# ---- block 1 ----
Fig. 1: block 1, cell sizes after repair
Bar = 20 um.
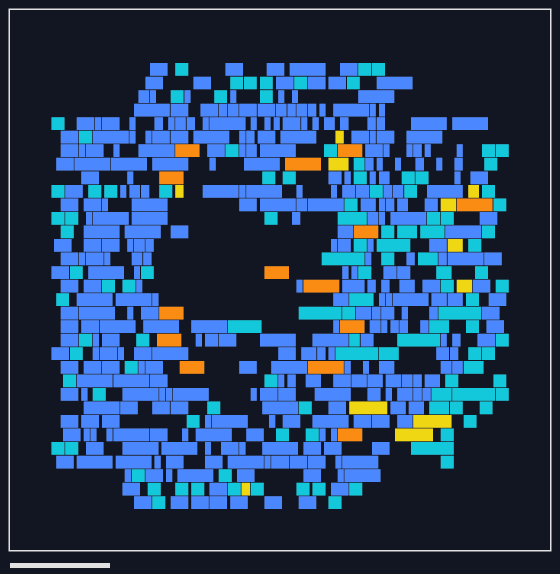

--- config.mk ---
export PLATFORM = sky130hd
export DESIGN_NAME = fpu_normalize
export DESIGN_NICKNAME = d
export VERILOG_FILES = /design/src/rtl/fpu_normalize.sv
export SDC_FILE = /design/constraint.sdc
export NUM_CORES = 1
export LEC_CHECK = 0
export CAP_MARGIN = 20
export CORE_MARGIN = 8
export CORE_UTILIZATION = 35
export DETAILED_ROUTE_END_ITERATION = 7
export PLACE_DENSITY = 0.82
export SETUP_SLACK_MARGIN = 0.4
export SLEW_MARGIN = 20
export SYNTH_ARGS = -nofsm -noshare
export SYNTH_HDL_FRONTEND = slang
export SYNTH_SLANG_ARGS = --single-unit
--- constraint.sdc ---
create_clock -name clk -period 2.33 [get_ports clk]
set_input_delay 0.466 -clock clk [delete_from_list [all_inputs] [get_ports clk]]
set_output_delay 0.466 -clock clk [all_outputs]
set_load 0.1 [all_outputs]
--- src/rtl/fpu_normalize.sv ---
// fpu_normalize: make the hidden bit explicit and normalize subnormals to leading-1 form with a widened signed exponent.
// Ports: clk, rst (sync, active-high); in_valid/in_ready plus in_sign/in_exponent/in_significand/in_is_* class flags;
// out_valid/out_ready plus out_sign/out_exponent (signed, still biased)/out_significand (explicit bit at [S])/out_is_*.
// FPU_NORM_FAST_EN: normalize subnormals in the accept cycle (leading-zero count + barrel shift); default is one bit per cycle.
module fpu_normalize #(
  parameter int SIGN_WIDTH = 1,
  parameter int EXPONENT_WIDTH = 11,
  parameter int SIGNIFICAND_WIDTH = 52,
  localparam int XW = ((EXPONENT_WIDTH > $clog2(SIGNIFICAND_WIDTH + 1)) ? EXPONENT_WIDTH : $clog2(SIGNIFICAND_WIDTH + 1)) + 2
) (
  input  logic                          clk,
  input  logic                          rst,
  input  logic                          in_valid,
  output logic                          in_ready,
  input  logic [SIGN_WIDTH-1:0]         in_sign,
  input  logic [EXPONENT_WIDTH-1:0]     in_exponent,
  input  logic [SIGNIFICAND_WIDTH-1:0]  in_significand,
  input  logic                          in_is_zero,
  input  logic                          in_is_subnormal,
  input  logic                          in_is_inf,
  input  logic                          in_is_nan,
  output logic                          out_valid,
  input  logic                          out_ready,
  output logic [SIGN_WIDTH-1:0]         out_sign,
  output logic signed [XW-1:0]          out_exponent,
  output logic [SIGNIFICAND_WIDTH:0]    out_significand,
  output logic                          out_is_zero,
  output logic                          out_is_subnormal,
  output logic                          out_is_inf,
  output logic                          out_is_nan
);
  localparam int S = SIGNIFICAND_WIDTH;
  typedef enum logic [1:0] {IDLE, SHIFT, DONE} state_t;
  state_t state, state_n;
  logic [SIGN_WIDTH-1:0] sign_n;
  logic signed [XW-1:0] exp_n;
  logic [S:0] sig_n;
  logic [3:0] flags_n;
  assign in_ready = state == IDLE;
  assign out_valid = state == DONE;
`ifdef FPU_NORM_FAST_EN
  logic [XW-1:0] lz;
  // scanning upward lets the highest set bit win
  always_comb begin
    lz = '0;
    for (int i = 0; i < S; i++)
      if (in_significand[i]) lz = XW'(S - i);
  end
`endif
  always_comb begin
    state_n = state;
    sign_n = out_sign;
    exp_n = out_exponent;
    sig_n = out_significand;
    flags_n = {out_is_nan, out_is_inf, out_is_zero, out_is_subnormal};
    if (state == IDLE && in_valid) begin
      sign_n = in_sign;
      flags_n = {in_is_nan, in_is_inf, in_is_zero, in_is_subnormal};
      state_n = DONE;
      if (in_is_nan || in_is_inf) begin
        exp_n = XW'(in_exponent);
        sig_n = {1'b0, in_significand};
      end else if (in_is_zero) begin
        exp_n = '0;
        sig_n = '0;
      end else if (in_is_subnormal) begin
`ifdef FPU_NORM_FAST_EN
        exp_n = XW'(1) - lz;
        sig_n = {1'b0, in_significand} << lz;
`else
        exp_n = XW'(1);
        sig_n = {1'b0, in_significand};
        state_n = SHIFT;
`endif
      end else begin
        exp_n = XW'(in_exponent);
        sig_n = {1'b1, in_significand};
      end
    end else if (state == SHIFT) begin
      sig_n = out_significand << 1;
      exp_n = out_exponent - XW'(1);
      state_n = out_significand[S-1] ? DONE : SHIFT;
    end else if (state == DONE) begin
      state_n = out_ready ? IDLE : DONE;
    end
  end
  always_ff @(posedge clk) begin
    if (rst) begin
      state <= IDLE;
      out_sign <= '0;
      out_exponent <= '0;
      out_significand <= '0;
      {out_is_nan, out_is_inf, out_is_zero, out_is_subnormal} <= '0;
    end else begin
      state <= state_n;
      out_sign <= sign_n;
      out_exponent <= exp_n;
      out_significand <= sig_n;
      {out_is_nan, out_is_inf, out_is_zero, out_is_subnormal} <= flags_n;
    end
  end
endmodule
# ---- block 2 ----
### config.mk
export PLATFORM = sky130hd
export DESIGN_NAME = id_stage_reg
export DESIGN_NICKNAME = d
export VERILOG_FILES = /design/src/rtl/id_stage_reg_pkg.sv /design/src/rtl/id_stage_reg_ext_sel.sv /design/src/rtl/id_stage_reg.sv
export SDC_FILE = /design/constraint.sdc
export NUM_CORES = 1
export LEC_CHECK = 0
export ABC_AREA = 1
export CAP_MARGIN = 20
export CORE_AREA = 5 5 102 104
export CTS_BUF_LIST = sky130_fd_sc_hd__clkbuf_16
export CTS_CLUSTER_SIZE = 8
export DETAILED_ROUTE_END_ITERATION = 10
export DIE_AREA = 0 0 107 109
export PLACE_DENSITY = 0.85
export SYNTH_ARGS = -nofsm -noshare
export SYNTH_HDL_FRONTEND = slang
export SYNTH_SLANG_ARGS = --single-unit
### constraint.sdc
create_clock -name clk -period 1.9 [get_ports clk]
set_clock_uncertainty 0.05 [all_clocks]
set_input_delay 0.19 -clock clk [delete_from_list [all_inputs] [get_ports clk]]
set_output_delay 0.19 -clock clk [all_outputs]
set_load 0.01 [all_outputs]
### src/rtl/id_stage_reg_pkg.sv
// Shared MIPS definitions: opcode constants, extender select encodings and the NOP word.
package mips_defs;

  localparam logic [5:0] OP_RTYPE = 6'h00;
  localparam logic [5:0] OP_J     = 6'h02;
  localparam logic [5:0] OP_JAL   = 6'h03;
  localparam logic [5:0] OP_BEQ   = 6'h04;
  localparam logic [5:0] OP_BNE   = 6'h05;
  localparam logic [5:0] OP_ADDI  = 6'h08;
  localparam logic [5:0] OP_ADDIU = 6'h09;
  localparam logic [5:0] OP_SLTI  = 6'h0A;
  localparam logic [5:0] OP_SLTIU = 6'h0B;
  localparam logic [5:0] OP_ANDI  = 6'h0C;
  localparam logic [5:0] OP_ORI   = 6'h0D;
  localparam logic [5:0] OP_XORI  = 6'h0E;
  localparam logic [5:0] OP_LUI   = 6'h0F;
  localparam logic [5:0] OP_LW    = 6'h23;
  localparam logic [5:0] OP_SW    = 6'h2B;

  typedef enum logic {
    EXT_ZERO = 1'b0,
    EXT_SIGN = 1'b1
  } ext_mode_e;

  // sll $0,$0,0
  localparam logic [31:0] NOP_WORD = 32'h0000_0000;

endpackage

### src/rtl/id_stage_reg_ext_sel.sv
// Opcode decoder producing the extender select and a raw (unqualified) illegal flag.
module ext_sel_decode
  import mips_defs::*;
(
  input  logic [5:0] opcode,
  output logic       ext_sign,
  output logic       illegal_raw
);

  ext_mode_e w_mode;

  always_comb begin
    w_mode      = EXT_SIGN;
    illegal_raw = 1'b0;
    case (opcode)
      OP_ANDI, OP_ORI, OP_XORI, OP_LUI: w_mode = EXT_ZERO;
      OP_RTYPE, OP_J, OP_JAL, OP_BEQ, OP_BNE,
      OP_ADDI, OP_ADDIU, OP_SLTI, OP_SLTIU,
      OP_LW, OP_SW:                     w_mode = EXT_SIGN;
      default:                          illegal_raw = 1'b1;
    endcase
  end

  assign ext_sign = w_mode;

endmodule

### src/rtl/id_stage_reg.sv
// IF/ID pipeline register with stall/flush control and combinational field decode.
module id_stage_reg #(
  parameter int          PC_W     = 32,
  parameter logic [31:0] NOP_WORD = mips_defs::NOP_WORD
) (
  input  logic            clk,
  input  logic            rst,
  input  logic            in_valid,
  output logic            in_ready,
  input  logic [31:0]     instr_in,
  input  logic [PC_W-1:0] pc4_in,
  input  logic            stall,
  input  logic            flush,
  output logic            out_valid,
  output logic [31:0]     instr_q,
  output logic [PC_W-1:0] pc4_q,
  output logic [5:0]      opcode,
  output logic [4:0]      rs,
  output logic [4:0]      rt,
  output logic [4:0]      rd,
  output logic [4:0]      shamt,
  output logic [5:0]      funct,
  output logic [15:0]     imm16,
  output logic            ext_sign,
  output logic            illegal
);

  logic [31:0]     r_instr;
  logic [PC_W-1:0] r_pc4;
  logic            r_valid;
  logic            w_illegal_raw;

  // Ready must not look at in_valid, otherwise fetch and this stage form a loop.
  assign in_ready = !stall;

  always_ff @(posedge clk or posedge rst) begin
    if (rst) begin
      r_instr <= NOP_WORD;
      r_pc4   <= '0;
      r_valid <= 1'b0;
    end else if (flush) begin
      r_instr <= NOP_WORD;
      r_pc4   <= '0;
      r_valid <= 1'b0;
    end else if (!stall) begin
      if (in_valid) begin
        r_instr <= instr_in;
        r_pc4   <= pc4_in;
        r_valid <= 1'b1;
      end else begin
        r_instr <= NOP_WORD;
        r_valid <= 1'b0;
      end
    end
  end

  assign out_valid = r_valid;
  assign instr_q   = r_instr;
  assign pc4_q     = r_pc4;
  assign opcode    = r_instr[31:26];
  assign rs        = r_instr[25:21];
  assign rt        = r_instr[20:16];
  assign rd        = r_instr[15:11];
  assign shamt     = r_instr[10:6];
  assign funct     = r_instr[5:0];
  assign imm16     = r_instr[15:0];

  ext_sel_decode u_ext_sel (
    .opcode      (r_instr[31:26]),
    .ext_sign    (ext_sign),
    .illegal_raw (w_illegal_raw)
  );

  assign illegal = r_valid && w_illegal_raw;

endmodule

# ---- block 3 ----
==> config.mk <==
export PLATFORM = sky130hd
export DESIGN_NAME = shift_seq_flat
export DESIGN_NICKNAME = d
export VERILOG_FILES = /design/src/rtl/shift_seq_if.sv /design/src/rtl/shift_seq.sv /design/src/flat_wrapper.sv
export SDC_FILE = /design/constraint.sdc
export NUM_CORES = 1
export LEC_CHECK = 0
export CAP_MARGIN = 20
export CORE_MARGIN = 2
export CORE_UTILIZATION = 40
export DETAILED_ROUTE_END_ITERATION = 10
export PLACE_DENSITY = 0.87
export SYNTH_ARGS = -nofsm -noshare
export SYNTH_HDL_FRONTEND = slang
export SYNTH_SLANG_ARGS = --single-unit
==> constraint.sdc <==
create_clock -name clk -period 3.15 [get_ports clk]
set_input_delay 0.7875 -clock clk [delete_from_list [all_inputs] [get_ports clk]]
set_output_delay 0.7875 -clock clk [all_outputs]
set_load 0.05 [all_outputs]
==> src/rtl/shift_seq_if.sv <==
// Request/result handshake bundle for the multi-cycle shift sequencer.
// The master drives requests and accepts results; the slave is the sequencer.
interface shift_seq_if #(
  parameter int WIDTH = 4,
  parameter int AMT_W = 3
);
  logic             in_valid;
  logic             in_ready;
  logic [WIDTH-1:0] in_data;
  logic             in_dir;
  logic [AMT_W-1:0] in_amt;
  logic             out_valid;
  logic             out_ready;
  logic [WIDTH-1:0] out_data;

  modport master (
    output in_valid, in_data, in_dir, in_amt, out_ready,
    input  in_ready, out_valid, out_data
  );

  modport slave (
    input  in_valid, in_data, in_dir, in_amt, out_ready,
    output in_ready, out_valid, out_data
  );
endinterface

==> src/rtl/shift_seq.sv <==
// Multi-cycle shift sequencer wrapped around an external 4-bit single-step
// shifter: loads a request, steps the shifter once per clock, returns result.
module shift_seq #(
  parameter int WIDTH = 4,
  parameter int AMT_W = 3
) (
  input  logic             clk,
  input  logic             rst,
  shift_seq_if.slave       io,
  output logic [WIDTH-1:0] sh_i,
  output logic             sh_d,
  input  logic [WIDTH-1:0] sh_o,
  output logic             busy
);

  typedef enum logic [1:0] {
    IDLE  = 2'd0,
    SHIFT = 2'd1,
    DONE  = 2'd2
  } state_t;

  state_t           state, state_n;
  logic [WIDTH-1:0] data_r;
  logic             dir_r;
  logic [AMT_W-1:0] cnt_r;
  logic             load;
  logic             step;

  always_ff @(posedge clk or posedge rst) begin
    if (rst) begin
      state <= IDLE;
    end else begin
      state <= state_n;
    end
  end

  always_comb begin
    state_n     = state;
    load        = 1'b0;
    step        = 1'b0;
    io.in_ready  = 1'b0;
    io.out_valid = 1'b0;
    unique case (state)
      IDLE: begin
        io.in_ready = 1'b1;
        if (io.in_valid) begin
          load    = 1'b1;
          state_n = (io.in_amt == '0) ? DONE : SHIFT;
        end
      end
      SHIFT: begin
        step = 1'b1;
        if (cnt_r == AMT_W'(1)) begin
          state_n = DONE;
        end
      end
      DONE: begin
        io.out_valid = 1'b1;
        if (io.out_ready) begin
          state_n = IDLE;
        end
      end
      default: begin
        state_n = IDLE;
      end
    endcase
  end

  // Request fields are captured only at the accept edge; the shifter
  // output is folded back only while stepping.
  always_ff @(posedge clk or posedge rst) begin
    if (rst) begin
      data_r <= '0;
      dir_r  <= 1'b0;
      cnt_r  <= '0;
    end else if (load) begin
      data_r <= io.in_data;
      dir_r  <= io.in_dir;
      cnt_r  <= io.in_amt;
    end else if (step) begin
      data_r <= sh_o;
      cnt_r  <= cnt_r - AMT_W'(1);
    end
  end

  assign sh_i        = data_r;
  assign sh_d        = dir_r;
  assign io.out_data = data_r;
  assign busy        = (state != IDLE);

endmodule

==> src/flat_wrapper.sv <==
// flat-port wrapper written by rule: the top's interface ports become plain ports
module shift_seq_flat 
#(
  parameter int WIDTH = 4,
  parameter int AMT_W = 3
)
  (clk, rst, sh_i, sh_d, sh_o, busy, io_in_valid, io_in_data, io_in_dir, io_in_amt, io_out_ready, io_in_ready, io_out_valid, io_out_data);
  shift_seq_if #(.WIDTH(WIDTH), .AMT_W(AMT_W)) io_i ();
  input  logic clk;
  input  logic rst;
  output logic [WIDTH-1:0] sh_i;
  output logic sh_d;
  input  logic [WIDTH-1:0] sh_o;
  output logic busy;
  input wire logic [$bits(io_i.in_valid)-1:0] io_in_valid;
  input wire logic [$bits(io_i.in_data)-1:0] io_in_data;
  input wire logic [$bits(io_i.in_dir)-1:0] io_in_dir;
  input wire logic [$bits(io_i.in_amt)-1:0] io_in_amt;
  input wire logic [$bits(io_i.out_ready)-1:0] io_out_ready;
  output wire logic [$bits(io_i.in_ready)-1:0] io_in_ready;
  output wire logic [$bits(io_i.out_valid)-1:0] io_out_valid;
  output wire logic [$bits(io_i.out_data)-1:0] io_out_data;
  assign io_i.in_valid = io_in_valid;
  assign io_i.in_data = io_in_data;
  assign io_i.in_dir = io_in_dir;
  assign io_i.in_amt = io_in_amt;
  assign io_i.out_ready = io_out_ready;
  assign io_in_ready = io_i.in_ready;
  assign io_out_valid = io_i.out_valid;
  assign io_out_data = io_i.out_data;
  shift_seq #(.WIDTH(WIDTH), .AMT_W(AMT_W)) u_core (.clk(clk), .rst(rst), .io(io_i), .sh_i(sh_i), .sh_d(sh_d), .sh_o(sh_o), .busy(busy));
endmodule
# ---- block 4 ----
### src/rtl/framebuffer_port_arbiter.sv
// framebuffer_port_arbiter
// Shares the single-port framebuffer RAM between the display fetch path
// (reads, absolute priority) and the frame loader path (writes, parked in a
// holding buffer and retired in idle RAM cycles). A guard cycle after every
// read burst keeps the RAM output register stable for the fetch path.
//
// Build option: define FB_ARB_WRBUF2_EN to replace the 1-entry holding
// register with a 2-entry in-order FIFO.
module framebuffer_port_arbiter #(
  parameter int ADDR_WIDTH   = 11,
  parameter int DATA_WIDTH   = 16,
  parameter int STARVE_LIMIT = 64
) (
  input  logic                  clk_in,
  input  logic                  reset,
  input  logic                  rd_req,
  input  logic [ADDR_WIDTH-1:0] rd_addr,
  output logic [DATA_WIDTH-1:0] rd_data,
  input  logic                  wr_req,
  input  logic [ADDR_WIDTH-1:0] wr_addr,
  input  logic [DATA_WIDTH-1:0] wr_data,
  output logic                  wr_ack,
  output logic                  wr_busy,
  output logic                  wr_starved,
  output logic [ADDR_WIDTH-1:0] ram_addr,
  output logic [DATA_WIDTH-1:0] ram_wdata,
  output logic                  ram_we,
  output logic                  ram_clk_en,
  input  logic [DATA_WIDTH-1:0] ram_rdata
);

  typedef enum logic [1:0] {
    ST_IDLE  = 2'd0,
    ST_READ  = 2'd1,
    ST_GUARD = 2'd2,
    ST_WRITE = 2'd3
  } state_e;

  state_e                  state_q;
  state_e                  state_d;

  // Holding buffer view shared by both buffer variants
  logic                    buf_nonempty_s;
  logic [ADDR_WIDTH-1:0]   head_addr_s;
  logic [DATA_WIDTH-1:0]   head_data_s;
  logic                    busy_d;

  logic                    accept_s;
  logic                    retire_s;

  logic                    wr_ack_q;
  logic                    wr_busy_q;
  logic                    wr_starved_q;
  logic [7:0]              starve_q;
  logic [7:0]              starve_d;

  logic [ADDR_WIDTH-1:0]   ram_addr_q;
  logic [DATA_WIDTH-1:0]   ram_wdata_q;
  logic [ADDR_WIDTH-1:0]   ram_addr_s;
  logic [DATA_WIDTH-1:0]   ram_wdata_s;
  logic                    ram_we_s;
  logic                    ram_clk_en_s;

  // Read data passes straight through: the arbiter adds no read latency
  assign rd_data = ram_rdata;

  // Arbitration decision for this cycle; it is also the next registered state
  always_comb begin
    state_d = ST_IDLE;
    if (!reset) begin
      state_d = ST_IDLE;
    end else if (rd_req) begin
      state_d = ST_READ;
    end else if (state_q == ST_READ) begin
      state_d = ST_GUARD;
    end else if (buf_nonempty_s) begin
      state_d = ST_WRITE;
    end else begin
      state_d = ST_IDLE;
    end
  end

  // State register
  always_ff @(posedge clk_in or negedge reset) begin
    if (!reset) begin
      state_q <= ST_IDLE;
    end else begin
      state_q <= state_d;
    end
  end

  assign retire_s = (state_d == ST_WRITE);
  assign accept_s = reset & wr_req & ~wr_busy_q;

  // RAM port drive; idle and guard cycles hold the last address and data
  always_comb begin
    ram_addr_s   = ram_addr_q;
    ram_wdata_s  = ram_wdata_q;
    ram_we_s     = 1'b0;
    ram_clk_en_s = 1'b0;
    case (state_d)
      ST_READ: begin
        ram_addr_s   = rd_addr;
        ram_clk_en_s = 1'b1;
      end
      ST_WRITE: begin
        ram_addr_s   = head_addr_s;
        ram_wdata_s  = head_data_s;
        ram_we_s     = 1'b1;
        ram_clk_en_s = 1'b1;
      end
      default: begin
        ram_addr_s   = ram_addr_q;
        ram_wdata_s  = ram_wdata_q;
        ram_we_s     = 1'b0;
        ram_clk_en_s = 1'b0;
      end
    endcase
  end

  // Remember the last driven RAM address/data so idle cycles hold them
  always_ff @(posedge clk_in or negedge reset) begin
    if (!reset) begin
      ram_addr_q  <= '0;
      ram_wdata_q <= '0;
    end else begin
      ram_addr_q  <= ram_addr_s;
      ram_wdata_q <= ram_wdata_s;
    end
  end

  assign ram_addr   = ram_addr_s;
  assign ram_wdata  = ram_wdata_s;
  assign ram_we     = ram_we_s;
  assign ram_clk_en = ram_clk_en_s;

`ifdef FB_ARB_WRBUF2_EN
  // Two-entry in-order FIFO: accept and retire may share an edge
  logic [ADDR_WIDTH-1:0] fifo_addr_q [2];
  logic [DATA_WIDTH-1:0] fifo_data_q [2];
  logic                  wptr_q;
  logic                  rptr_q;
  logic [1:0]            cnt_q;
  logic [1:0]            cnt_d;

  assign buf_nonempty_s = (cnt_q != 2'd0);
  assign head_addr_s    = fifo_addr_q[rptr_q];
  assign head_data_s    = fifo_data_q[rptr_q];
  assign busy_d         = (cnt_d == 2'd2);

  // Occupancy after this edge
  always_comb begin
    cnt_d = cnt_q;
    case ({accept_s, retire_s})
      2'b10:   cnt_d = cnt_q + 2'd1;
      2'b01:   cnt_d = cnt_q - 2'd1;
      default: cnt_d = cnt_q;
    endcase
  end

  // FIFO storage and pointers
  always_ff @(posedge clk_in or negedge reset) begin
    if (!reset) begin
      for (int i = 0; i < 2; i++) begin
        fifo_addr_q[i] <= '0;
        fifo_data_q[i] <= '0;
      end
      wptr_q <= 1'b0;
      rptr_q <= 1'b0;
      cnt_q  <= 2'd0;
    end else begin
      cnt_q <= cnt_d;
      if (accept_s) begin
        fifo_addr_q[wptr_q] <= wr_addr;
        fifo_data_q[wptr_q] <= wr_data;
        wptr_q              <= ~wptr_q;
      end
      if (retire_s) begin
        rptr_q <= ~rptr_q;
      end
    end
  end
`else
  // Single holding register: stays busy through its retiring cycle
  logic                  hold_vld_q;
  logic                  hold_vld_d;
  logic [ADDR_WIDTH-1:0] hold_addr_q;
  logic [DATA_WIDTH-1:0] hold_data_q;

  assign buf_nonempty_s = hold_vld_q;
  assign head_addr_s    = hold_addr_q;
  assign head_data_s    = hold_data_q;
  assign busy_d         = hold_vld_d;

  // Occupancy after this edge
  always_comb begin
    hold_vld_d = hold_vld_q;
    if (accept_s) begin
      hold_vld_d = 1'b1;
    end else if (retire_s) begin
      hold_vld_d = 1'b0;
    end else begin
      hold_vld_d = hold_vld_q;
    end
  end

  // Holding register storage
  always_ff @(posedge clk_in or negedge reset) begin
    if (!reset) begin
      hold_vld_q  <= 1'b0;
      hold_addr_q <= '0;
      hold_data_q <= '0;
    end else begin
      hold_vld_q <= hold_vld_d;
      if (accept_s) begin
        hold_addr_q <= wr_addr;
        hold_data_q <= wr_data;
      end
    end
  end
`endif

  // Saturating count of cycles a pending write has been held off
  always_comb begin
    starve_d = starve_q;
    if (!buf_nonempty_s || retire_s) begin
      starve_d = 8'd0;
    end else if (starve_q != 8'hFF) begin
      starve_d = starve_q + 8'd1;
    end else begin
      starve_d = starve_q;
    end
  end

  // Loader handshake and status registers
  always_ff @(posedge clk_in or negedge reset) begin
    if (!reset) begin
      wr_ack_q     <= 1'b0;
      wr_busy_q    <= 1'b0;
      wr_starved_q <= 1'b0;
      starve_q     <= 8'd0;
    end else begin
      wr_ack_q     <= accept_s;
      wr_busy_q    <= busy_d;
      starve_q     <= starve_d;
      wr_starved_q <= (int'(starve_d) >= STARVE_LIMIT);
    end
  end

  assign wr_ack     = wr_ack_q;
  assign wr_busy    = wr_busy_q;
  assign wr_starved = wr_starved_q;

endmodule

### config.mk
export PLATFORM = sky130hd
export DESIGN_NAME = framebuffer_port_arbiter
export DESIGN_NICKNAME = d
export VERILOG_FILES = /design/src/rtl/framebuffer_port_arbiter.sv
export SDC_FILE = /design/constraint.sdc
export NUM_CORES = 1
export LEC_CHECK = 0
export CELL_PAD_IN_SITES_DETAIL_PLACEMENT = 1
export CELL_PAD_IN_SITES_GLOBAL_PLACEMENT = 2
export CORE_MARGIN = 8
export CORE_UTILIZATION = 40
export CTS_CLUSTER_SIZE = 40
export DETAILED_ROUTE_END_ITERATION = 10
export DONT_BUFFER_PORTS = 1
export PLACE_DENSITY = 0.93
export SETUP_SLACK_MARGIN = 0.2
export SYNTH_ARGS = -nofsm -noshare
export SYNTH_HDL_FRONTEND = slang
export SYNTH_SLANG_ARGS = --single-unit
export TNS_END_PERCENT = 100
### constraint.sdc
create_clock -name clk_in -period 2.9 [get_ports clk_in]
set_input_delay 0.435 -clock clk_in [delete_from_list [all_inputs] [get_ports clk_in]]
set_output_delay 0.435 -clock clk_in [all_outputs]
set_load 0.02 [all_outputs]

==> layout pictures side by side <==
Placement by cell class.
Plate I
Bar = 10 um.
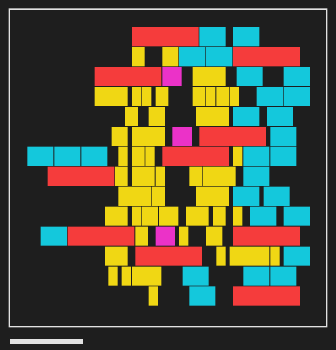
Plate II
Bar = 20 um.
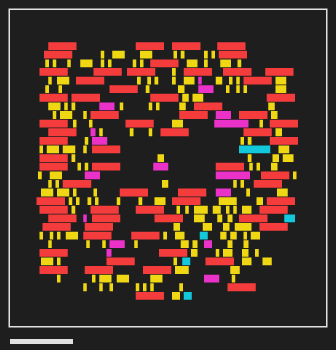
Plate III
Bar = 20 um.
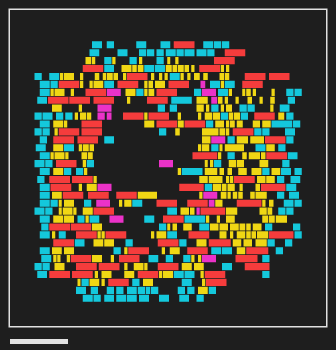
- block 1 = Plate III
- block 4 = Plate II
- block 3 = Plate I

Fig. 2: block 3, pin map
Pins as bars across the die edge, other pins in grey.
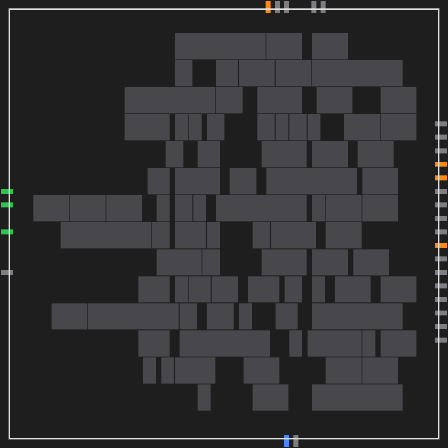
legend:
  orange:
    port: io_in_data
    pins: 4
    direction: input
    edge: 3 east, 1 north
  blue:
    port: io_in_ready
    pins: 1
    direction: output
    edge: south
  green:
    port: io_in_amt
    pins: 3
    direction: input
    edge: west
all pins by edge: 17 east, 5 north, 4 west, 2 south
Die Wd: 43.1 um
Die Ht: 43.1 um
I/O Buffers: 27

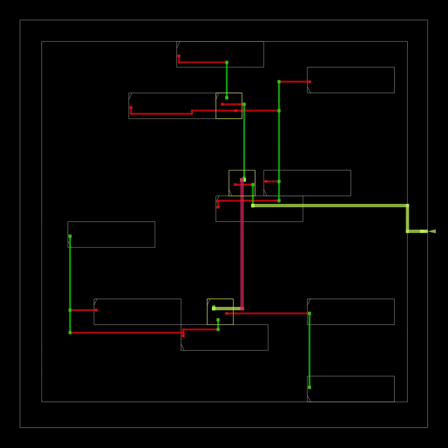
Fig. 3. The clock network (block 3).
Clock Power: 86.8 uW
flop count: 10
clock buffers: 3

==> changes_impl.md, block 3 <==
### Implementation results

* CP Buf/Inv Count at 2
* Clock sink count at 10
* Post-Synth AOI/OAI Area at 25.6%
* Minimum clock period at 2.75 ns
* Power Dens Cells at 1210 nW/um^2
* Layout Skew at 0.00414 ns
* Worst Setup EP: busy
* Mean Syn Cell Area at 9.69 sq um
* Cell Area, Synth at 611 sq um
* Outcome: completed
* Worst-path fanout max at 16
* Top cells by area, synth: dfrtp_1, a22oi_2, o21ai_1, buf_4, nand2_1
* CTS buffer count at 3
* # Post-CTS Setup Buffers at 0
* Pleak at 0.360 nW
* Total Wirelength at 1330 um
* Worst R2R Start: u_core.state[0]
* Fmax at 363 MHz
* Yosys stat area at 611 sq um
* Area fraction in mux cells at 2.46%
* Iteration-0 DRC Markers at 8
* Final core utilization at 58.8%
* Final worst setup slack at 0.395 ns
* Fin. Hold Viols at 0
* Slew headroom at 58.8%
* Final net count at 106
* Worst Setup Start Kind: flip-flop
-- block 3: worst min-delay path: stages, from the launching register on --
cell	delay [ns]
dfrtp_1	0.34
nand2_1	0.05
o21ai_1	0.07
-- block 3: cells by family (layout without fill, tap and decap cells) --
logic type / count (synthesis) / count (layout)
AOI/OAI and AO/OA: 20 / 20
muxes: 1 / 1
adders and majority gates: 2 / 2
DFF: 10 / 10
buffers and inverters: 14 / 37
and+or+nand+nor: 16 / 16
-- block 3: layout make-up --
| class | count | area (sq um) |
|---|---|---|
| clock buffers | 3 | 22.5 |
| repair buffers | 27 | 270 |
| fillers | 130 | 606 |
| inverters | 7 | 26.3 |
| multi-input cells | 39 | 277 |
| well taps | 16 | 20.0 |
| flip-flops and latches | 10 | 250 |
-- block 3: routing by layer --
metal  track usage (%)  vias up  share of wire, %  wire length (um)
met5                 0        -                 0                 0
met4              5.45        0              0.98                13
met3              5.53        2                11               150
met2              24.8       30                45               597
met1              19.5      237                43               569
li1                  -      257                 -                 -
-- block 3: registers in the layout (all words and copies together) (netlist names) --
name	cells
u_core.sh_d	1
u_core.cnt_r	3
u_core.state	2
u_core.io.out_data	4
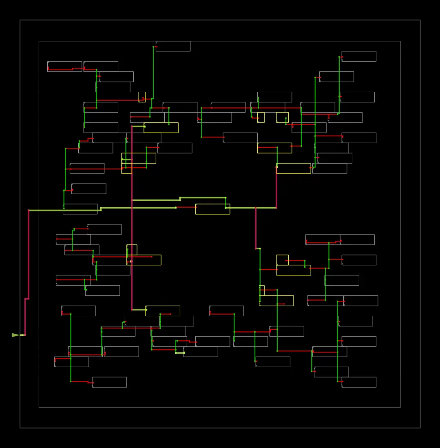
Fig. 4. The clock network (block 2).
Clock Power: 1.47 mW
clock buffers: 9
CTS buffer count: 9
clock latency (worst-skew pair): 0.32 ns

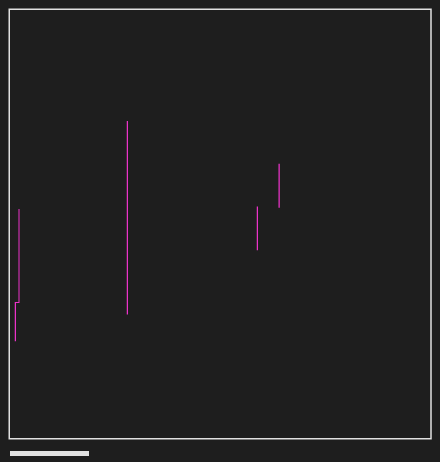
Fig. 5. Signal wires on met4 (block 2).
Bar = 20 um.
main direction: vertical
wire length on this layer: 105 um
Total Wirelength: 8640 um
routed via count: 2779

==> changes_impl.md, block 2 <==
### Implementation results

* Outcome: completed
* Yosys stat cell total at 348
* Grt met2 use at 25.0%
* Minimum clock period at 1.75 ns
* Detail Placement HPWL at 6500 um
* Seq pwr at 1.49 mW
* Largest type area fraction at 52.6%
* Floorplan Nets at 417
* Grt met3 use at 4.74%
* Tapcells at 114
* Final worst path period share at 92.2%
* Delay-heaviest family, CP: buffers and inverters
* Max-slew violation count at 0
* First-pass GRT wire length at 13800 um
* GRT Max-Usage Layer: met2
* Inst Count DP at 584
* Hold-fix buffers, CTS at 0
[block 2: through the flow]
stage                     hold WS (ns)  worst slack (ns)  instance area, sq um  utilization (%)
after floorplan                  0.270            0.0335                  3090                -
after global placement           0.452             0.274                  4660             49.3
after detailed placement         0.456             0.204                  4660             49.3
after CTS                        0.242             0.122                  4930             52.1
after global routing             0.265            0.0485                  4930             52.1
final                            0.245             0.147                  4930             52.1
[block 2: flip-flops by register name, summed over array words and instances (netlist names)]
name and cells:
out_valid 1, pc4_q 32, instr_q 32
[block 2: worst register-to-register path: stages, from the launching register on]
cell and delay [ns]:
dfrtp_1 0.40, inv_1 0.09, o22ai_1 0.18
[block 2: path summary, 6_finish.rpt]
kind,cells after the start,start,to,slack [ns]
setup / recovery,3,instr_q[30],ext_sign,0.15
hold / removal,3,rst,pc4_q[17],0.25
setup reg to reg,2,instr_q[27],instr_q[27],1.09
hold reg to reg,2,pc4_q[22],pc4_q[22],0.47
max in group asynchronous,3,rst,instr_q[29],1.26
min in group clk,3,pc4_in[10],pc4_q[10],0.36
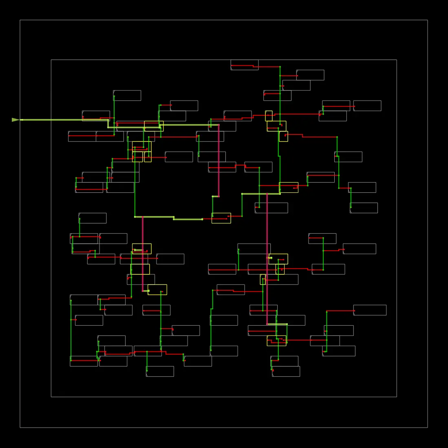
Fig. 6. The clock network (block 1).
clock latency (worst-skew pair): 0.34 ns
Clock Power: 879 uW
clock buffers: 11
flop count: 73

## Picture notes: Fig. 1
legend:
  blue:
    size: x1 and smaller
    cells: 350
    share: 72%
    most_used: clkdlybuf4s50_1
  orange:
    size: x6 and larger
    cells: 14
    share: 2.9%
    most_used: clkbuf_8
  yellow:
    size: x2
    cells: 11
    share: 2.2%
    most_used: dfxtp_2
  cyan:
    size: x3 and x4
    cells: 114
    share: 23%
    most_used: buf_4

==> changes_impl.md, block 1 <==
### Implementation results

* Clock power frac at 24.6%
* Outcome: completed
* Worst setup EP type: flip-flop
* Pleak at 1.93 nW
* H-tree Lvls at 3
* CTS buffer count at 9
* Pre-placement core utilization at 36.3%
* Root buf cell: clkbuf_8
* Top cells by count, synth: dfxtp_1, nor2_1, a222oi_1
* R2r worst-path depth at 4
* Worst Setup Start Kind: flip-flop
* Area leader, netlist: dfxtp_1
* # Post-CTS Setup Buffers at 1
* Num ports at 145
* Logic pwr share at 35.9%
* Initial antenna violation count at 0
* Netlist cell types at 43
* Final ANT Viol Nets at 0
* Simple-Gate Fraction of Synth Area at 18.9%
* Synthesis Warnings at 0
* Ant diodes at 0
* Total Wirelength at 10800 um
* Net Sw Frac at 40.2%
block 1: worst max path at each step:
stage                     cells after the start       startpoint               end
final                                         4  out_exponent[5]  out_exponent[12]
after global routing                          4  out_exponent[5]  out_exponent[12]
after CTS                                     4  out_exponent[6]  out_exponent[12]
after detailed placement                      6         in_valid  out_exponent[10]
after global placement                        6         in_valid  out_exponent[10]
after floorplan                               5  out_exponent[4]  out_exponent[12]
block 1: cell type report:
class	count	area share, %
Tap cell	105	2.76
Sequential cell	73	31.3
Timing Repair Buffer	166	30.8
Clock inverter	5	0.630
Inverter	5	0.394
Clock buffer	11	2.97
Multi-Input combinational cell	229	31.1
block 1: through the flow:
step           setup TNS [ns]  hold slack (ns)  setup slack, ns  util, %  instance area [sq um]
6_report                    0            0.461            0.389     57.7                   4770
2_1_floorplan               0            0.566            0.192        -                   3060
3_5_place_dp          -0.0173            0.457          -0.0173     54.7                   4510
5_1_grt                     0            0.493            0.358     57.7                   4770
4_1_cts                     0            0.465            0.352     57.1                   4710
3_3_place_gp         -0.00792            0.442         -0.00792     54.7                   4510
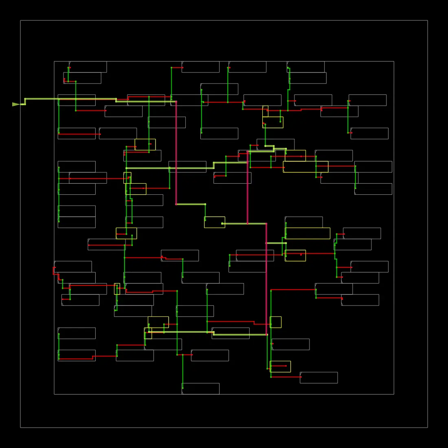
Fig. 7. The clock network (block 4).
flop count: 67
CTS buffer count: 9

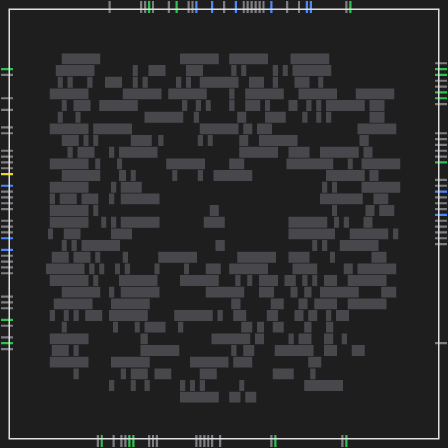
Fig. 8. Pin map (block 4).
Pins as bars across the die edge, other pins in grey.
legend:
  blue:
    port: wr_addr
    pins: 11
    direction: input
    edge: 6 north, 3 west, 2 east
  green:
    port: rd_data
    pins: 16
    direction: output
    edge: 5 east, 5 south, 3 north, 3 west
  yellow:
    port: wr_ack
    pins: 1
    direction: output
    edge: west
all pins by edge: 33 west, 27 east, 26 north, 20 south
Die Wd: 99.8 um
Die Ht: 99.8 um
I/O Buffers: 0

==> changes_impl.md, block 4 <==
### Implementation results

* Top cells excl fill/tap: nand2_1, dfrtp_1, mux2_2, and3_1, a221o_1
* CP startpoint: wr_busy
* Area growth from synthesis to layout at 7.13%
* Worst Setup Start Kind: flip-flop
* Outcome: completed
* GP Congestion at 0.695
* Share of post-route cells with drive strength above 1 at 15.7%
* H-tree Lvls at 3
* Hold Crit Depth at 2
* Worst-path clk slew at 0.07 ns
* Most numerous logic cell after layout: nand2_1
* Worst-path fanout max at 28
* Critical Path AT at 1.96 ns
* Fmax at 417 MHz
* Max-slew violation count at 0
* Slew headroom at 66.2%
block 4: power groups by stage:
stage,clock [mW],sequential (mW),combinational (mW)
2_1_floorplan,0,1.35,0.631
3_3_place_gp,0,1.39,0.661
3_5_place_dp,0,1.40,0.692
4_1_cts,0.850,1.39,0.717
5_1_grt,0.886,1.42,0.779
6_report,0.822,1.38,0.700
block 4: per-layer routing:
layer | track usage (%) | wire, um | up-vias
met3 | 7.54 | 651 | 12
li1 | - | - | 813
met1 | 15.9 | 2690 | 900
met5 | 0 | 23 | -
met4 | 5.36 | 74 | 4
met2 | 21.1 | 3070 | 54
block 4: cell type report:
type | instances | area, sq um | share of cell area, %
sequential | 67 | 1680 | 55.7
multi-input combinational | 156 | 925 | 30.7
clock buffer | 11 | 131 | 4.37
tap | 96 | 120 | 3.99
clock inverter | 5 | 77.6 | 2.58
timing repair buffer | 5 | 60.1 | 2.00
inverter | 5 | 18.8 | 0.624
block 4: worst max path at each step:
stage	endpoint	slack (ns)	cells after the start
after global routing	ram_wdata[14]	0.37	3
after detailed placement	ram_wdata[2]	0.80	4
final	ram_wdata[2]	0.50	3
after global placement	ram_wdata[1]	0.83	4
after CTS	ram_wdata[14]	0.45	3
after floorplan	ram_addr[10]	0.95	5

# ---- block 5 ----
Fig. 9: block 5, cell sizes after repair
Bar = 20 um.
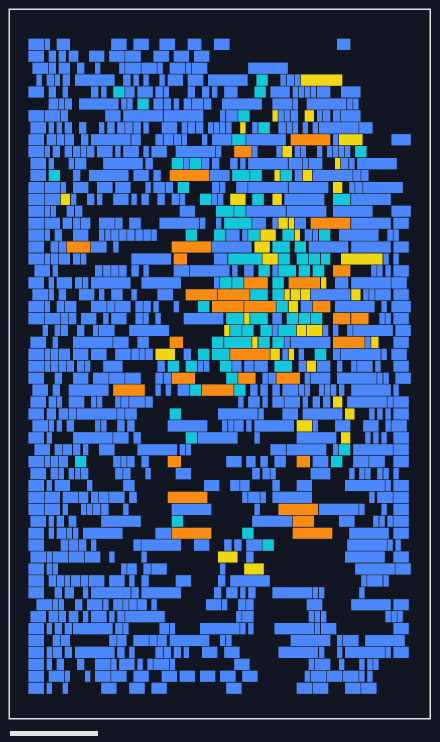

===== src/rtl/fp16_add_arbiter.sv =====
// Round-robin scheduler sharing one pipelined fp16 adder among N_REQ requesters, routing tagged results back.
// Define FP16_ARB_STAT_EN to add per-requester NaN/inf result counters (STAT_EXC, STAT_CLR).
module fp16_add_arbiter #(
  parameter int N_REQ     = 4,
  parameter int ADD_LAT   = 3,
  parameter int MAX_OUTST = 4
) (
  input  logic                CLK,
  input  logic                RSTn,
  input  logic                EN,
  input  logic [N_REQ-1:0]    REQ_VALID,
  input  logic [16*N_REQ-1:0] REQ_A,
  input  logic [16*N_REQ-1:0] REQ_B,
  output logic [N_REQ-1:0]    REQ_READY,
  output logic                ADD_DVI,
  output logic [15:0]         ADD_A,
  output logic [15:0]         ADD_B,
  input  logic [15:0]         ADD_DO,
  input  logic [5:0]          ADD_DO_TYPE,
  output logic [N_REQ-1:0]    RSP_VALID,
  output logic [15:0]         RSP_DATA,
  output logic [5:0]          RSP_TYPE,
`ifdef FP16_ARB_STAT_EN
  input  logic                STAT_CLR,
  output logic [16*N_REQ-1:0] STAT_EXC,
`endif
  output logic                IDLE
);

  localparam int ID_W  = $clog2(N_REQ);
  localparam int CNT_W = $clog2(MAX_OUTST + 1);
  localparam logic [CNT_W-1:0] MAX_CNT = CNT_W'(MAX_OUTST);

  typedef logic [ID_W-1:0]  id_t;
  typedef logic [CNT_W-1:0] cnt_t;
  typedef struct packed {
    logic vld;
    id_t  id;
  } tag_t;

  id_t              ptr;
  id_t              issue_id;
  id_t              grant_id;
  logic             grant_any;
  logic [N_REQ-1:0] eligible;
  logic [15:0]      sel_a;
  logic [15:0]      sel_b;
  cnt_t             outst     [N_REQ];
  cnt_t             outst_nxt [N_REQ];
  tag_t             tags      [ADD_LAT+1];
  tag_t             aligned;
  logic             idle_nxt;

  // Stage 0 captures the tag as DVI enters the adder; the last stage lines up with ADD_DO.
  assign aligned = tags[ADD_LAT];

  // Two passes give the wrap-around search: indices at/after ptr first, then those before it.
  // NOTE: every always_comb output gets a default before any branch so no path can infer a latch.
  always_comb begin
    REQ_READY = '0;
    grant_id  = '0;
    grant_any = 1'b0;
    sel_a     = '0;
    sel_b     = '0;
    eligible  = '0;
    for (int i = 0; i < N_REQ; i++)
      eligible[i] = REQ_VALID[i] && (outst[i] < MAX_CNT);
    if (EN && RSTn) begin
      for (int pass = 0; pass < 2; pass++) begin
        for (int i = 0; i < N_REQ; i++) begin
          if (!grant_any && eligible[i] &&
              ((pass == 0) ? (i >= int'(ptr)) : (i < int'(ptr)))) begin
            grant_any    = 1'b1;
            grant_id     = id_t'(i);
            REQ_READY[i] = 1'b1;
            sel_a        = REQ_A[16*i +: 16];
            sel_b        = REQ_B[16*i +: 16];
          end
        end
      end
    end
  end

  // NOTE: sequential state uses non-blocking assignments so every register samples pre-edge values.
  always_ff @(posedge CLK or negedge RSTn) begin
    if (!RSTn) begin
      ADD_DVI  <= 1'b0;
      ADD_A    <= '0;
      ADD_B    <= '0;
      issue_id <= '0;
      ptr      <= '0;
    end else begin
      ADD_DVI <= grant_any;
      if (grant_any) begin
        ADD_A    <= sel_a;
        ADD_B    <= sel_b;
        issue_id <= grant_id;
        ptr      <= (grant_id == id_t'(N_REQ - 1)) ? '0 : grant_id + 1'b1;
      end
    end
  end

  // NOTE: the tag array is reset on purpose; clearing it is what drops in-flight results on reset.
  always_ff @(posedge CLK or negedge RSTn) begin
    if (!RSTn) begin
      for (int k = 0; k <= ADD_LAT; k++) tags[k] <= '0;
    end else begin
      tags[0] <= '{vld: ADD_DVI, id: issue_id};
      for (int k = 1; k <= ADD_LAT; k++) tags[k] <= tags[k-1];
    end
  end

  always_ff @(posedge CLK or negedge RSTn) begin
    if (!RSTn) begin
      RSP_VALID <= '0;
      RSP_DATA  <= '0;
      RSP_TYPE  <= '0;
    end else begin
      RSP_VALID <= '0;
      if (aligned.vld) begin
        for (int i = 0; i < N_REQ; i++)
          if (aligned.id == id_t'(i)) RSP_VALID[i] <= 1'b1;
        RSP_DATA <= ADD_DO;
        RSP_TYPE <= ADD_DO_TYPE;
      end
    end
  end

  // A slot is returned on the edge after its response strobe, so READY reopens one cycle later.
  always_comb begin
    for (int i = 0; i < N_REQ; i++) begin
      outst_nxt[i] = outst[i];
      if (REQ_READY[i] && !RSP_VALID[i])
        outst_nxt[i] = outst[i] + 1'b1;
      else if (!REQ_READY[i] && RSP_VALID[i])
        outst_nxt[i] = outst[i] - 1'b1;
    end
  end

  // IDLE is registered from next-state values so it rises right after the final drain edge.
  always_comb begin
    idle_nxt = !grant_any && !ADD_DVI;
    for (int k = 0; k <= ADD_LAT; k++)
      if (tags[k].vld) idle_nxt = 1'b0;
    for (int i = 0; i < N_REQ; i++)
      if (outst_nxt[i] != '0) idle_nxt = 1'b0;
  end

  always_ff @(posedge CLK or negedge RSTn) begin
    if (!RSTn) begin
      for (int i = 0; i < N_REQ; i++) outst[i] <= '0;
      IDLE <= 1'b1;
    end else begin
      for (int i = 0; i < N_REQ; i++) outst[i] <= outst_nxt[i];
      IDLE <= idle_nxt;
    end
  end

`ifdef FP16_ARB_STAT_EN
  logic [15:0] exc_cnt [N_REQ];

  always_ff @(posedge CLK or negedge RSTn) begin
    if (!RSTn) begin
      for (int i = 0; i < N_REQ; i++) exc_cnt[i] <= '0;
    end else if (STAT_CLR) begin
      for (int i = 0; i < N_REQ; i++) exc_cnt[i] <= '0;
    end else begin
      for (int i = 0; i < N_REQ; i++)
        if (RSP_VALID[i] && (RSP_TYPE[2:0] != 3'b000) && (exc_cnt[i] != 16'hFFFF))
          exc_cnt[i] <= exc_cnt[i] + 1'b1;
    end
  end

  always_comb begin
    STAT_EXC = '0;
    for (int i = 0; i < N_REQ; i++) STAT_EXC[16*i +: 16] = exc_cnt[i];
  end
`endif

endmodule


===== config.mk =====
export PLATFORM = sky130hd
export DESIGN_NAME = fp16_add_arbiter
export DESIGN_NICKNAME = d
export VERILOG_FILES = /design/src/rtl/fp16_add_arbiter.sv
export SDC_FILE = /design/constraint.sdc
export NUM_CORES = 1
export LEC_CHECK = 0
export ABC_AREA = 1
export CAP_MARGIN = 20
export CORE_ASPECT_RATIO = 1.75
export CORE_MARGIN = 4
export CORE_UTILIZATION = 39
export DETAILED_ROUTE_END_ITERATION = 6
export PLACE_DENSITY = 0.77
export SLEW_MARGIN = 10
export SYNTH_ARGS = -nofsm -noshare
export SYNTH_HDL_FRONTEND = slang
export SYNTH_SLANG_ARGS = --single-unit
export TNS_END_PERCENT = 10

===== constraint.sdc =====
create_clock -name CLK -period 1.8 [get_ports CLK]
set_input_delay 0.45 -clock CLK [delete_from_list [all_inputs] [get_ports CLK]]
set_output_delay 0.45 -clock CLK [all_outputs]
set_load 0.01 [all_outputs]

# ---- block 6 ----
===== src/rtl/alu_pkg.sv =====
// Shared ALU definitions: ALUControl encodings, controller state and shift-kind enums.
// The codes match the ALU decoder that drives ALUControl.
package alu_pkg;

    localparam logic [3:0] ALU_ADD      = 4'b0000;
    localparam logic [3:0] ALU_SUB      = 4'b0001;
    localparam logic [3:0] ALU_AND      = 4'b0010;
    localparam logic [3:0] ALU_OR       = 4'b0011;
    localparam logic [3:0] ALU_SLL_SLLI = 4'b0100;
    localparam logic [3:0] ALU_SLT      = 4'b0101;
    localparam logic [3:0] ALU_SLTU     = 4'b0110;
    localparam logic [3:0] ALU_XOR      = 4'b0111;
    localparam logic [3:0] ALU_SRL_SRLI = 4'b1000;
    localparam logic [3:0] ALU_SRA_SRAI = 4'b1001;

    typedef enum logic {IDLE, SHIFT} state_t;

    typedef enum logic [1:0] {SH_L, SH_RL, SH_RA} shkind_t;

    function automatic logic is_shift(input logic [3:0] code);
        return (code == ALU_SLL_SLLI) || (code == ALU_SRL_SRLI) || (code == ALU_SRA_SRAI);
    endfunction

    function automatic shkind_t shift_kind(input logic [3:0] code);
        shkind_t k;
        k = SH_RL;
        if (code == ALU_SLL_SLLI) k = SH_L;
        if (code == ALU_SRA_SRAI) k = SH_RA;
        return k;
    endfunction

endpackage


===== src/rtl/alu_iter_if.sv =====
// Execute-stage ALU port bundle: valid/ready operand handshake plus done/Result/Zero return.
// master = controller side, slave = alu_iter.
interface alu_iter_if #(parameter int WIDTH = 32);
    logic             in_valid;
    logic             in_ready;
    logic [WIDTH-1:0] SrcA;
    logic [WIDTH-1:0] SrcB;
    logic [3:0]       ALUControl;
    logic             done;
    logic [WIDTH-1:0] Result;
    logic             Zero;

    modport master (output in_valid, SrcA, SrcB, ALUControl,
                    input  in_ready, done, Result, Zero);
    modport slave  (input  in_valid, SrcA, SrcB, ALUControl,
                    output in_ready, done, Result, Zero);
endinterface


===== src/rtl/alu_shift_serial.sv =====
// One-bit-per-cycle shifter: shift register, remaining count and kind, loaded on accept.
// last marks the step whose dnext is the final shifted value.
module alu_shift_serial
    import alu_pkg::*;
#(
    parameter int WIDTH = 32,
    parameter int SHW   = $clog2(WIDTH)
) (
    input  logic             clk,
    input  logic             reset,
    input  logic             load,
    input  shkind_t          kind_in,
    input  logic [SHW-1:0]   amt,
    input  logic [WIDTH-1:0] din,
    output logic [WIDTH-1:0] dnext,
    output logic             last
);

    logic [WIDTH-1:0] sreg;
    logic [SHW-1:0]   cnt;
    shkind_t          kind_q;

    always_comb begin
        dnext = sreg;
        case (kind_q)
            SH_L:    dnext = {sreg[WIDTH-2:0], 1'b0};
            SH_RL:   dnext = {1'b0, sreg[WIDTH-1:1]};
            SH_RA:   dnext = {sreg[WIDTH-1], sreg[WIDTH-1:1]};
            default: dnext = sreg;
        endcase
    end

    assign last = (cnt == SHW'(1));

    always_ff @(posedge clk) begin
        if (reset) begin
            sreg   <= '0;
            cnt    <= '0;
            kind_q <= SH_L;
        end else if (load) begin
            sreg   <= din;
            cnt    <= amt;
            kind_q <= kind_in;
        end else if (cnt != '0) begin
            sreg <= dnext;
            cnt  <= cnt - SHW'(1);
        end
    end

endmodule


===== src/rtl/alu_iter.sv =====
// Multi-cycle execute ALU: single-cycle arithmetic/logic, serial shifts unless
// ALU_ITER_BARREL_SHIFT_EN selects a one-cycle barrel shifter.
module alu_iter
    import alu_pkg::*;
#(
    parameter int WIDTH = 32
) (
    input  logic     clk,
    input  logic     reset,
    alu_iter_if.slave bus
);

    localparam int SHW = $clog2(WIDTH);

    logic [WIDTH-1:0] a, b, res_c, wr_val, result_q;
    logic [3:0]       code;
    logic [SHW-1:0]   amt;
    logic             rdy, accept, single, wr, zero_q, done_q;

    assign a      = bus.SrcA;
    assign b      = bus.SrcB;
    assign code   = bus.ALUControl;
    assign amt    = b[SHW-1:0];
    assign accept = bus.in_valid && rdy;

    always_comb begin
        res_c = '0;
        case (code)
            ALU_ADD:      res_c = a + b;
            ALU_SUB:      res_c = a - b;
            ALU_AND:      res_c = a & b;
            ALU_OR:       res_c = a | b;
            ALU_XOR:      res_c = a ^ b;
            ALU_SLT:      res_c = {{(WIDTH-1){1'b0}}, ($signed(a) < $signed(b))};
            ALU_SLTU:     res_c = {{(WIDTH-1){1'b0}}, (a < b)};
`ifdef ALU_ITER_BARREL_SHIFT_EN
            ALU_SLL_SLLI: res_c = a << amt;
            ALU_SRL_SRLI: res_c = a >> amt;
            ALU_SRA_SRAI: res_c = WIDTH'($signed(a) >>> amt);
`else
            // Only zero-amount shifts take this path; the rest go through the serial shifter.
            ALU_SLL_SLLI, ALU_SRL_SRLI, ALU_SRA_SRAI: res_c = a;
`endif
            default:      res_c = '0;
        endcase
    end

`ifdef ALU_ITER_BARREL_SHIFT_EN
    assign rdy    = !reset;
    assign single = accept;
    assign wr     = single;
    assign wr_val = res_c;
`else
    state_t           state_q, state_d;
    logic             shift_go, load, fin, last;
    logic [WIDTH-1:0] sh_next;

    assign shift_go = is_shift(code) && (amt != '0);
    assign rdy      = (state_q == IDLE) && !reset;
    assign single   = accept && !shift_go;

    alu_shift_serial #(.WIDTH(WIDTH), .SHW(SHW)) u_shift (
        .clk     (clk),
        .reset   (reset),
        .load    (load),
        .kind_in (shift_kind(code)),
        .amt     (amt),
        .din     (a),
        .dnext   (sh_next),
        .last    (last)
    );

    always_ff @(posedge clk) begin
        if (reset) state_q <= IDLE;
        else       state_q <= state_d;
    end

    always_comb begin
        state_d = state_q;
        load    = 1'b0;
        fin     = 1'b0;
        case (state_q)
            IDLE: begin
                if (accept && shift_go) begin
                    load    = 1'b1;
                    state_d = SHIFT;
                end
            end
            SHIFT: begin
                if (last) begin
                    fin     = 1'b1;
                    state_d = IDLE;
                end
            end
            default: state_d = IDLE;
        endcase
    end

    assign wr     = single || fin;
    assign wr_val = fin ? sh_next : res_c;
`endif

    always_ff @(posedge clk) begin
        if (reset) begin
            result_q <= '0;
            zero_q   <= 1'b1;
            done_q   <= 1'b0;
        end else begin
            done_q <= wr;
            if (wr) begin
                result_q <= wr_val;
                zero_q   <= (wr_val == '0);
            end
        end
    end

    assign bus.in_ready = rdy;
    assign bus.done     = done_q;
    assign bus.Result   = result_q;
    assign bus.Zero     = zero_q;

endmodule


===== src/flat_wrapper.sv =====
// flat-port wrapper written by rule: the top's interface ports become plain ports
module alu_iter_flat import alu_pkg::*;
#(
    parameter int WIDTH = 32
)
  (clk, reset, bus_in_valid, bus_SrcA, bus_SrcB, bus_ALUControl, bus_in_ready, bus_done, bus_Result, bus_Zero);
  alu_iter_if #(.WIDTH(WIDTH)) bus_i ();
  input  logic clk;
  input  logic reset;
  input wire logic [$bits(bus_i.in_valid)-1:0] bus_in_valid;
  input wire logic [$bits(bus_i.SrcA)-1:0] bus_SrcA;
  input wire logic [$bits(bus_i.SrcB)-1:0] bus_SrcB;
  input wire logic [$bits(bus_i.ALUControl)-1:0] bus_ALUControl;
  output wire logic [$bits(bus_i.in_ready)-1:0] bus_in_ready;
  output wire logic [$bits(bus_i.done)-1:0] bus_done;
  output wire logic [$bits(bus_i.Result)-1:0] bus_Result;
  output wire logic [$bits(bus_i.Zero)-1:0] bus_Zero;
  assign bus_i.in_valid = bus_in_valid;
  assign bus_i.SrcA = bus_SrcA;
  assign bus_i.SrcB = bus_SrcB;
  assign bus_i.ALUControl = bus_ALUControl;
  assign bus_in_ready = bus_i.in_ready;
  assign bus_done = bus_i.done;
  assign bus_Result = bus_i.Result;
  assign bus_Zero = bus_i.Zero;
  alu_iter #(.WIDTH(WIDTH)) u_core (.clk(clk), .reset(reset), .bus(bus_i));
endmodule

===== config.mk =====
export PLATFORM = sky130hd
export DESIGN_NAME = alu_iter_flat
export DESIGN_NICKNAME = d
export VERILOG_FILES = /design/src/rtl/alu_pkg.sv /design/src/rtl/alu_iter_if.sv /design/src/rtl/alu_shift_serial.sv /design/src/rtl/alu_iter.sv /design/src/flat_wrapper.sv
export SDC_FILE = /design/constraint.sdc
export NUM_CORES = 1
export LEC_CHECK = 0
export CORE_ASPECT_RATIO = 0.7
export CORE_MARGIN = 10
export CORE_UTILIZATION = 56
export CTS_CLUSTER_SIZE = 10
export DETAILED_ROUTE_END_ITERATION = 6
export HOLD_SLACK_MARGIN = 0.15
export PLACE_DENSITY = 0.88
export SKIP_CTS_REPAIR_TIMING = 1
export SYNTH_ARGS = -nofsm -noshare
export SYNTH_HDL_FRONTEND = slang
export SYNTH_HIERARCHICAL = 1
export SYNTH_SLANG_ARGS = --single-unit

===== constraint.sdc =====
create_clock -name clk -period 4.8 [get_ports clk]
set_input_delay 0.72 -clock clk [delete_from_list [all_inputs] [get_ports clk]]
set_output_delay 0.72 -clock clk [all_outputs]
set_load 0.005 [all_outputs]

# ---- block 7 ----
===== src/rtl/sr_drv_pkg.sv =====
// Shared definitions for the SR-bank pulse driver: FSM state encodings,
// default pulse/settle timing and the timer width helper.
package sr_drv_pkg;

   typedef enum logic [1:0] {
      ST_IDLE   = 2'd0,
      ST_DRIVE  = 2'd1,
      ST_SETTLE = 2'd2,
      ST_CHECK  = 2'd3
   } sr_state_e;

   localparam int PULSE_CYC_DEF  = 2;
   localparam int SETTLE_CYC_DEF = 1;

   // Width that holds the larger of the two phase lengths; never below 1 bit.
   function automatic int sr_cnt_width(input int pulse_cyc, input int settle_cyc);
      int m;
      m = (pulse_cyc > settle_cyc) ? pulse_cyc : settle_cyc;
      return (m < 1) ? 1 : $clog2(m + 1);
   endfunction

endpackage


===== src/rtl/sr_pulse_timer.sv =====
// Loadable down-counter shared by the DRIVE and SETTLE phases; holds at zero
// instead of wrapping.
module sr_pulse_timer #(
   parameter int CW = 2
) (
   input  logic          clk,
   input  logic          rst,
   input  logic          load,
   input  logic [CW-1:0] load_val,
   output logic          zero
);

   logic [CW-1:0] cnt_q, cnt_d;

   always_comb begin
      cnt_d = cnt_q;
      if (load)
         cnt_d = load_val;
      else if (cnt_q != '0)
         cnt_d = cnt_q - 1'b1;
   end

   // NOTE: state registers use non-blocking assignment so every flop samples pre-edge values.
   always_ff @(posedge clk or negedge rst) begin
      if (!rst)
         cnt_q <= '0;
      else
         cnt_q <= cnt_d;
   end

   assign zero = (cnt_q == '0);

endmodule


===== src/rtl/sr_pulse_driver.sv =====
// Drives set/reset pulses into an SR flip-flop bank only where the read-back
// differs from the target, then checks the result. Optional: SR_PULSE_RETRY_EN.
module sr_pulse_driver
   import sr_drv_pkg::*;
#(
   parameter int WIDTH      = 4,
   parameter int PULSE_CYC  = PULSE_CYC_DEF,
   parameter int SETTLE_CYC = SETTLE_CYC_DEF
) (
   input  logic             clk,
   input  logic             rst,
   input  logic             req_valid,
   output logic             req_ready,
   input  logic [WIDTH-1:0] req_target,
   input  logic [WIDTH-1:0] q_fb,
   output logic [WIDTH-1:0] s_out,
   output logic [WIDTH-1:0] r_out,
   output logic             busy,
   output logic             done,
   output logic             err
);

   localparam int CW = sr_cnt_width(PULSE_CYC, SETTLE_CYC);
   localparam logic [CW-1:0] PULSE_LD  = CW'(PULSE_CYC - 1);
   localparam logic [CW-1:0] SETTLE_LD = CW'((SETTLE_CYC > 0) ? SETTLE_CYC - 1 : 0);

   sr_state_e        state_q, state_d;
   logic [WIDTH-1:0] tgt_q, tgt_d;
   logic [WIDTH-1:0] s_mask_q, s_mask_d;
   logic [WIDTH-1:0] r_mask_q, r_mask_d;
   logic             timer_load;
   logic [CW-1:0]    timer_val;
   logic             timer_zero;
   logic             mism;
`ifdef SR_PULSE_RETRY_EN
   logic             retry_q, retry_d;
`endif

   sr_pulse_timer #(.CW(CW)) u_timer (
      .clk      (clk),
      .rst      (rst),
      .load     (timer_load),
      .load_val (timer_val),
      .zero     (timer_zero)
   );

   assign mism = (q_fb != tgt_q);

   // NOTE: every always_comb output gets a default first so no latch is inferred.
   always_comb begin
      state_d    = state_q;
      tgt_d      = tgt_q;
      s_mask_d   = s_mask_q;
      r_mask_d   = r_mask_q;
      timer_load = 1'b0;
      timer_val  = '0;
`ifdef SR_PULSE_RETRY_EN
      retry_d    = retry_q;
`endif
      case (state_q)
         ST_IDLE: begin
            if (req_valid) begin
               tgt_d    = req_target;
               s_mask_d = req_target & ~q_fb;
               r_mask_d = ~req_target & q_fb;
`ifdef SR_PULSE_RETRY_EN
               retry_d  = 1'b0;
`endif
               if ((s_mask_d | r_mask_d) == '0) begin
                  state_d = ST_CHECK;
               end else begin
                  state_d    = ST_DRIVE;
                  timer_load = 1'b1;
                  timer_val  = PULSE_LD;
               end
            end
         end
         ST_DRIVE: begin
            if (timer_zero) begin
               if (SETTLE_CYC == 0) begin
                  state_d = ST_CHECK;
               end else begin
                  state_d    = ST_SETTLE;
                  timer_load = 1'b1;
                  timer_val  = SETTLE_LD;
               end
            end
         end
         ST_SETTLE: begin
            if (timer_zero)
               state_d = ST_CHECK;
         end
         ST_CHECK: begin
            state_d = ST_IDLE;
`ifdef SR_PULSE_RETRY_EN
            // One retry with masks rebuilt from the bank's present state.
            if (mism && !retry_q) begin
               retry_d  = 1'b1;
               s_mask_d = tgt_q & ~q_fb;
               r_mask_d = ~tgt_q & q_fb;
               if ((s_mask_d | r_mask_d) == '0) begin
                  state_d = ST_CHECK;
               end else begin
                  state_d    = ST_DRIVE;
                  timer_load = 1'b1;
                  timer_val  = PULSE_LD;
               end
            end
`endif
         end
         default: state_d = ST_IDLE;
      endcase
   end

   always_ff @(posedge clk or negedge rst) begin
      if (!rst) begin
         state_q  <= ST_IDLE;
         tgt_q    <= '0;
         s_mask_q <= '0;
         r_mask_q <= '0;
`ifdef SR_PULSE_RETRY_EN
         retry_q  <= 1'b0;
`endif
      end else begin
         state_q  <= state_d;
         tgt_q    <= tgt_d;
         s_mask_q <= s_mask_d;
         r_mask_q <= r_mask_d;
`ifdef SR_PULSE_RETRY_EN
         retry_q  <= retry_d;
`endif
      end
   end

   // Outputs decode the state register directly, so reset clears them at once.
   assign req_ready = (state_q == ST_IDLE);
   assign busy      = (state_q != ST_IDLE);
   assign s_out     = (state_q == ST_DRIVE) ? s_mask_q : '0;
   assign r_out     = (state_q == ST_DRIVE) ? r_mask_q : '0;
`ifdef SR_PULSE_RETRY_EN
   assign done      = (state_q == ST_CHECK) && (!mism || retry_q);
`else
   assign done      = (state_q == ST_CHECK);
`endif
   assign err       = done && mism;

endmodule

===== config.mk =====
export PLATFORM = sky130hd
export DESIGN_NAME = sr_pulse_driver
export DESIGN_NICKNAME = d
export VERILOG_FILES = /design/src/rtl/sr_drv_pkg.sv /design/src/rtl/sr_pulse_timer.sv /design/src/rtl/sr_pulse_driver.sv
export SDC_FILE = /design/constraint.sdc
export NUM_CORES = 1
export LEC_CHECK = 0
export CORE_UTILIZATION = 45
export CTS_CLUSTER_DIAMETER = 200
export DETAILED_ROUTE_END_ITERATION = 12
export PLACE_DENSITY = 0.84
export SLEW_MARGIN = 15
export SYNTH_ARGS = -nofsm -noshare
export SYNTH_HDL_FRONTEND = slang
export SYNTH_SLANG_ARGS = --single-unit
export TNS_END_PERCENT = 20

===== constraint.sdc =====
create_clock -name clk -period 2.3 [get_ports clk]
set_clock_uncertainty 0.05 [all_clocks]
set_input_delay 0.46 -clock clk [delete_from_list [all_inputs] [get_ports clk]]
set_output_delay 0.46 -clock clk [all_outputs]
set_load 0.005 [all_outputs]

# ---- block 8 ----
**src/rtl/ddr3_cmd_arb.sv**
```systemverilog
// ddr3_cmd_arb: two-port round-robin arbiter in front of the DDR3 controller local interface.
// Grants one whole transaction at a time and steers write handshakes and read beats to its owner.
module ddr3_cmd_arb #(
    parameter int unsigned TIMEOUT = 4096
) (
    input  logic        clk,
    input  logic        rstn,

    input  logic        a_cmd_valid,
    input  logic [3:0]  a_cmd,
    input  logic [25:0] a_addr,
    input  logic [4:0]  a_burst_cnt,
    input  logic [63:0] a_write_data,
    input  logic [7:0]  a_data_mask,
    output logic        a_cmd_ack,
    output logic        a_wr_rdy,
    output logic [63:0] a_rd_data,
    output logic        a_rd_valid,

    input  logic        b_cmd_valid,
    input  logic [3:0]  b_cmd,
    input  logic [25:0] b_addr,
    input  logic [4:0]  b_burst_cnt,
    input  logic [63:0] b_write_data,
    input  logic [7:0]  b_data_mask,
    output logic        b_cmd_ack,
    output logic        b_wr_rdy,
    output logic [63:0] b_rd_data,
    output logic        b_rd_valid,

    input  logic        mc_init_done,
    input  logic        mc_cmd_rdy,
    input  logic        mc_datain_rdy,
    input  logic [63:0] mc_read_data,
    input  logic        mc_read_data_valid,
    output logic        mc_cmd_valid,
    output logic [3:0]  mc_cmd,
    output logic [25:0] mc_addr,
    output logic [4:0]  mc_burst_cnt,
    output logic [63:0] mc_write_data,
    output logic [7:0]  mc_data_mask,

    output logic        busy,
    output logic        owner,
    output logic        timeout_err
);

    localparam int unsigned WdW = $clog2(TIMEOUT + 1);

    typedef enum logic [1:0] {
        StIdle,
        StIssue,
        StWdata,
        StRdata
    } state_e;

    state_e         state_q, state_d;
    logic           owner_q, owner_d;
    logic [6:0]     beats_q, beats_d;
    logic [WdW-1:0] wdog_q, wdog_d;
    logic           timeout_q, timeout_d;

    logic [3:0]     own_cmd;
    logic [25:0]    own_addr;
    logic [4:0]     own_burst;
    logic           own_is_rd;
    logic           own_is_wr;
    logic           grant_port;
    logic [4:0]     grant_burst;
    logic           data_beat;

    function automatic logic is_read(input logic [3:0] code);
        return (code == 4'b0001) || (code == 4'b0011);
    endfunction

    function automatic logic is_write(input logic [3:0] code);
        return (code == 4'b0010) || (code == 4'b0100);
    endfunction

    // Burst count 0 encodes 32 bursts, i.e. 64 beats.
    function automatic logic [6:0] beats_for(input logic [4:0] bc);
        return (bc == 5'd0) ? 7'd64 : {1'b0, bc, 1'b0};
    endfunction

    always_comb begin
        own_cmd     = owner_q ? b_cmd       : a_cmd;
        own_addr    = owner_q ? b_addr      : a_addr;
        own_burst   = owner_q ? b_burst_cnt : a_burst_cnt;
        own_is_rd   = is_read(own_cmd);
        own_is_wr   = is_write(own_cmd);
        // On contention the port that did not hold the last grant wins.
        grant_port  = (a_cmd_valid && b_cmd_valid) ? ~owner_q : b_cmd_valid;
        grant_burst = grant_port ? b_burst_cnt : a_burst_cnt;
        data_beat   = ((state_q == StWdata) && mc_datain_rdy) ||
                      ((state_q == StRdata) && mc_read_data_valid);
    end

    always_comb begin
        state_d   = state_q;
        owner_d   = owner_q;
        beats_d   = beats_q;
        wdog_d    = wdog_q;
        timeout_d = timeout_q;
        case (state_q)
            StIdle: begin
                if (mc_init_done && (a_cmd_valid || b_cmd_valid)) begin
                    state_d = StIssue;
                    owner_d = grant_port;
                    beats_d = beats_for(grant_burst);
                end
            end
            StIssue: begin
                if (mc_cmd_rdy) begin
                    wdog_d = '0;
                    if (own_is_wr) begin
                        state_d = StWdata;
                    end else if (own_is_rd) begin
                        state_d = StRdata;
                    end else begin
                        state_d = StIdle;
                    end
                end
            end
            StWdata, StRdata: begin
                if (data_beat && (beats_q == 7'd1)) begin
                    state_d = StIdle;
                end else begin
                    if (data_beat) begin
                        beats_d = beats_q - 7'd1;
                    end
                    // A completing last beat takes priority over the watchdog.
                    if (wdog_q == WdW'(TIMEOUT - 1)) begin
                        state_d   = StIdle;
                        timeout_d = 1'b1;
                    end else begin
                        wdog_d = wdog_q + 1'b1;
                    end
                end
            end
            default: state_d = StIdle;
        endcase
    end

    always_comb begin
        mc_cmd_valid  = (state_q == StIssue);
        mc_cmd        = mc_cmd_valid ? own_cmd   : 4'd0;
        mc_addr       = mc_cmd_valid ? own_addr  : 26'd0;
        mc_burst_cnt  = mc_cmd_valid ? own_burst : 5'd0;
        mc_write_data = owner_q ? b_write_data : a_write_data;
        mc_data_mask  = owner_q ? b_data_mask  : a_data_mask;

        a_cmd_ack     = mc_cmd_valid && mc_cmd_rdy && !owner_q;
        b_cmd_ack     = mc_cmd_valid && mc_cmd_rdy &&  owner_q;
        a_wr_rdy      = (state_q == StWdata) && mc_datain_rdy && !owner_q;
        b_wr_rdy      = (state_q == StWdata) && mc_datain_rdy &&  owner_q;
        a_rd_data     = mc_read_data;
        b_rd_data     = mc_read_data;
        a_rd_valid    = (state_q == StRdata) && mc_read_data_valid && !owner_q;
        b_rd_valid    = (state_q == StRdata) && mc_read_data_valid &&  owner_q;

        busy          = (state_q != StIdle);
        owner         = owner_q;
        timeout_err   = timeout_q;
    end

    always_ff @(posedge clk) begin
        if (!rstn) begin
            state_q   <= StIdle;
            owner_q   <= 1'b1;
            beats_q   <= 7'd0;
            wdog_q    <= '0;
            timeout_q <= 1'b0;
        end else begin
            state_q   <= state_d;
            owner_q   <= owner_d;
            beats_q   <= beats_d;
            wdog_q    <= wdog_d;
            timeout_q <= timeout_d;
        end
    end

endmodule

```
**config.mk**
```make
export PLATFORM = sky130hd
export DESIGN_NAME = ddr3_cmd_arb
export DESIGN_NICKNAME = d
export VERILOG_FILES = /design/src/rtl/ddr3_cmd_arb.sv
export SDC_FILE = /design/constraint.sdc
export NUM_CORES = 1
export LEC_CHECK = 0
export CAP_MARGIN = 40
export CORE_AREA = 5 5 203 205
export CTS_CLUSTER_DIAMETER = 30
export DETAILED_ROUTE_END_ITERATION = 12
export DIE_AREA = 0 0 208 210
export MAX_ROUTING_LAYER = met4
export PLACE_DENSITY = 0.41
export SYNTH_ARGS = -nofsm -noshare
export SYNTH_HDL_FRONTEND = slang
export SYNTH_SLANG_ARGS = --single-unit
```
**constraint.sdc**
```tcl
create_clock -name clk -period 5.4 [get_ports clk]
set_input_delay 0.81 -clock clk [delete_from_list [all_inputs] [get_ports clk]]
set_output_delay 0.81 -clock clk [all_outputs]
set_load 0.02 [all_outputs]
```
Fig. 10: block 8, signal wires on met4
Bar = 50 um.
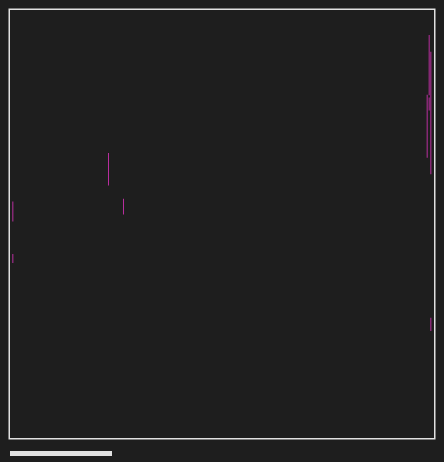
main direction: vertical
wire length on this layer: 169 um
share of all routed wire: 0.66%

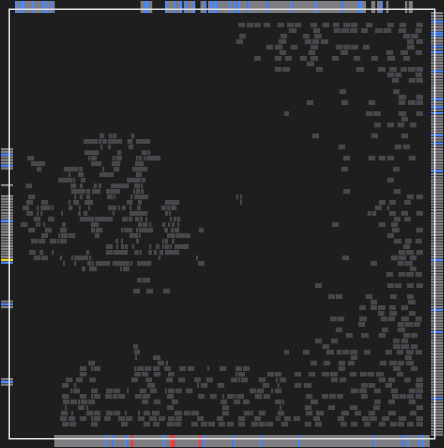
Fig. 11. Pin map (block 8).
Pins as bars across the die edge, other pins in grey.
legend:
  yellow:
    port: mc_cmd_rdy
    pins: 1
    direction: input
    edge: west
  red:
    port: b_cmd
    pins: 4
    direction: input
    edge: south
  blue:
    port: a_rd_data
    pins: 64
    direction: output
    edge: 29 north, 16 east, 13 south, 6 west
Die Wd: 208 um
Die Ht: 210 um

==> changes_impl.md, block 8 <==
### Implementation results

* Num ports at 531
* Placed cell areas at 6830 sq um
* Via/cell ratio at 3.34
* CP Buf/Inv Count at 4
* I/O Buffers at 338
* Netlist cell types at 50
* CP Depth at 7
* Floorplan Nets at 760
* Hold-fix buffers, CTS at 0
* Critical Path RT at 4.59 ns
* Mean Syn Cell Area at 8.08 sq um
* Worst setup EP type: primary output
* Synthesis Warnings at 0
* WL met2 at 11900 um
* Clock buf/inv share at 1.14%
* WL met3 at 2090 um
* Final worst setup slack at 1.76 ns
* Clock sink count at 24
* Adder share at 0.987%
* # Post-CTS Setup Buffers at 0
* Hold Crit Depth at 2
* Final worst path period share at 67.3%
* FF/Latch Area at 484 sq um
* Detail Placement HPWL at 22400 um
* CP Cell Sequence: inv_2 > nand2_1 > buf_4 > inv_1 > nand2_1 > nor2_1 > clkdlybuf4s50_1
* Outcome: completed
* Final net count at 959
* Area leader, netlist: buf_4
* Worst Setup Start Kind: flip-flop
## block 8: cells in the mapped netlist, types with 2 or more instances
cell and count:
a21oi_1 10, nor4_1 3, xnor2_1 8, clkbuf_1 8, nor4_2 3, mux2_2 73, or4_1 3, mux2i_1 40
nor3_1 4, nand3_1 6, o21ai_0 7, o31ai_1 2, ha_1 3, buf_2 5, and2_1 2, nand4_1 3
o211ai_1 3, nand2_1 26, inv_1 5, nand2b_1 2, o22ai_1 3, buf_4 128, buf_1 7, a31oi_1 6
nor2b_1 2, dfxtp_1 24, buf_6 2, or3_1 3, and3_1 2, nor2_1 58
## block 8: per-layer routing
| layer | GRT usage [%] | vias to the layer above |
|---|---|---|
| met5 | - | - |
| met1 | 14.2 | 1821 |
| met3 | 4.02 | 19 |
| met4 | 0.906 | 0 |
| li1 | - | 1892 |
| met2 | 18.0 | 254 |
## block 8: sequential cells by signal (all words and copies together), names as in the netlist
name and count:
beats_q 7, state_q 2, owner 1, timeout_err 1, wdog_q 13
## block 8: power breakdown
group,switching [mW],internal (mW),leakage (nW),total (mW)
registers,0.0208,0.182,0.195,0.203
clock network,0.0679,0.101,0.0382,0.169
logic,0.287,0.356,2.31,0.644
total,0.376,0.640,2.54,1.02
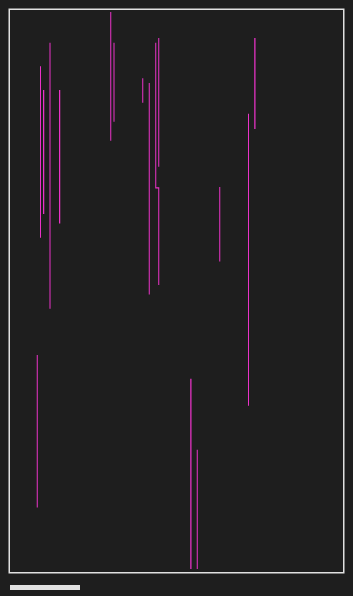
Fig. 12. Signal wires on met4 (block 5).
Bar = 20 um.
main direction: vertical
nets with wire on the layer: 16
routed via count: 5901
Total Wirelength: 18300 um

About Fig. 9:
legend:
  orange:
    size: x6 and larger
    cells: 32
    share: 3.3%
    most_used: clkbuf_16
  yellow:
    size: x2
    cells: 42
    share: 4.3%
    most_used: nand2_2
  blue:
    size: x1 and smaller
    cells: 831
    share: 85%
    most_used: clkdlybuf4s50_1
  cyan:
    size: x3 and x4
    cells: 75
    share: 7.7%
    most_used: buf_4

==> changes_impl.md, block 5 <==
### Implementation results

* Violated checks: setup timing
* Worst setup EP type: primary output
* Post-Synth AOI/OAI Area at 20.2%
* Worst R2R Start: ptr[1]
* Logic pwr share at 56.8%
* Detail Placement HPWL at 14000 um
* Syn Inst Count at 715
* Pre-placement core utilization at 40.2%
* Hold-fix buffers, CTS at 0
* HP Class: in2async
* Num ports at 221
* Synth async-reset ratio at 100%
* XOR Share, Synth at 0.834%
* Final worst setup slack at -0.285 ns
* CTS buffer count at 9
* Top cells by count, synth: nand2_1, dfrtp_1, inv_1
* Outcome: finished with violations
* FF/Latch Area at 2200 sq um
* GRT Max-Usage Layer: met2
* CORE AREA at 13100 sq um
* Final number of setup-violating endpoints at 41
* Initial antenna violation count at 0
* Largest net degree at the start of global routing at 65
* Pint at 7.11 mW
* Setup TNS at -4.74 ns
* Via/cell ratio at 5.13
block 5: cells by family after synthesis:
logic type                 Yosys count
and+or+nand+nor                    309
buffers and inverters              115
xor gates and xnor gates             5
DFF                                 88
AOI/OAI and AO/OA                  190
adders and majority gates            8
block 5: sequential cells by signal, indices dropped and copies added (netlist names):
signal and cells:
ADD_A 16, ADD_B 16, RSP_DATA 16, outst 12, tags 9, RSP_TYPE 6
RSP_VALID 4, aligned 3, issue_id 2, ptr 2, ADD_DVI 1, IDLE 1
block 5: what timing repair did:
action	4_1_cts	5_1_grt
buffers inserted	5	2
endpoints found under the setup margin	54	52
pin swaps	11	11
gates resized	50	46
block 5: worst max-delay path by stage:
| stage | start | end | slack (ns) | cells past startpoint |
|---|---|---|---|---|
| floorplan | outst[11] | ADD_B[12] | 0.0001 | 13 |
| global placement | REQ_VALID[0] | REQ_READY[2] | -0.84 | 11 |
| detailed placement | REQ_VALID[0] | REQ_READY[2] | -0.89 | 11 |
| CTS | ptr[1] | REQ_READY[2] | -0.27 | 9 |
| global route | ptr[1] | IDLE | -0.43 | 17 |
| finish | ptr[0] | REQ_READY[2] | -0.29 | 9 |
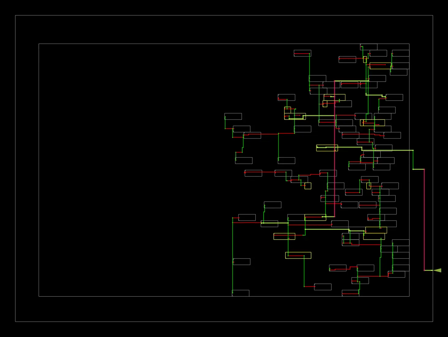
Fig. 13. The clock network (block 6).
clock buffers: 11
clock latency (worst-skew pair): 0.34 ns
Clock Power: 672 uW
Layout Skew: 0.0109 ns
CTS buffer count: 9

==> changes_impl.md, block 6 <==
### Implementation results

* Outcome: completed
* Reg power frac at 25.9%
* Clock sink count at 74
* Ant diodes at 0
* Top logic family: AND-OR/OR-AND gates
* Worst R2R Start: u_core/u_shift/kind_q[1]
* Net Sw Frac at 42.9%
* Worst Max-Slew Pin Slew at 1.22 ns
* Pre-placement core utilization at 57.7%
* Fillers at 1425
* Ys flop type: dfxtp_1
* WL met3 at 7220 um
* Clk buf depth at 2
* Grt met2 use at 45.3%
* Fin. Hold Viols at 0
* Tot GR Track Use at 33.1%
* Synth async-reset ratio at 0%
* Grt ovf at 0
* Most numerous logic cell after layout: inv_1
* Cell Area, Synth at 10000 sq um
* Final ANT Viol Nets at 0
* Fmax at 221 MHz
* Critical Path RT at 5.05 ns
* Yosys stat cell total at 1370
* Routed via count at 11.9k
-- block 6: sequential cells by signal (all words and copies together) (netlist names) --
name,cells
u_core/bus.Zero,1
u_core/bus.done,1
u_core/u_shift/kind_q,2
u_core/state_q,1
u_core/bus.Result,32
u_core/u_shift/cnt,5
u_core/u_shift/sreg,32
-- block 6: per-stage QoR --
stage	setup WS [ns]	instance area, sq um	total power [mW]	utilization, %
finish	0.275	12200	2.88	70.0
global route	0.0484	12200	2.99	70.0
CTS	0.293	12100	2.81	69.9
detailed placement	0.0296	11900	2.14	68.2
global placement	0.0729	11900	2.11	68.2
floorplan	1.01	10000	1.59	-
-- block 6: worst max-delay path by stage --
| stage | depth (start not counted) | slack, ns | end |
|---|---|---|---|
| after floorplan | 15 | 1.01 | u_core/bus.Zero |
| after global placement | 17 | 0.07 | u_core/bus.Zero |
| after detailed placement | 17 | 0.03 | u_core/bus.Zero |
| after CTS | 17 | 0.29 | u_core/bus.Zero |
| after global routing | 17 | 0.05 | u_core/bus.Zero |
| final | 17 | 0.28 | u_core/bus.Zero |
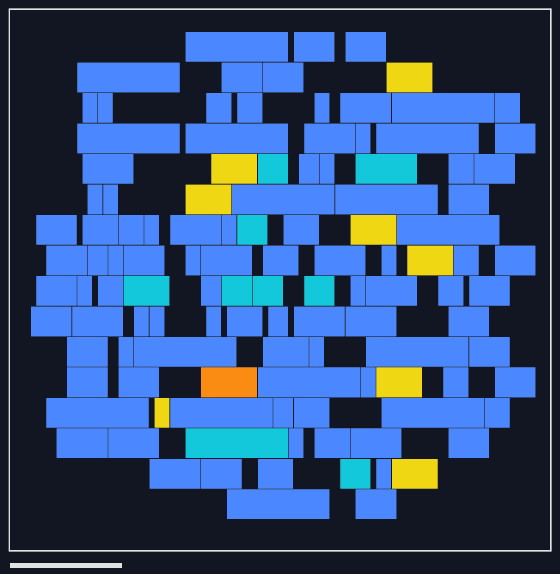
Fig. 14. Cell sizes after repair (block 7).
Bar = 10 um.
legend:
  orange:
    size: x6 and larger
    cells: 1
    share: 0.86%
    most_used: clkbuf_8
  cyan:
    size: x3 and x4
    cells: 9
    share: 7.8%
  yellow:
    size: x2
    cells: 8
    share: 6.9%
    most_used: mux2_2
  blue:
    size: x1 and smaller
    cells: 98
    share: 84%
    most_used: clkdlybuf4s50_1
area growth from synthesis to layout: 32.9%
fin area: 1270 sq um
final worst setup slack: 0.0477 ns
bufs w/o clock: 25

==> changes_impl.md, block 7 <==
### Implementation results

* Worst-path fanout max at 2
* Tot Pwr at 1.34 mW
* Simple-Gate Fraction of Synth Area at 11.9%
* Post-synth EDFFs at 0
* CTS buffer count at 3
* Clock latency (worst-skew pair) at 0.27 ns
* Outcome: completed
* Met1 Resource Use GR at 17.0%
* Share of post-route cells with drive strength above 1 at 15.5%
* Worst setup EP type: primary output
* Grt met2 use at 29.3%
* Grt met3 use at 3.70%
* Adder share at 18.3%
* Clock Power at 182 uW
* Pre-placement core utilization at 48.4%
* Hold Slack at 0.456 ns
* First-pass iteration count of the detailed router at 4
* Yosys stat cell total at 88
* Mean Syn Cell Area at 10.9 sq um
* Worst Max-Slew Pin Slew at 0.730 ns
* Unrepaired setup endpoints after global routing: no
* Top logic family: adder cells
* Floorplan Nets at 113
* Detail Placement HPWL at 1320 um
* Power Dens Cells at 1050 nW/um^2
* Fillers at 154
* Cell Area, Synth at 960 sq um
* CTS tree: yes
* Via/cell ratio at 4.85
* Top cells excl fill/tap: clkdlybuf4s50_1, dfrtp_1, ha_1, inv_1, and2_1
-- block 7: path summary, 6_finish.rpt --
| kind | start | to | slack (ns) | cells after the start |
|---|---|---|---|---|
| max in group asynchronous | rst | tgt_q[2] | 1.18 | 1 |
| worst max-delay path | q_fb[1] | err | 0.05 | 4 |
| min in group asynchronous | rst | s_mask_q[3] | 0.56 | 1 |
| worst min register to register | s_mask_q[2] | s_mask_q[2] | 0.46 | 1 |
| worst max register to register | state_q[0] | s_mask_q[1] | 0.77 | 4 |
| worst min-delay path | s_mask_q[2] | s_mask_q[2] | 0.46 | 1 |
-- block 7: cell families (layout without fill, tap and decap cells) --
family	count (synthesis)	after routing
and+or+nand+nor	21	21
adders and majority gates	14	14
xor gates and xnor gates	4	4
AOI/OAI and AO/OA	8	8
muxes	11	11
buffers and inverters	14	42
DFF	16	16
-- block 7: registers in the layout (all words and copies together) (netlist names) --
name and flops:
tgt_q 4, s_mask_q 4, r_mask_q 4, state_q 2
u_timer.cnt_q 2
-- block 7: critical path: stages --
cell	delay [ns]
clkdlybuf4s50_1	0.44
xor2_1	0.18
o41a_1	0.40
dlygate4sd2_1	0.27

# ---- block 9 ----
Fig. 15: block 9, pin map
Pins as bars across the die edge, other pins in grey.
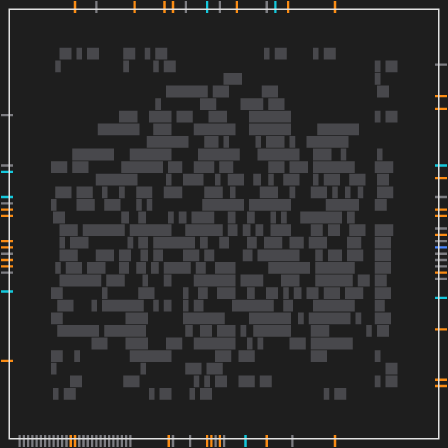

`src/rtl/irq_controller.sv`:
```
`timescale 1ns/1ps
// Prioritised external interrupt controller feeding coprocessor 0, with an mtc0-style register port.
// o_irq rises one cycle after a line is captured; ack/eret take effect on the sampling edge; no backpressure.
module irq_controller #(
  parameter int         N_IRQ        = 8,
  parameter logic [4:0] PENDING_ADDR = 5'd0,
  parameter logic [4:0] MASK_ADDR    = 5'd1,
  parameter logic [4:0] TRIGGER_ADDR = 5'd2,
  parameter logic [4:0] VECTOR_ADDR  = 5'd3
) (
  input  logic             i_clk,
  input  logic             i_rst,
  input  logic [N_IRQ-1:0] i_irq,
  input  logic             i_ack,
  input  logic             i_eret,
  input  logic             i_we,
  input  logic [4:0]       i_address,
  input  logic [31:0]      i_data,
  output logic             o_irq,
  output logic [4:0]       o_vector,
  output logic [31:0]      o_data
);

  logic [N_IRQ-1:0] pending;
  logic [N_IRQ-1:0] mask;
  logic [N_IRQ-1:0] trigger;
  logic [N_IRQ-1:0] irq_prev;
  logic             in_service;
  logic [4:0]       vector;

  logic [N_IRQ-1:0] req;
  logic [N_IRQ-1:0] set_bits;
  logic [N_IRQ-1:0] clr_bits;
  logic [N_IRQ-1:0] ack_sel;
  logic [4:0]       ack_idx;
  logic             ack_eff;
  logic             pend_wr;
  logic             mask_wr;
  logic             trig_wr;
  logic             unused_data;

  // Edge-mode lines set only on a 0->1 transition; level-mode lines set whenever high.
  assign set_bits = i_irq & (~trigger | ~irq_prev);
  assign req      = pending & mask;
  assign o_irq    = (|req) & ~in_service;
  assign ack_eff  = i_ack & o_irq;
  assign o_vector = vector;

  assign pend_wr = i_we && (i_address == PENDING_ADDR);
  assign mask_wr = i_we && (i_address == MASK_ADDR);
  assign trig_wr = i_we && (i_address == TRIGGER_ADDR);

  assign unused_data = ^i_data;

  // Scan high to low so the lowest requesting index wins.
  always_comb begin
    ack_idx = '0;
    ack_sel = '0;
    for (int k = N_IRQ - 1; k >= 0; k--) begin
      if (req[k]) begin
        ack_idx    = 5'(k);
        ack_sel    = '0;
        ack_sel[k] = 1'b1;
      end
    end
  end

  assign clr_bits = ({N_IRQ{pend_wr}} & i_data[N_IRQ-1:0])
                  | ({N_IRQ{ack_eff}} & ack_sel);

  always_ff @(posedge i_clk or posedge i_rst) begin
    if (i_rst) begin
      pending    <= '0;
      mask       <= '0;
      trigger    <= '0;
      irq_prev   <= '0;
      in_service <= 1'b0;
      vector     <= '0;
    end else begin
      irq_prev <= i_irq;
      pending  <= (pending & ~clr_bits) | set_bits;
      if (mask_wr) mask <= i_data[N_IRQ-1:0];
      if (trig_wr) trigger <= i_data[N_IRQ-1:0];
      // An effective ack implies in_service was 0, so it also wins over a coincident eret.
      if (ack_eff) begin
        in_service <= 1'b1;
        vector     <= ack_idx;
      end else if (i_eret) begin
        in_service <= 1'b0;
      end
    end
  end

  always_comb begin
    o_data = '0;
    case (i_address)
      PENDING_ADDR: o_data[N_IRQ-1:0] = pending;
      MASK_ADDR:    o_data[N_IRQ-1:0] = mask;
      TRIGGER_ADDR: o_data[N_IRQ-1:0] = trigger;
      VECTOR_ADDR:  o_data = {in_service, 26'b0, vector};
      default:      o_data = '0;
    endcase
  end

endmodule

```
`config.mk`:
```
export PLATFORM = sky130hd
export DESIGN_NAME = irq_controller
export DESIGN_NICKNAME = d
export VERILOG_FILES = /design/src/rtl/irq_controller.sv
export SDC_FILE = /design/constraint.sdc
export NUM_CORES = 1
export LEC_CHECK = 0
export CAP_MARGIN = 10
export CELL_PAD_IN_SITES_DETAIL_PLACEMENT = 1
export CELL_PAD_IN_SITES_GLOBAL_PLACEMENT = 1
export CORE_MARGIN = 8
export CORE_UTILIZATION = 33
export CTS_CLUSTER_SIZE = 40
export DETAILED_ROUTE_END_ITERATION = 8
export GPL_TIMING_DRIVEN = 0
export PLACE_DENSITY = 0.89
export SLEW_MARGIN = 20
export SYNTH_ARGS = -nofsm -noshare
export SYNTH_HDL_FRONTEND = slang
export SYNTH_SLANG_ARGS = --single-unit
```
`constraint.sdc`:
```
create_clock -name i_clk -period 2.4 [get_ports i_clk]
set_input_delay 0.48 -clock i_clk [delete_from_list [all_inputs] [get_ports i_clk]]
set_output_delay 0.48 -clock i_clk [all_outputs]
set_load 0.1 [all_outputs]
```
# ---- block 10 ----
`src/rtl/spi_master_ctrl_pkg.sv`:
```
// Shared types and constants for the SPI master controller.
package spi_master_ctrl_pkg;

  // SPI mode 0: idle-low clock, sample on the rising edge, MSB first.
  localparam bit SPI_CPOL     = 1'b0;
  localparam bit SPI_CPHA     = 1'b0;
  localparam bit SPI_MSB_FRST = 1'b1;

  localparam int BYTE_W = 8;
  localparam int BIT_W  = 3;
  localparam int NB_W   = 4;

  typedef enum logic [2:0] {
    ST_IDLE  = 3'd0,
    ST_SETUP = 3'd1,
    ST_LOAD  = 3'd2,
    ST_LOW   = 3'd3,
    ST_HIGH  = 3'd4,
    ST_HOLD  = 3'd5,
    ST_GAP   = 3'd6
  } state_t;

  // Width of the half-period counter; never narrower than one bit.
  function automatic int tmr_width(input int div);
    return (div > 1) ? $clog2(div) : 1;
  endfunction

endpackage

```
`src/rtl/spi_master_ctrl_if.sv`:
```
// Byte-stream handshake and SPI pins of the master controller.
interface spi_master_ctrl_if;
  import spi_master_ctrl_pkg::*;

  logic              i_start;
  logic [NB_W-1:0]   i_num_bytes;
  logic              o_busy;
  logic              o_done;
  logic [BYTE_W-1:0] i_tx_data;
  logic              i_tx_valid;
  logic              o_tx_ready;
  logic [BYTE_W-1:0] o_rx_data;
  logic              o_rx_valid;
  logic              o_cs_b;
  logic              o_sclk;
  logic              o_mosi;
  logic              i_miso;

  modport master (
    input  i_start, i_num_bytes, i_tx_data, i_tx_valid, i_miso,
    output o_busy, o_done, o_tx_ready, o_rx_data, o_rx_valid,
           o_cs_b, o_sclk, o_mosi
  );

  modport slave (
    output i_start, i_num_bytes, i_tx_data, i_tx_valid, i_miso,
    input  o_busy, o_done, o_tx_ready, o_rx_data, o_rx_valid,
           o_cs_b, o_sclk, o_mosi
  );

endinterface

```
`src/rtl/spi_master_ctrl_halfper_timer.sv`:
```
// Loadable down-counter that marks the last clk cycle of an sclk half-period.
module spi_halfper_timer
  import spi_master_ctrl_pkg::*;
#(
  parameter int CLK_DIV = 4
) (
  input  logic i_clk,
  input  logic i_rst,
  input  logic i_load,
  output logic o_tick
);

  localparam int            W      = tmr_width(CLK_DIV);
  localparam logic [W-1:0]  RELOAD = W'(CLK_DIV - 1);

  logic [W-1:0] r_cnt;

  // Reload on every phase change, otherwise count down and rest at zero.
  always_ff @(posedge i_clk) begin
    if (i_rst)
      r_cnt <= '0;
    else if (i_load)
      r_cnt <= RELOAD;
    else if (r_cnt != '0)
      r_cnt <= r_cnt - W'(1);
  end

  assign o_tick = (r_cnt == '0);

endmodule

```
`src/rtl/spi_master_ctrl.sv`:
```
// SPI mode-0 master: burst of 1..MAX_BYTES bytes under one chip select.
module spi_master_ctrl
  import spi_master_ctrl_pkg::*;
#(
  parameter int CLK_DIV   = 4,
  parameter int MAX_BYTES = 8
) (
  input  logic              i_clk,
  input  logic              i_rst,
  spi_master_ctrl_if.master bus
);

  localparam logic [NB_W-1:0] MAX_NB = NB_W'(MAX_BYTES);

  state_t            r_state, w_state_nxt;
  logic              r_cs_b, r_sclk, r_busy, r_done, r_rx_valid;
  logic [BYTE_W-1:0] r_rx_data, r_tx_sh, r_rx_sh;
  logic [BIT_W-1:0]  r_bit_cnt;
  logic [NB_W-1:0]   r_byte_cnt;
  logic              w_tick, w_tmr_load, w_nb_ok, w_accept, w_xfer;
  logic              w_rise, w_fall, w_last_bit, w_last_byte;

  // A start in the done cycle is dropped so IDLE lasts at least one cycle.
  assign w_nb_ok     = (bus.i_num_bytes != '0) && (bus.i_num_bytes <= MAX_NB);
  assign w_accept    = (r_state == ST_IDLE) && bus.i_start && w_nb_ok && !r_done;
  assign w_xfer      = (r_state == ST_LOAD) && bus.i_tx_valid;
  assign w_rise      = (r_state == ST_LOW)  && w_tick;
  assign w_fall      = (r_state == ST_HIGH) && w_tick;
  assign w_last_bit  = (r_bit_cnt == BIT_W'(BYTE_W - 1));
  assign w_last_byte = (r_byte_cnt == NB_W'(1));
  assign w_tmr_load  = (w_state_nxt != r_state);

  spi_halfper_timer #(.CLK_DIV(CLK_DIV)) u_timer (
    .i_clk  (i_clk),
    .i_rst  (i_rst),
    .i_load (w_tmr_load),
    .o_tick (w_tick)
  );

  // Next-state decode: each SPI phase lasts one half-period, LOAD waits for data.
  always_comb begin
    w_state_nxt = r_state;
    case (r_state)
      ST_IDLE:  if (w_accept) w_state_nxt = ST_SETUP;
      ST_SETUP: if (w_tick)   w_state_nxt = ST_LOAD;
      ST_LOAD:  if (w_xfer)   w_state_nxt = ST_LOW;
      ST_LOW:   if (w_tick)   w_state_nxt = ST_HIGH;
      ST_HIGH: begin
        if (w_tick) begin
          if (!w_last_bit)     w_state_nxt = ST_LOW;
          else if (w_last_byte) w_state_nxt = ST_HOLD;
          else                 w_state_nxt = ST_LOAD;
        end
      end
      ST_HOLD:  if (w_tick)   w_state_nxt = ST_GAP;
      ST_GAP:   if (w_tick)   w_state_nxt = ST_IDLE;
      default:  w_state_nxt = ST_IDLE;
    endcase
  end

  // State register, pin registers, counters and the outgoing shift register.
  always_ff @(posedge i_clk) begin
    if (i_rst) begin
      r_state    <= ST_IDLE;
      r_cs_b     <= 1'b1;
      r_sclk     <= 1'b0;
      r_busy     <= 1'b0;
      r_done     <= 1'b0;
      r_rx_valid <= 1'b0;
      r_rx_data  <= '0;
      r_tx_sh    <= '0;
      r_bit_cnt  <= '0;
      r_byte_cnt <= '0;
    end else begin
      r_state    <= w_state_nxt;
      r_cs_b     <= (w_state_nxt == ST_IDLE) || (w_state_nxt == ST_GAP);
      r_sclk     <= (w_state_nxt == ST_HIGH);
      r_busy     <= (w_state_nxt != ST_IDLE);
      r_done     <= (r_state == ST_GAP) && (w_state_nxt == ST_IDLE);
      r_rx_valid <= w_fall && w_last_bit;
      if (w_fall && w_last_bit)
        r_rx_data <= r_rx_sh;
      // mosi is the MSB of this register; shift only between bits of a byte.
      if (w_xfer)
        r_tx_sh <= bus.i_tx_data;
      else if (w_fall && !w_last_bit)
        r_tx_sh <= {r_tx_sh[BYTE_W-2:0], 1'b0};
      if (w_fall)
        r_bit_cnt <= r_bit_cnt + BIT_W'(1);
      if (w_accept)
        r_byte_cnt <= bus.i_num_bytes;
      else if (w_fall && w_last_bit)
        r_byte_cnt <= r_byte_cnt - NB_W'(1);
    end
  end

  // Incoming shift register, filled MSB first on each rising sclk.
  always_ff @(posedge i_clk) begin
    if (w_rise)
      r_rx_sh <= {r_rx_sh[BYTE_W-2:0], bus.i_miso};
  end

  assign bus.o_cs_b     = r_cs_b;
  assign bus.o_sclk     = r_sclk;
  assign bus.o_mosi     = r_tx_sh[BYTE_W-1];
  assign bus.o_busy     = r_busy;
  assign bus.o_done     = r_done;
  assign bus.o_tx_ready = (r_state == ST_LOAD);
  assign bus.o_rx_data  = r_rx_data;
  assign bus.o_rx_valid = r_rx_valid;

endmodule

```
`src/flat_wrapper.sv`:
```
// flat-port wrapper written by rule: the top's interface ports become plain ports
module spi_master_ctrl_flat import spi_master_ctrl_pkg::*;
#(
  parameter int CLK_DIV   = 4,
  parameter int MAX_BYTES = 8
)
  (i_clk, i_rst, bus_i_start, bus_i_num_bytes, bus_i_tx_data, bus_i_tx_valid, bus_i_miso, bus_o_busy, bus_o_done, bus_o_tx_ready, bus_o_rx_data, bus_o_rx_valid, bus_o_cs_b, bus_o_sclk, bus_o_mosi);
  spi_master_ctrl_if bus_i ();
  input  logic i_clk;
  input  logic i_rst;
  input wire logic [$bits(bus_i.i_start)-1:0] bus_i_start;
  input wire logic [$bits(bus_i.i_num_bytes)-1:0] bus_i_num_bytes;
  input wire logic [$bits(bus_i.i_tx_data)-1:0] bus_i_tx_data;
  input wire logic [$bits(bus_i.i_tx_valid)-1:0] bus_i_tx_valid;
  input wire logic [$bits(bus_i.i_miso)-1:0] bus_i_miso;
  output wire logic [$bits(bus_i.o_busy)-1:0] bus_o_busy;
  output wire logic [$bits(bus_i.o_done)-1:0] bus_o_done;
  output wire logic [$bits(bus_i.o_tx_ready)-1:0] bus_o_tx_ready;
  output wire logic [$bits(bus_i.o_rx_data)-1:0] bus_o_rx_data;
  output wire logic [$bits(bus_i.o_rx_valid)-1:0] bus_o_rx_valid;
  output wire logic [$bits(bus_i.o_cs_b)-1:0] bus_o_cs_b;
  output wire logic [$bits(bus_i.o_sclk)-1:0] bus_o_sclk;
  output wire logic [$bits(bus_i.o_mosi)-1:0] bus_o_mosi;
  assign bus_i.i_start = bus_i_start;
  assign bus_i.i_num_bytes = bus_i_num_bytes;
  assign bus_i.i_tx_data = bus_i_tx_data;
  assign bus_i.i_tx_valid = bus_i_tx_valid;
  assign bus_i.i_miso = bus_i_miso;
  assign bus_o_busy = bus_i.o_busy;
  assign bus_o_done = bus_i.o_done;
  assign bus_o_tx_ready = bus_i.o_tx_ready;
  assign bus_o_rx_data = bus_i.o_rx_data;
  assign bus_o_rx_valid = bus_i.o_rx_valid;
  assign bus_o_cs_b = bus_i.o_cs_b;
  assign bus_o_sclk = bus_i.o_sclk;
  assign bus_o_mosi = bus_i.o_mosi;
  spi_master_ctrl #(.CLK_DIV(CLK_DIV), .MAX_BYTES(MAX_BYTES)) u_core (.i_clk(i_clk), .i_rst(i_rst), .bus(bus_i));
endmodule
```
`config.mk`:
```
export PLATFORM = sky130hd
export DESIGN_NAME = spi_master_ctrl_flat
export DESIGN_NICKNAME = d
export VERILOG_FILES = /design/src/rtl/spi_master_ctrl_pkg.sv /design/src/rtl/spi_master_ctrl_if.sv /design/src/rtl/spi_master_ctrl_halfper_timer.sv /design/src/rtl/spi_master_ctrl.sv /design/src/flat_wrapper.sv
export SDC_FILE = /design/constraint.sdc
export NUM_CORES = 1
export LEC_CHECK = 0
export ABC_AREA = 1
export CAP_MARGIN = 20
export CORE_MARGIN = 2
export CORE_UTILIZATION = 50
export CTS_BUF_LIST = sky130_fd_sc_hd__clkbuf_2
export DETAILED_ROUTE_END_ITERATION = 10
export PLACE_DENSITY = 0.78
export RECOVER_POWER = 100
export SYNTH_ARGS = -nofsm -noshare
export SYNTH_HDL_FRONTEND = slang
export SYNTH_SLANG_ARGS = --single-unit
```
`constraint.sdc`:
```
create_clock -name i_clk -period 2.8 [get_ports i_clk]
set_clock_uncertainty 0.05 [all_clocks]
set_input_delay 0.28 -clock i_clk [delete_from_list [all_inputs] [get_ports i_clk]]
set_output_delay 0.28 -clock i_clk [all_outputs]
set_load 0.01 [all_outputs]
```
Fig. 16: block 10, pin map
Pins as bars across the die edge, other pins in grey.
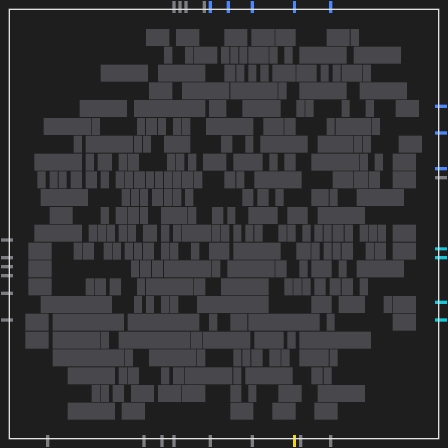
legend:
  yellow:
    port: bus_o_rx_valid
    pins: 1
    direction: output
    edge: south
  blue:
    port: bus_i_tx_data
    pins: 8
    direction: input
    edge: 5 north, 3 east
  cyan:
    port: bus_i_num_bytes
    pins: 4
    direction: input
    edge: east
all pins by edge: 9 north, 9 south, 8 east, 6 west

==> changes_impl.md, block 10 <==
### Implementation results

* Setup TNS at 0 ns
* Clock power frac at 25.9%
* Slew headroom at 64.5%
* Final net count at 292
* Top cells by count, synth: nand2_1, nor2_1, dfxtp_1
* Die Wd at 65.4 um
* Power Dens Cells at 565 nW/um^2
* Slowest CP cell: dfxtp_1
* Most frequent CP cell: nor2_1
* XOR Share, Synth at 2.32%
* Clock sink count at 41
* Outcome: completed
* Detail Placement HPWL at 2610 um
* First-pass iteration count of the detailed router at 4
* Post-synth regs at 41
* Grt ovf at 0
* Largest type area fraction at 35.1%
* Minimum clock period at 2.19 ns
* Inst Count DP at 311
* Fin area at 2280 sq um
* DRC at 0
* Synth async-reset ratio at 0%
* Hold EP: u_core.r_tx_sh[4]
* Routed via count at 1588
* GP Congestion at 0.841
* Reg power frac at 51.4%
* Area growth from synthesis to layout at 21.2%
-- block 10: cell type report --
type	instances	area [sq um]	share of cell area, %
clock buffer	6	30.0	1.32
clock inverter	2	33.8	1.48
inverter	29	114	4.99
multi-input combinational	160	820	35.9
sequential	41	901	39.5
tap	48	60.1	2.63
timing repair buffer	33	325	14.2
-- block 10: sequential cells by signal, indices dropped and copies added, names as in the netlist --
signal	count
u_core.bus.o_done	1
u_core.r_byte_cnt	4
u_core.bus.o_rx_valid	1
u_core.r_rx_sh	8
u_core.bus.o_cs_b	1
u_core.bus.o_sclk	1
u_core.r_bit_cnt	3
u_core.u_timer.r_cnt	2
u_core.r_state	3
u_core.bus.o_rx_data	8
u_core.r_tx_sh	8
u_core.bus.o_busy	1
-- block 10: critical path, delay by kind of cell (launching register included) --
kind,cells,cell delay [ns]
and+or+nand+nor,4,1.02
DFF,1,0.53
buffers and inverters,2,0.37
AOI/OAI and AO/OA,1,0.19
-- block 10: cell families after synthesis --
family,after synthesis
xor gates and xnor gates,5
AOI/OAI and AO/OA,32
DFF,41
buffers and inverters,35
and+or+nand+nor,118
adders and majority gates,5
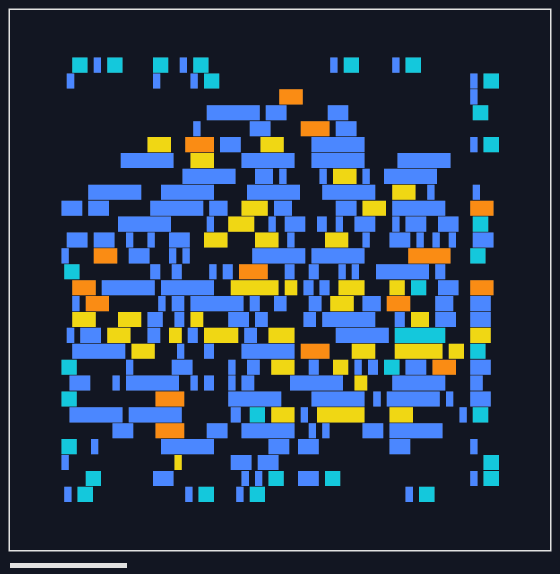
Fig. 17. Cell sizes after repair (block 9).
Bar = 20 um.
legend:
  cyan:
    size: x3 and x4
    cells: 31
    share: 12%
    most_used: buf_4
  blue:
    size: x1 and smaller
    cells: 168
    share: 67%
    most_used: dfrtp_1
  orange:
    size: x6 and larger
    cells: 15
    share: 6.0%
    most_used: buf_6
  yellow:
    size: x2
    cells: 36
    share: 14%
    most_used: mux2_2
area growth from synthesis to layout: 38.1%
bufs w/o clock: 68
fin area: 2660 sq um

## Picture notes: Fig. 15
legend:
  blue:
    port: i_we
    pins: 1
    direction: input
    edge: east
  cyan:
    port: i_irq
    pins: 8
    direction: input
    edge: 3 west, 2 east, 2 north, 1 south
  orange:
    port: o_data
    pins: 32
    direction: output
    edge: 10 east, 8 south, 7 north, 7 west
all pins by edge: 39 south, 21 east, 15 west, 13 north

==> changes_impl.md, block 9 <==
### Implementation results

* Outcome: completed
* Chip Area at 8540 sq um
* Power Dens Cells at 834 nW/um^2
* Via/cell ratio at 4.82
* Clock buf/inv share at 3.39%
* Inverters at 4
* Post-synth regs at 36
* Fillers at 671
* CTS tree: yes
* Clock sink count at 36
* Highest metal used: met4
* Syn Inst Count at 178
* Yosys stat area at 1930 sq um
* Rows at 28
* Clock latency (worst-skew pair) at 0.29 ns
* Detail Placement HPWL at 4070 um
* Yosys stat cell total at 178
* Hold Slack at 0.542 ns
* GRT Max-Usage Layer: met2
* NonClk Buf Share at 23.5%
* Clock buffers at 8
* Largest class: multi-input combinational cells
[block 9: critical path, cell delays in order]
cell	delay, ns
clkdlybuf4s50_1	0.44
or3_1	0.41
buf_6	0.16
nor2_1	0.11
buf_4	0.30
[block 9: stage by stage]
step	cell area (sq um)	worst slack, ns	cells	utilization (%)
6_report	2660	0.0205	325	46.0
5_1_grt	2660	0.00390	325	46.0
4_1_cts	2630	0.000330	325	45.4
3_5_place_dp	2500	-1.33	315	43.3
3_3_place_gp	2500	-1.32	315	43.3
2_1_floorplan	2030	-0.340	202	-
[block 9: cell usage after synthesis (3+ instances only)]
cell	n	share of area, %
a21oi_1	10	2.6
a22oi_1	4	1.6
a32o_1	6	3.1
and2_1	5	1.6
buf_4	25	9.7
dfrtp_1	36	47
inv_1	4	0.78
mux2_2	17	9.9
mux2i_1	5	2.6
mux4_2	3	3.5
nand2_1	19	3.7
nand3_1	6	1.6
nor2_1	13	2.5
[block 9: cells by family (layout without fill, tap and decap cells)]
kind of cell	after synthesis	count (layout)
simple gates	55	55
other cells	1	25
buf+inv	32	80
mux	25	25
flops	36	36
compound gates	29	29


==> notes/layouts.md <==
Pictures saved along the way, in no particular order.

Placement by cell class.
(a)
Bar = 10 um.
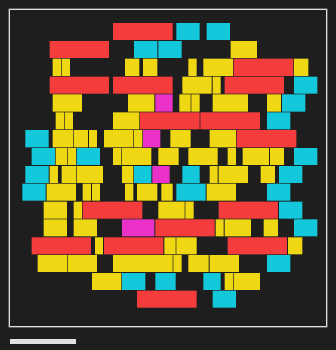
(b)
Bar = 20 um.
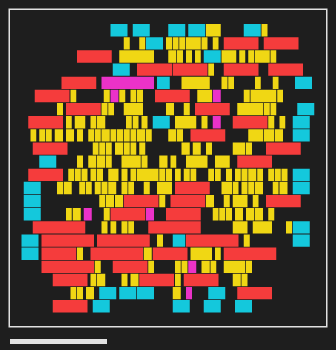
(c)
Bar = 20 um.
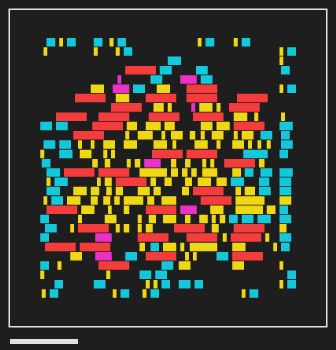
Of these, fewest cells: (a)
Of these, largest die: (c)
block 9: (c)
block 7: (a)
block 10: (b)

Key to (a):
legend:
  red:
    class: sequential cells
    cells: 16
    share_of_their_area: 32%
  magenta:
    class: clock drivers and dummy loads
    cells: 4
    share_of_their_area: 2.9%
  yellow:
    class: remaining logic cells
    cells: 71
    share_of_their_area: 45%
  cyan:
    class: remaining buffers and delay cells
    cells: 25
    share_of_their_area: 20%


==> layout pictures side by side <==
Pin map.
Pins as bars across the die edge, other pins in grey.
shot_01.png
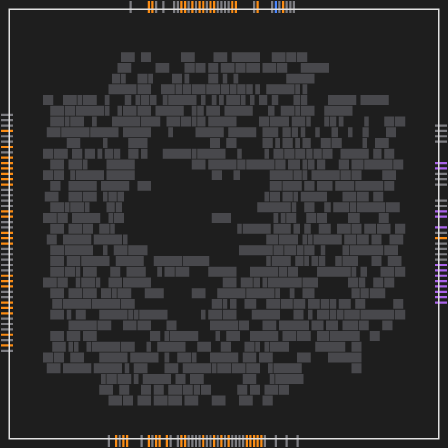
shot_02.png
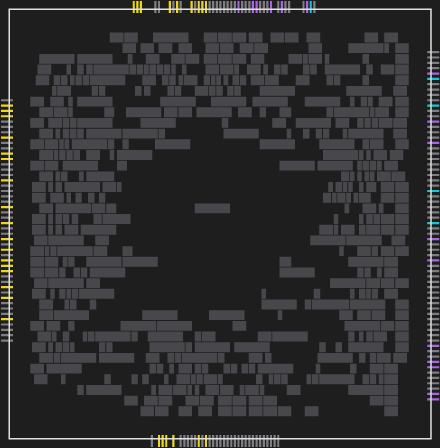
shot_03.png
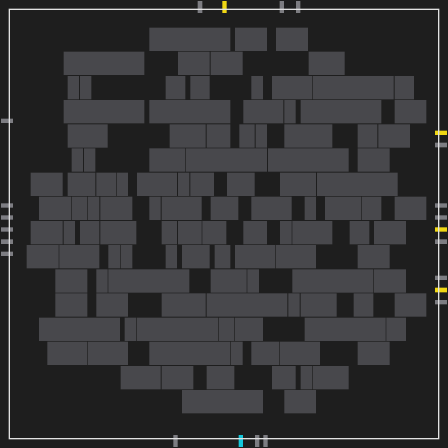
shot_04.png
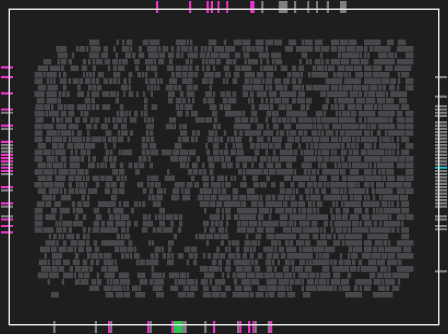
shot_05.png
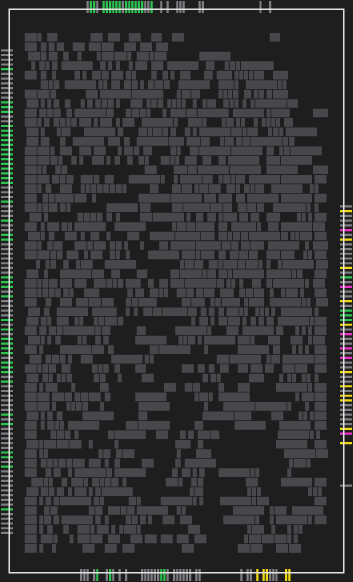
block 1: shot_01.png
block 5: shot_05.png
block 6: shot_04.png
block 7: shot_03.png
block 2: shot_02.png
- fewest pins: shot_03.png
- most pins: shot_05.png

Key to shot_03.png:
legend:
  cyan:
    port: err
    pins: 1
    direction: output
    edge: south
  yellow:
    port: r_out
    pins: 4
    direction: output
    edge: 3 east, 1 north

Power and IR drop assume default switching activity.
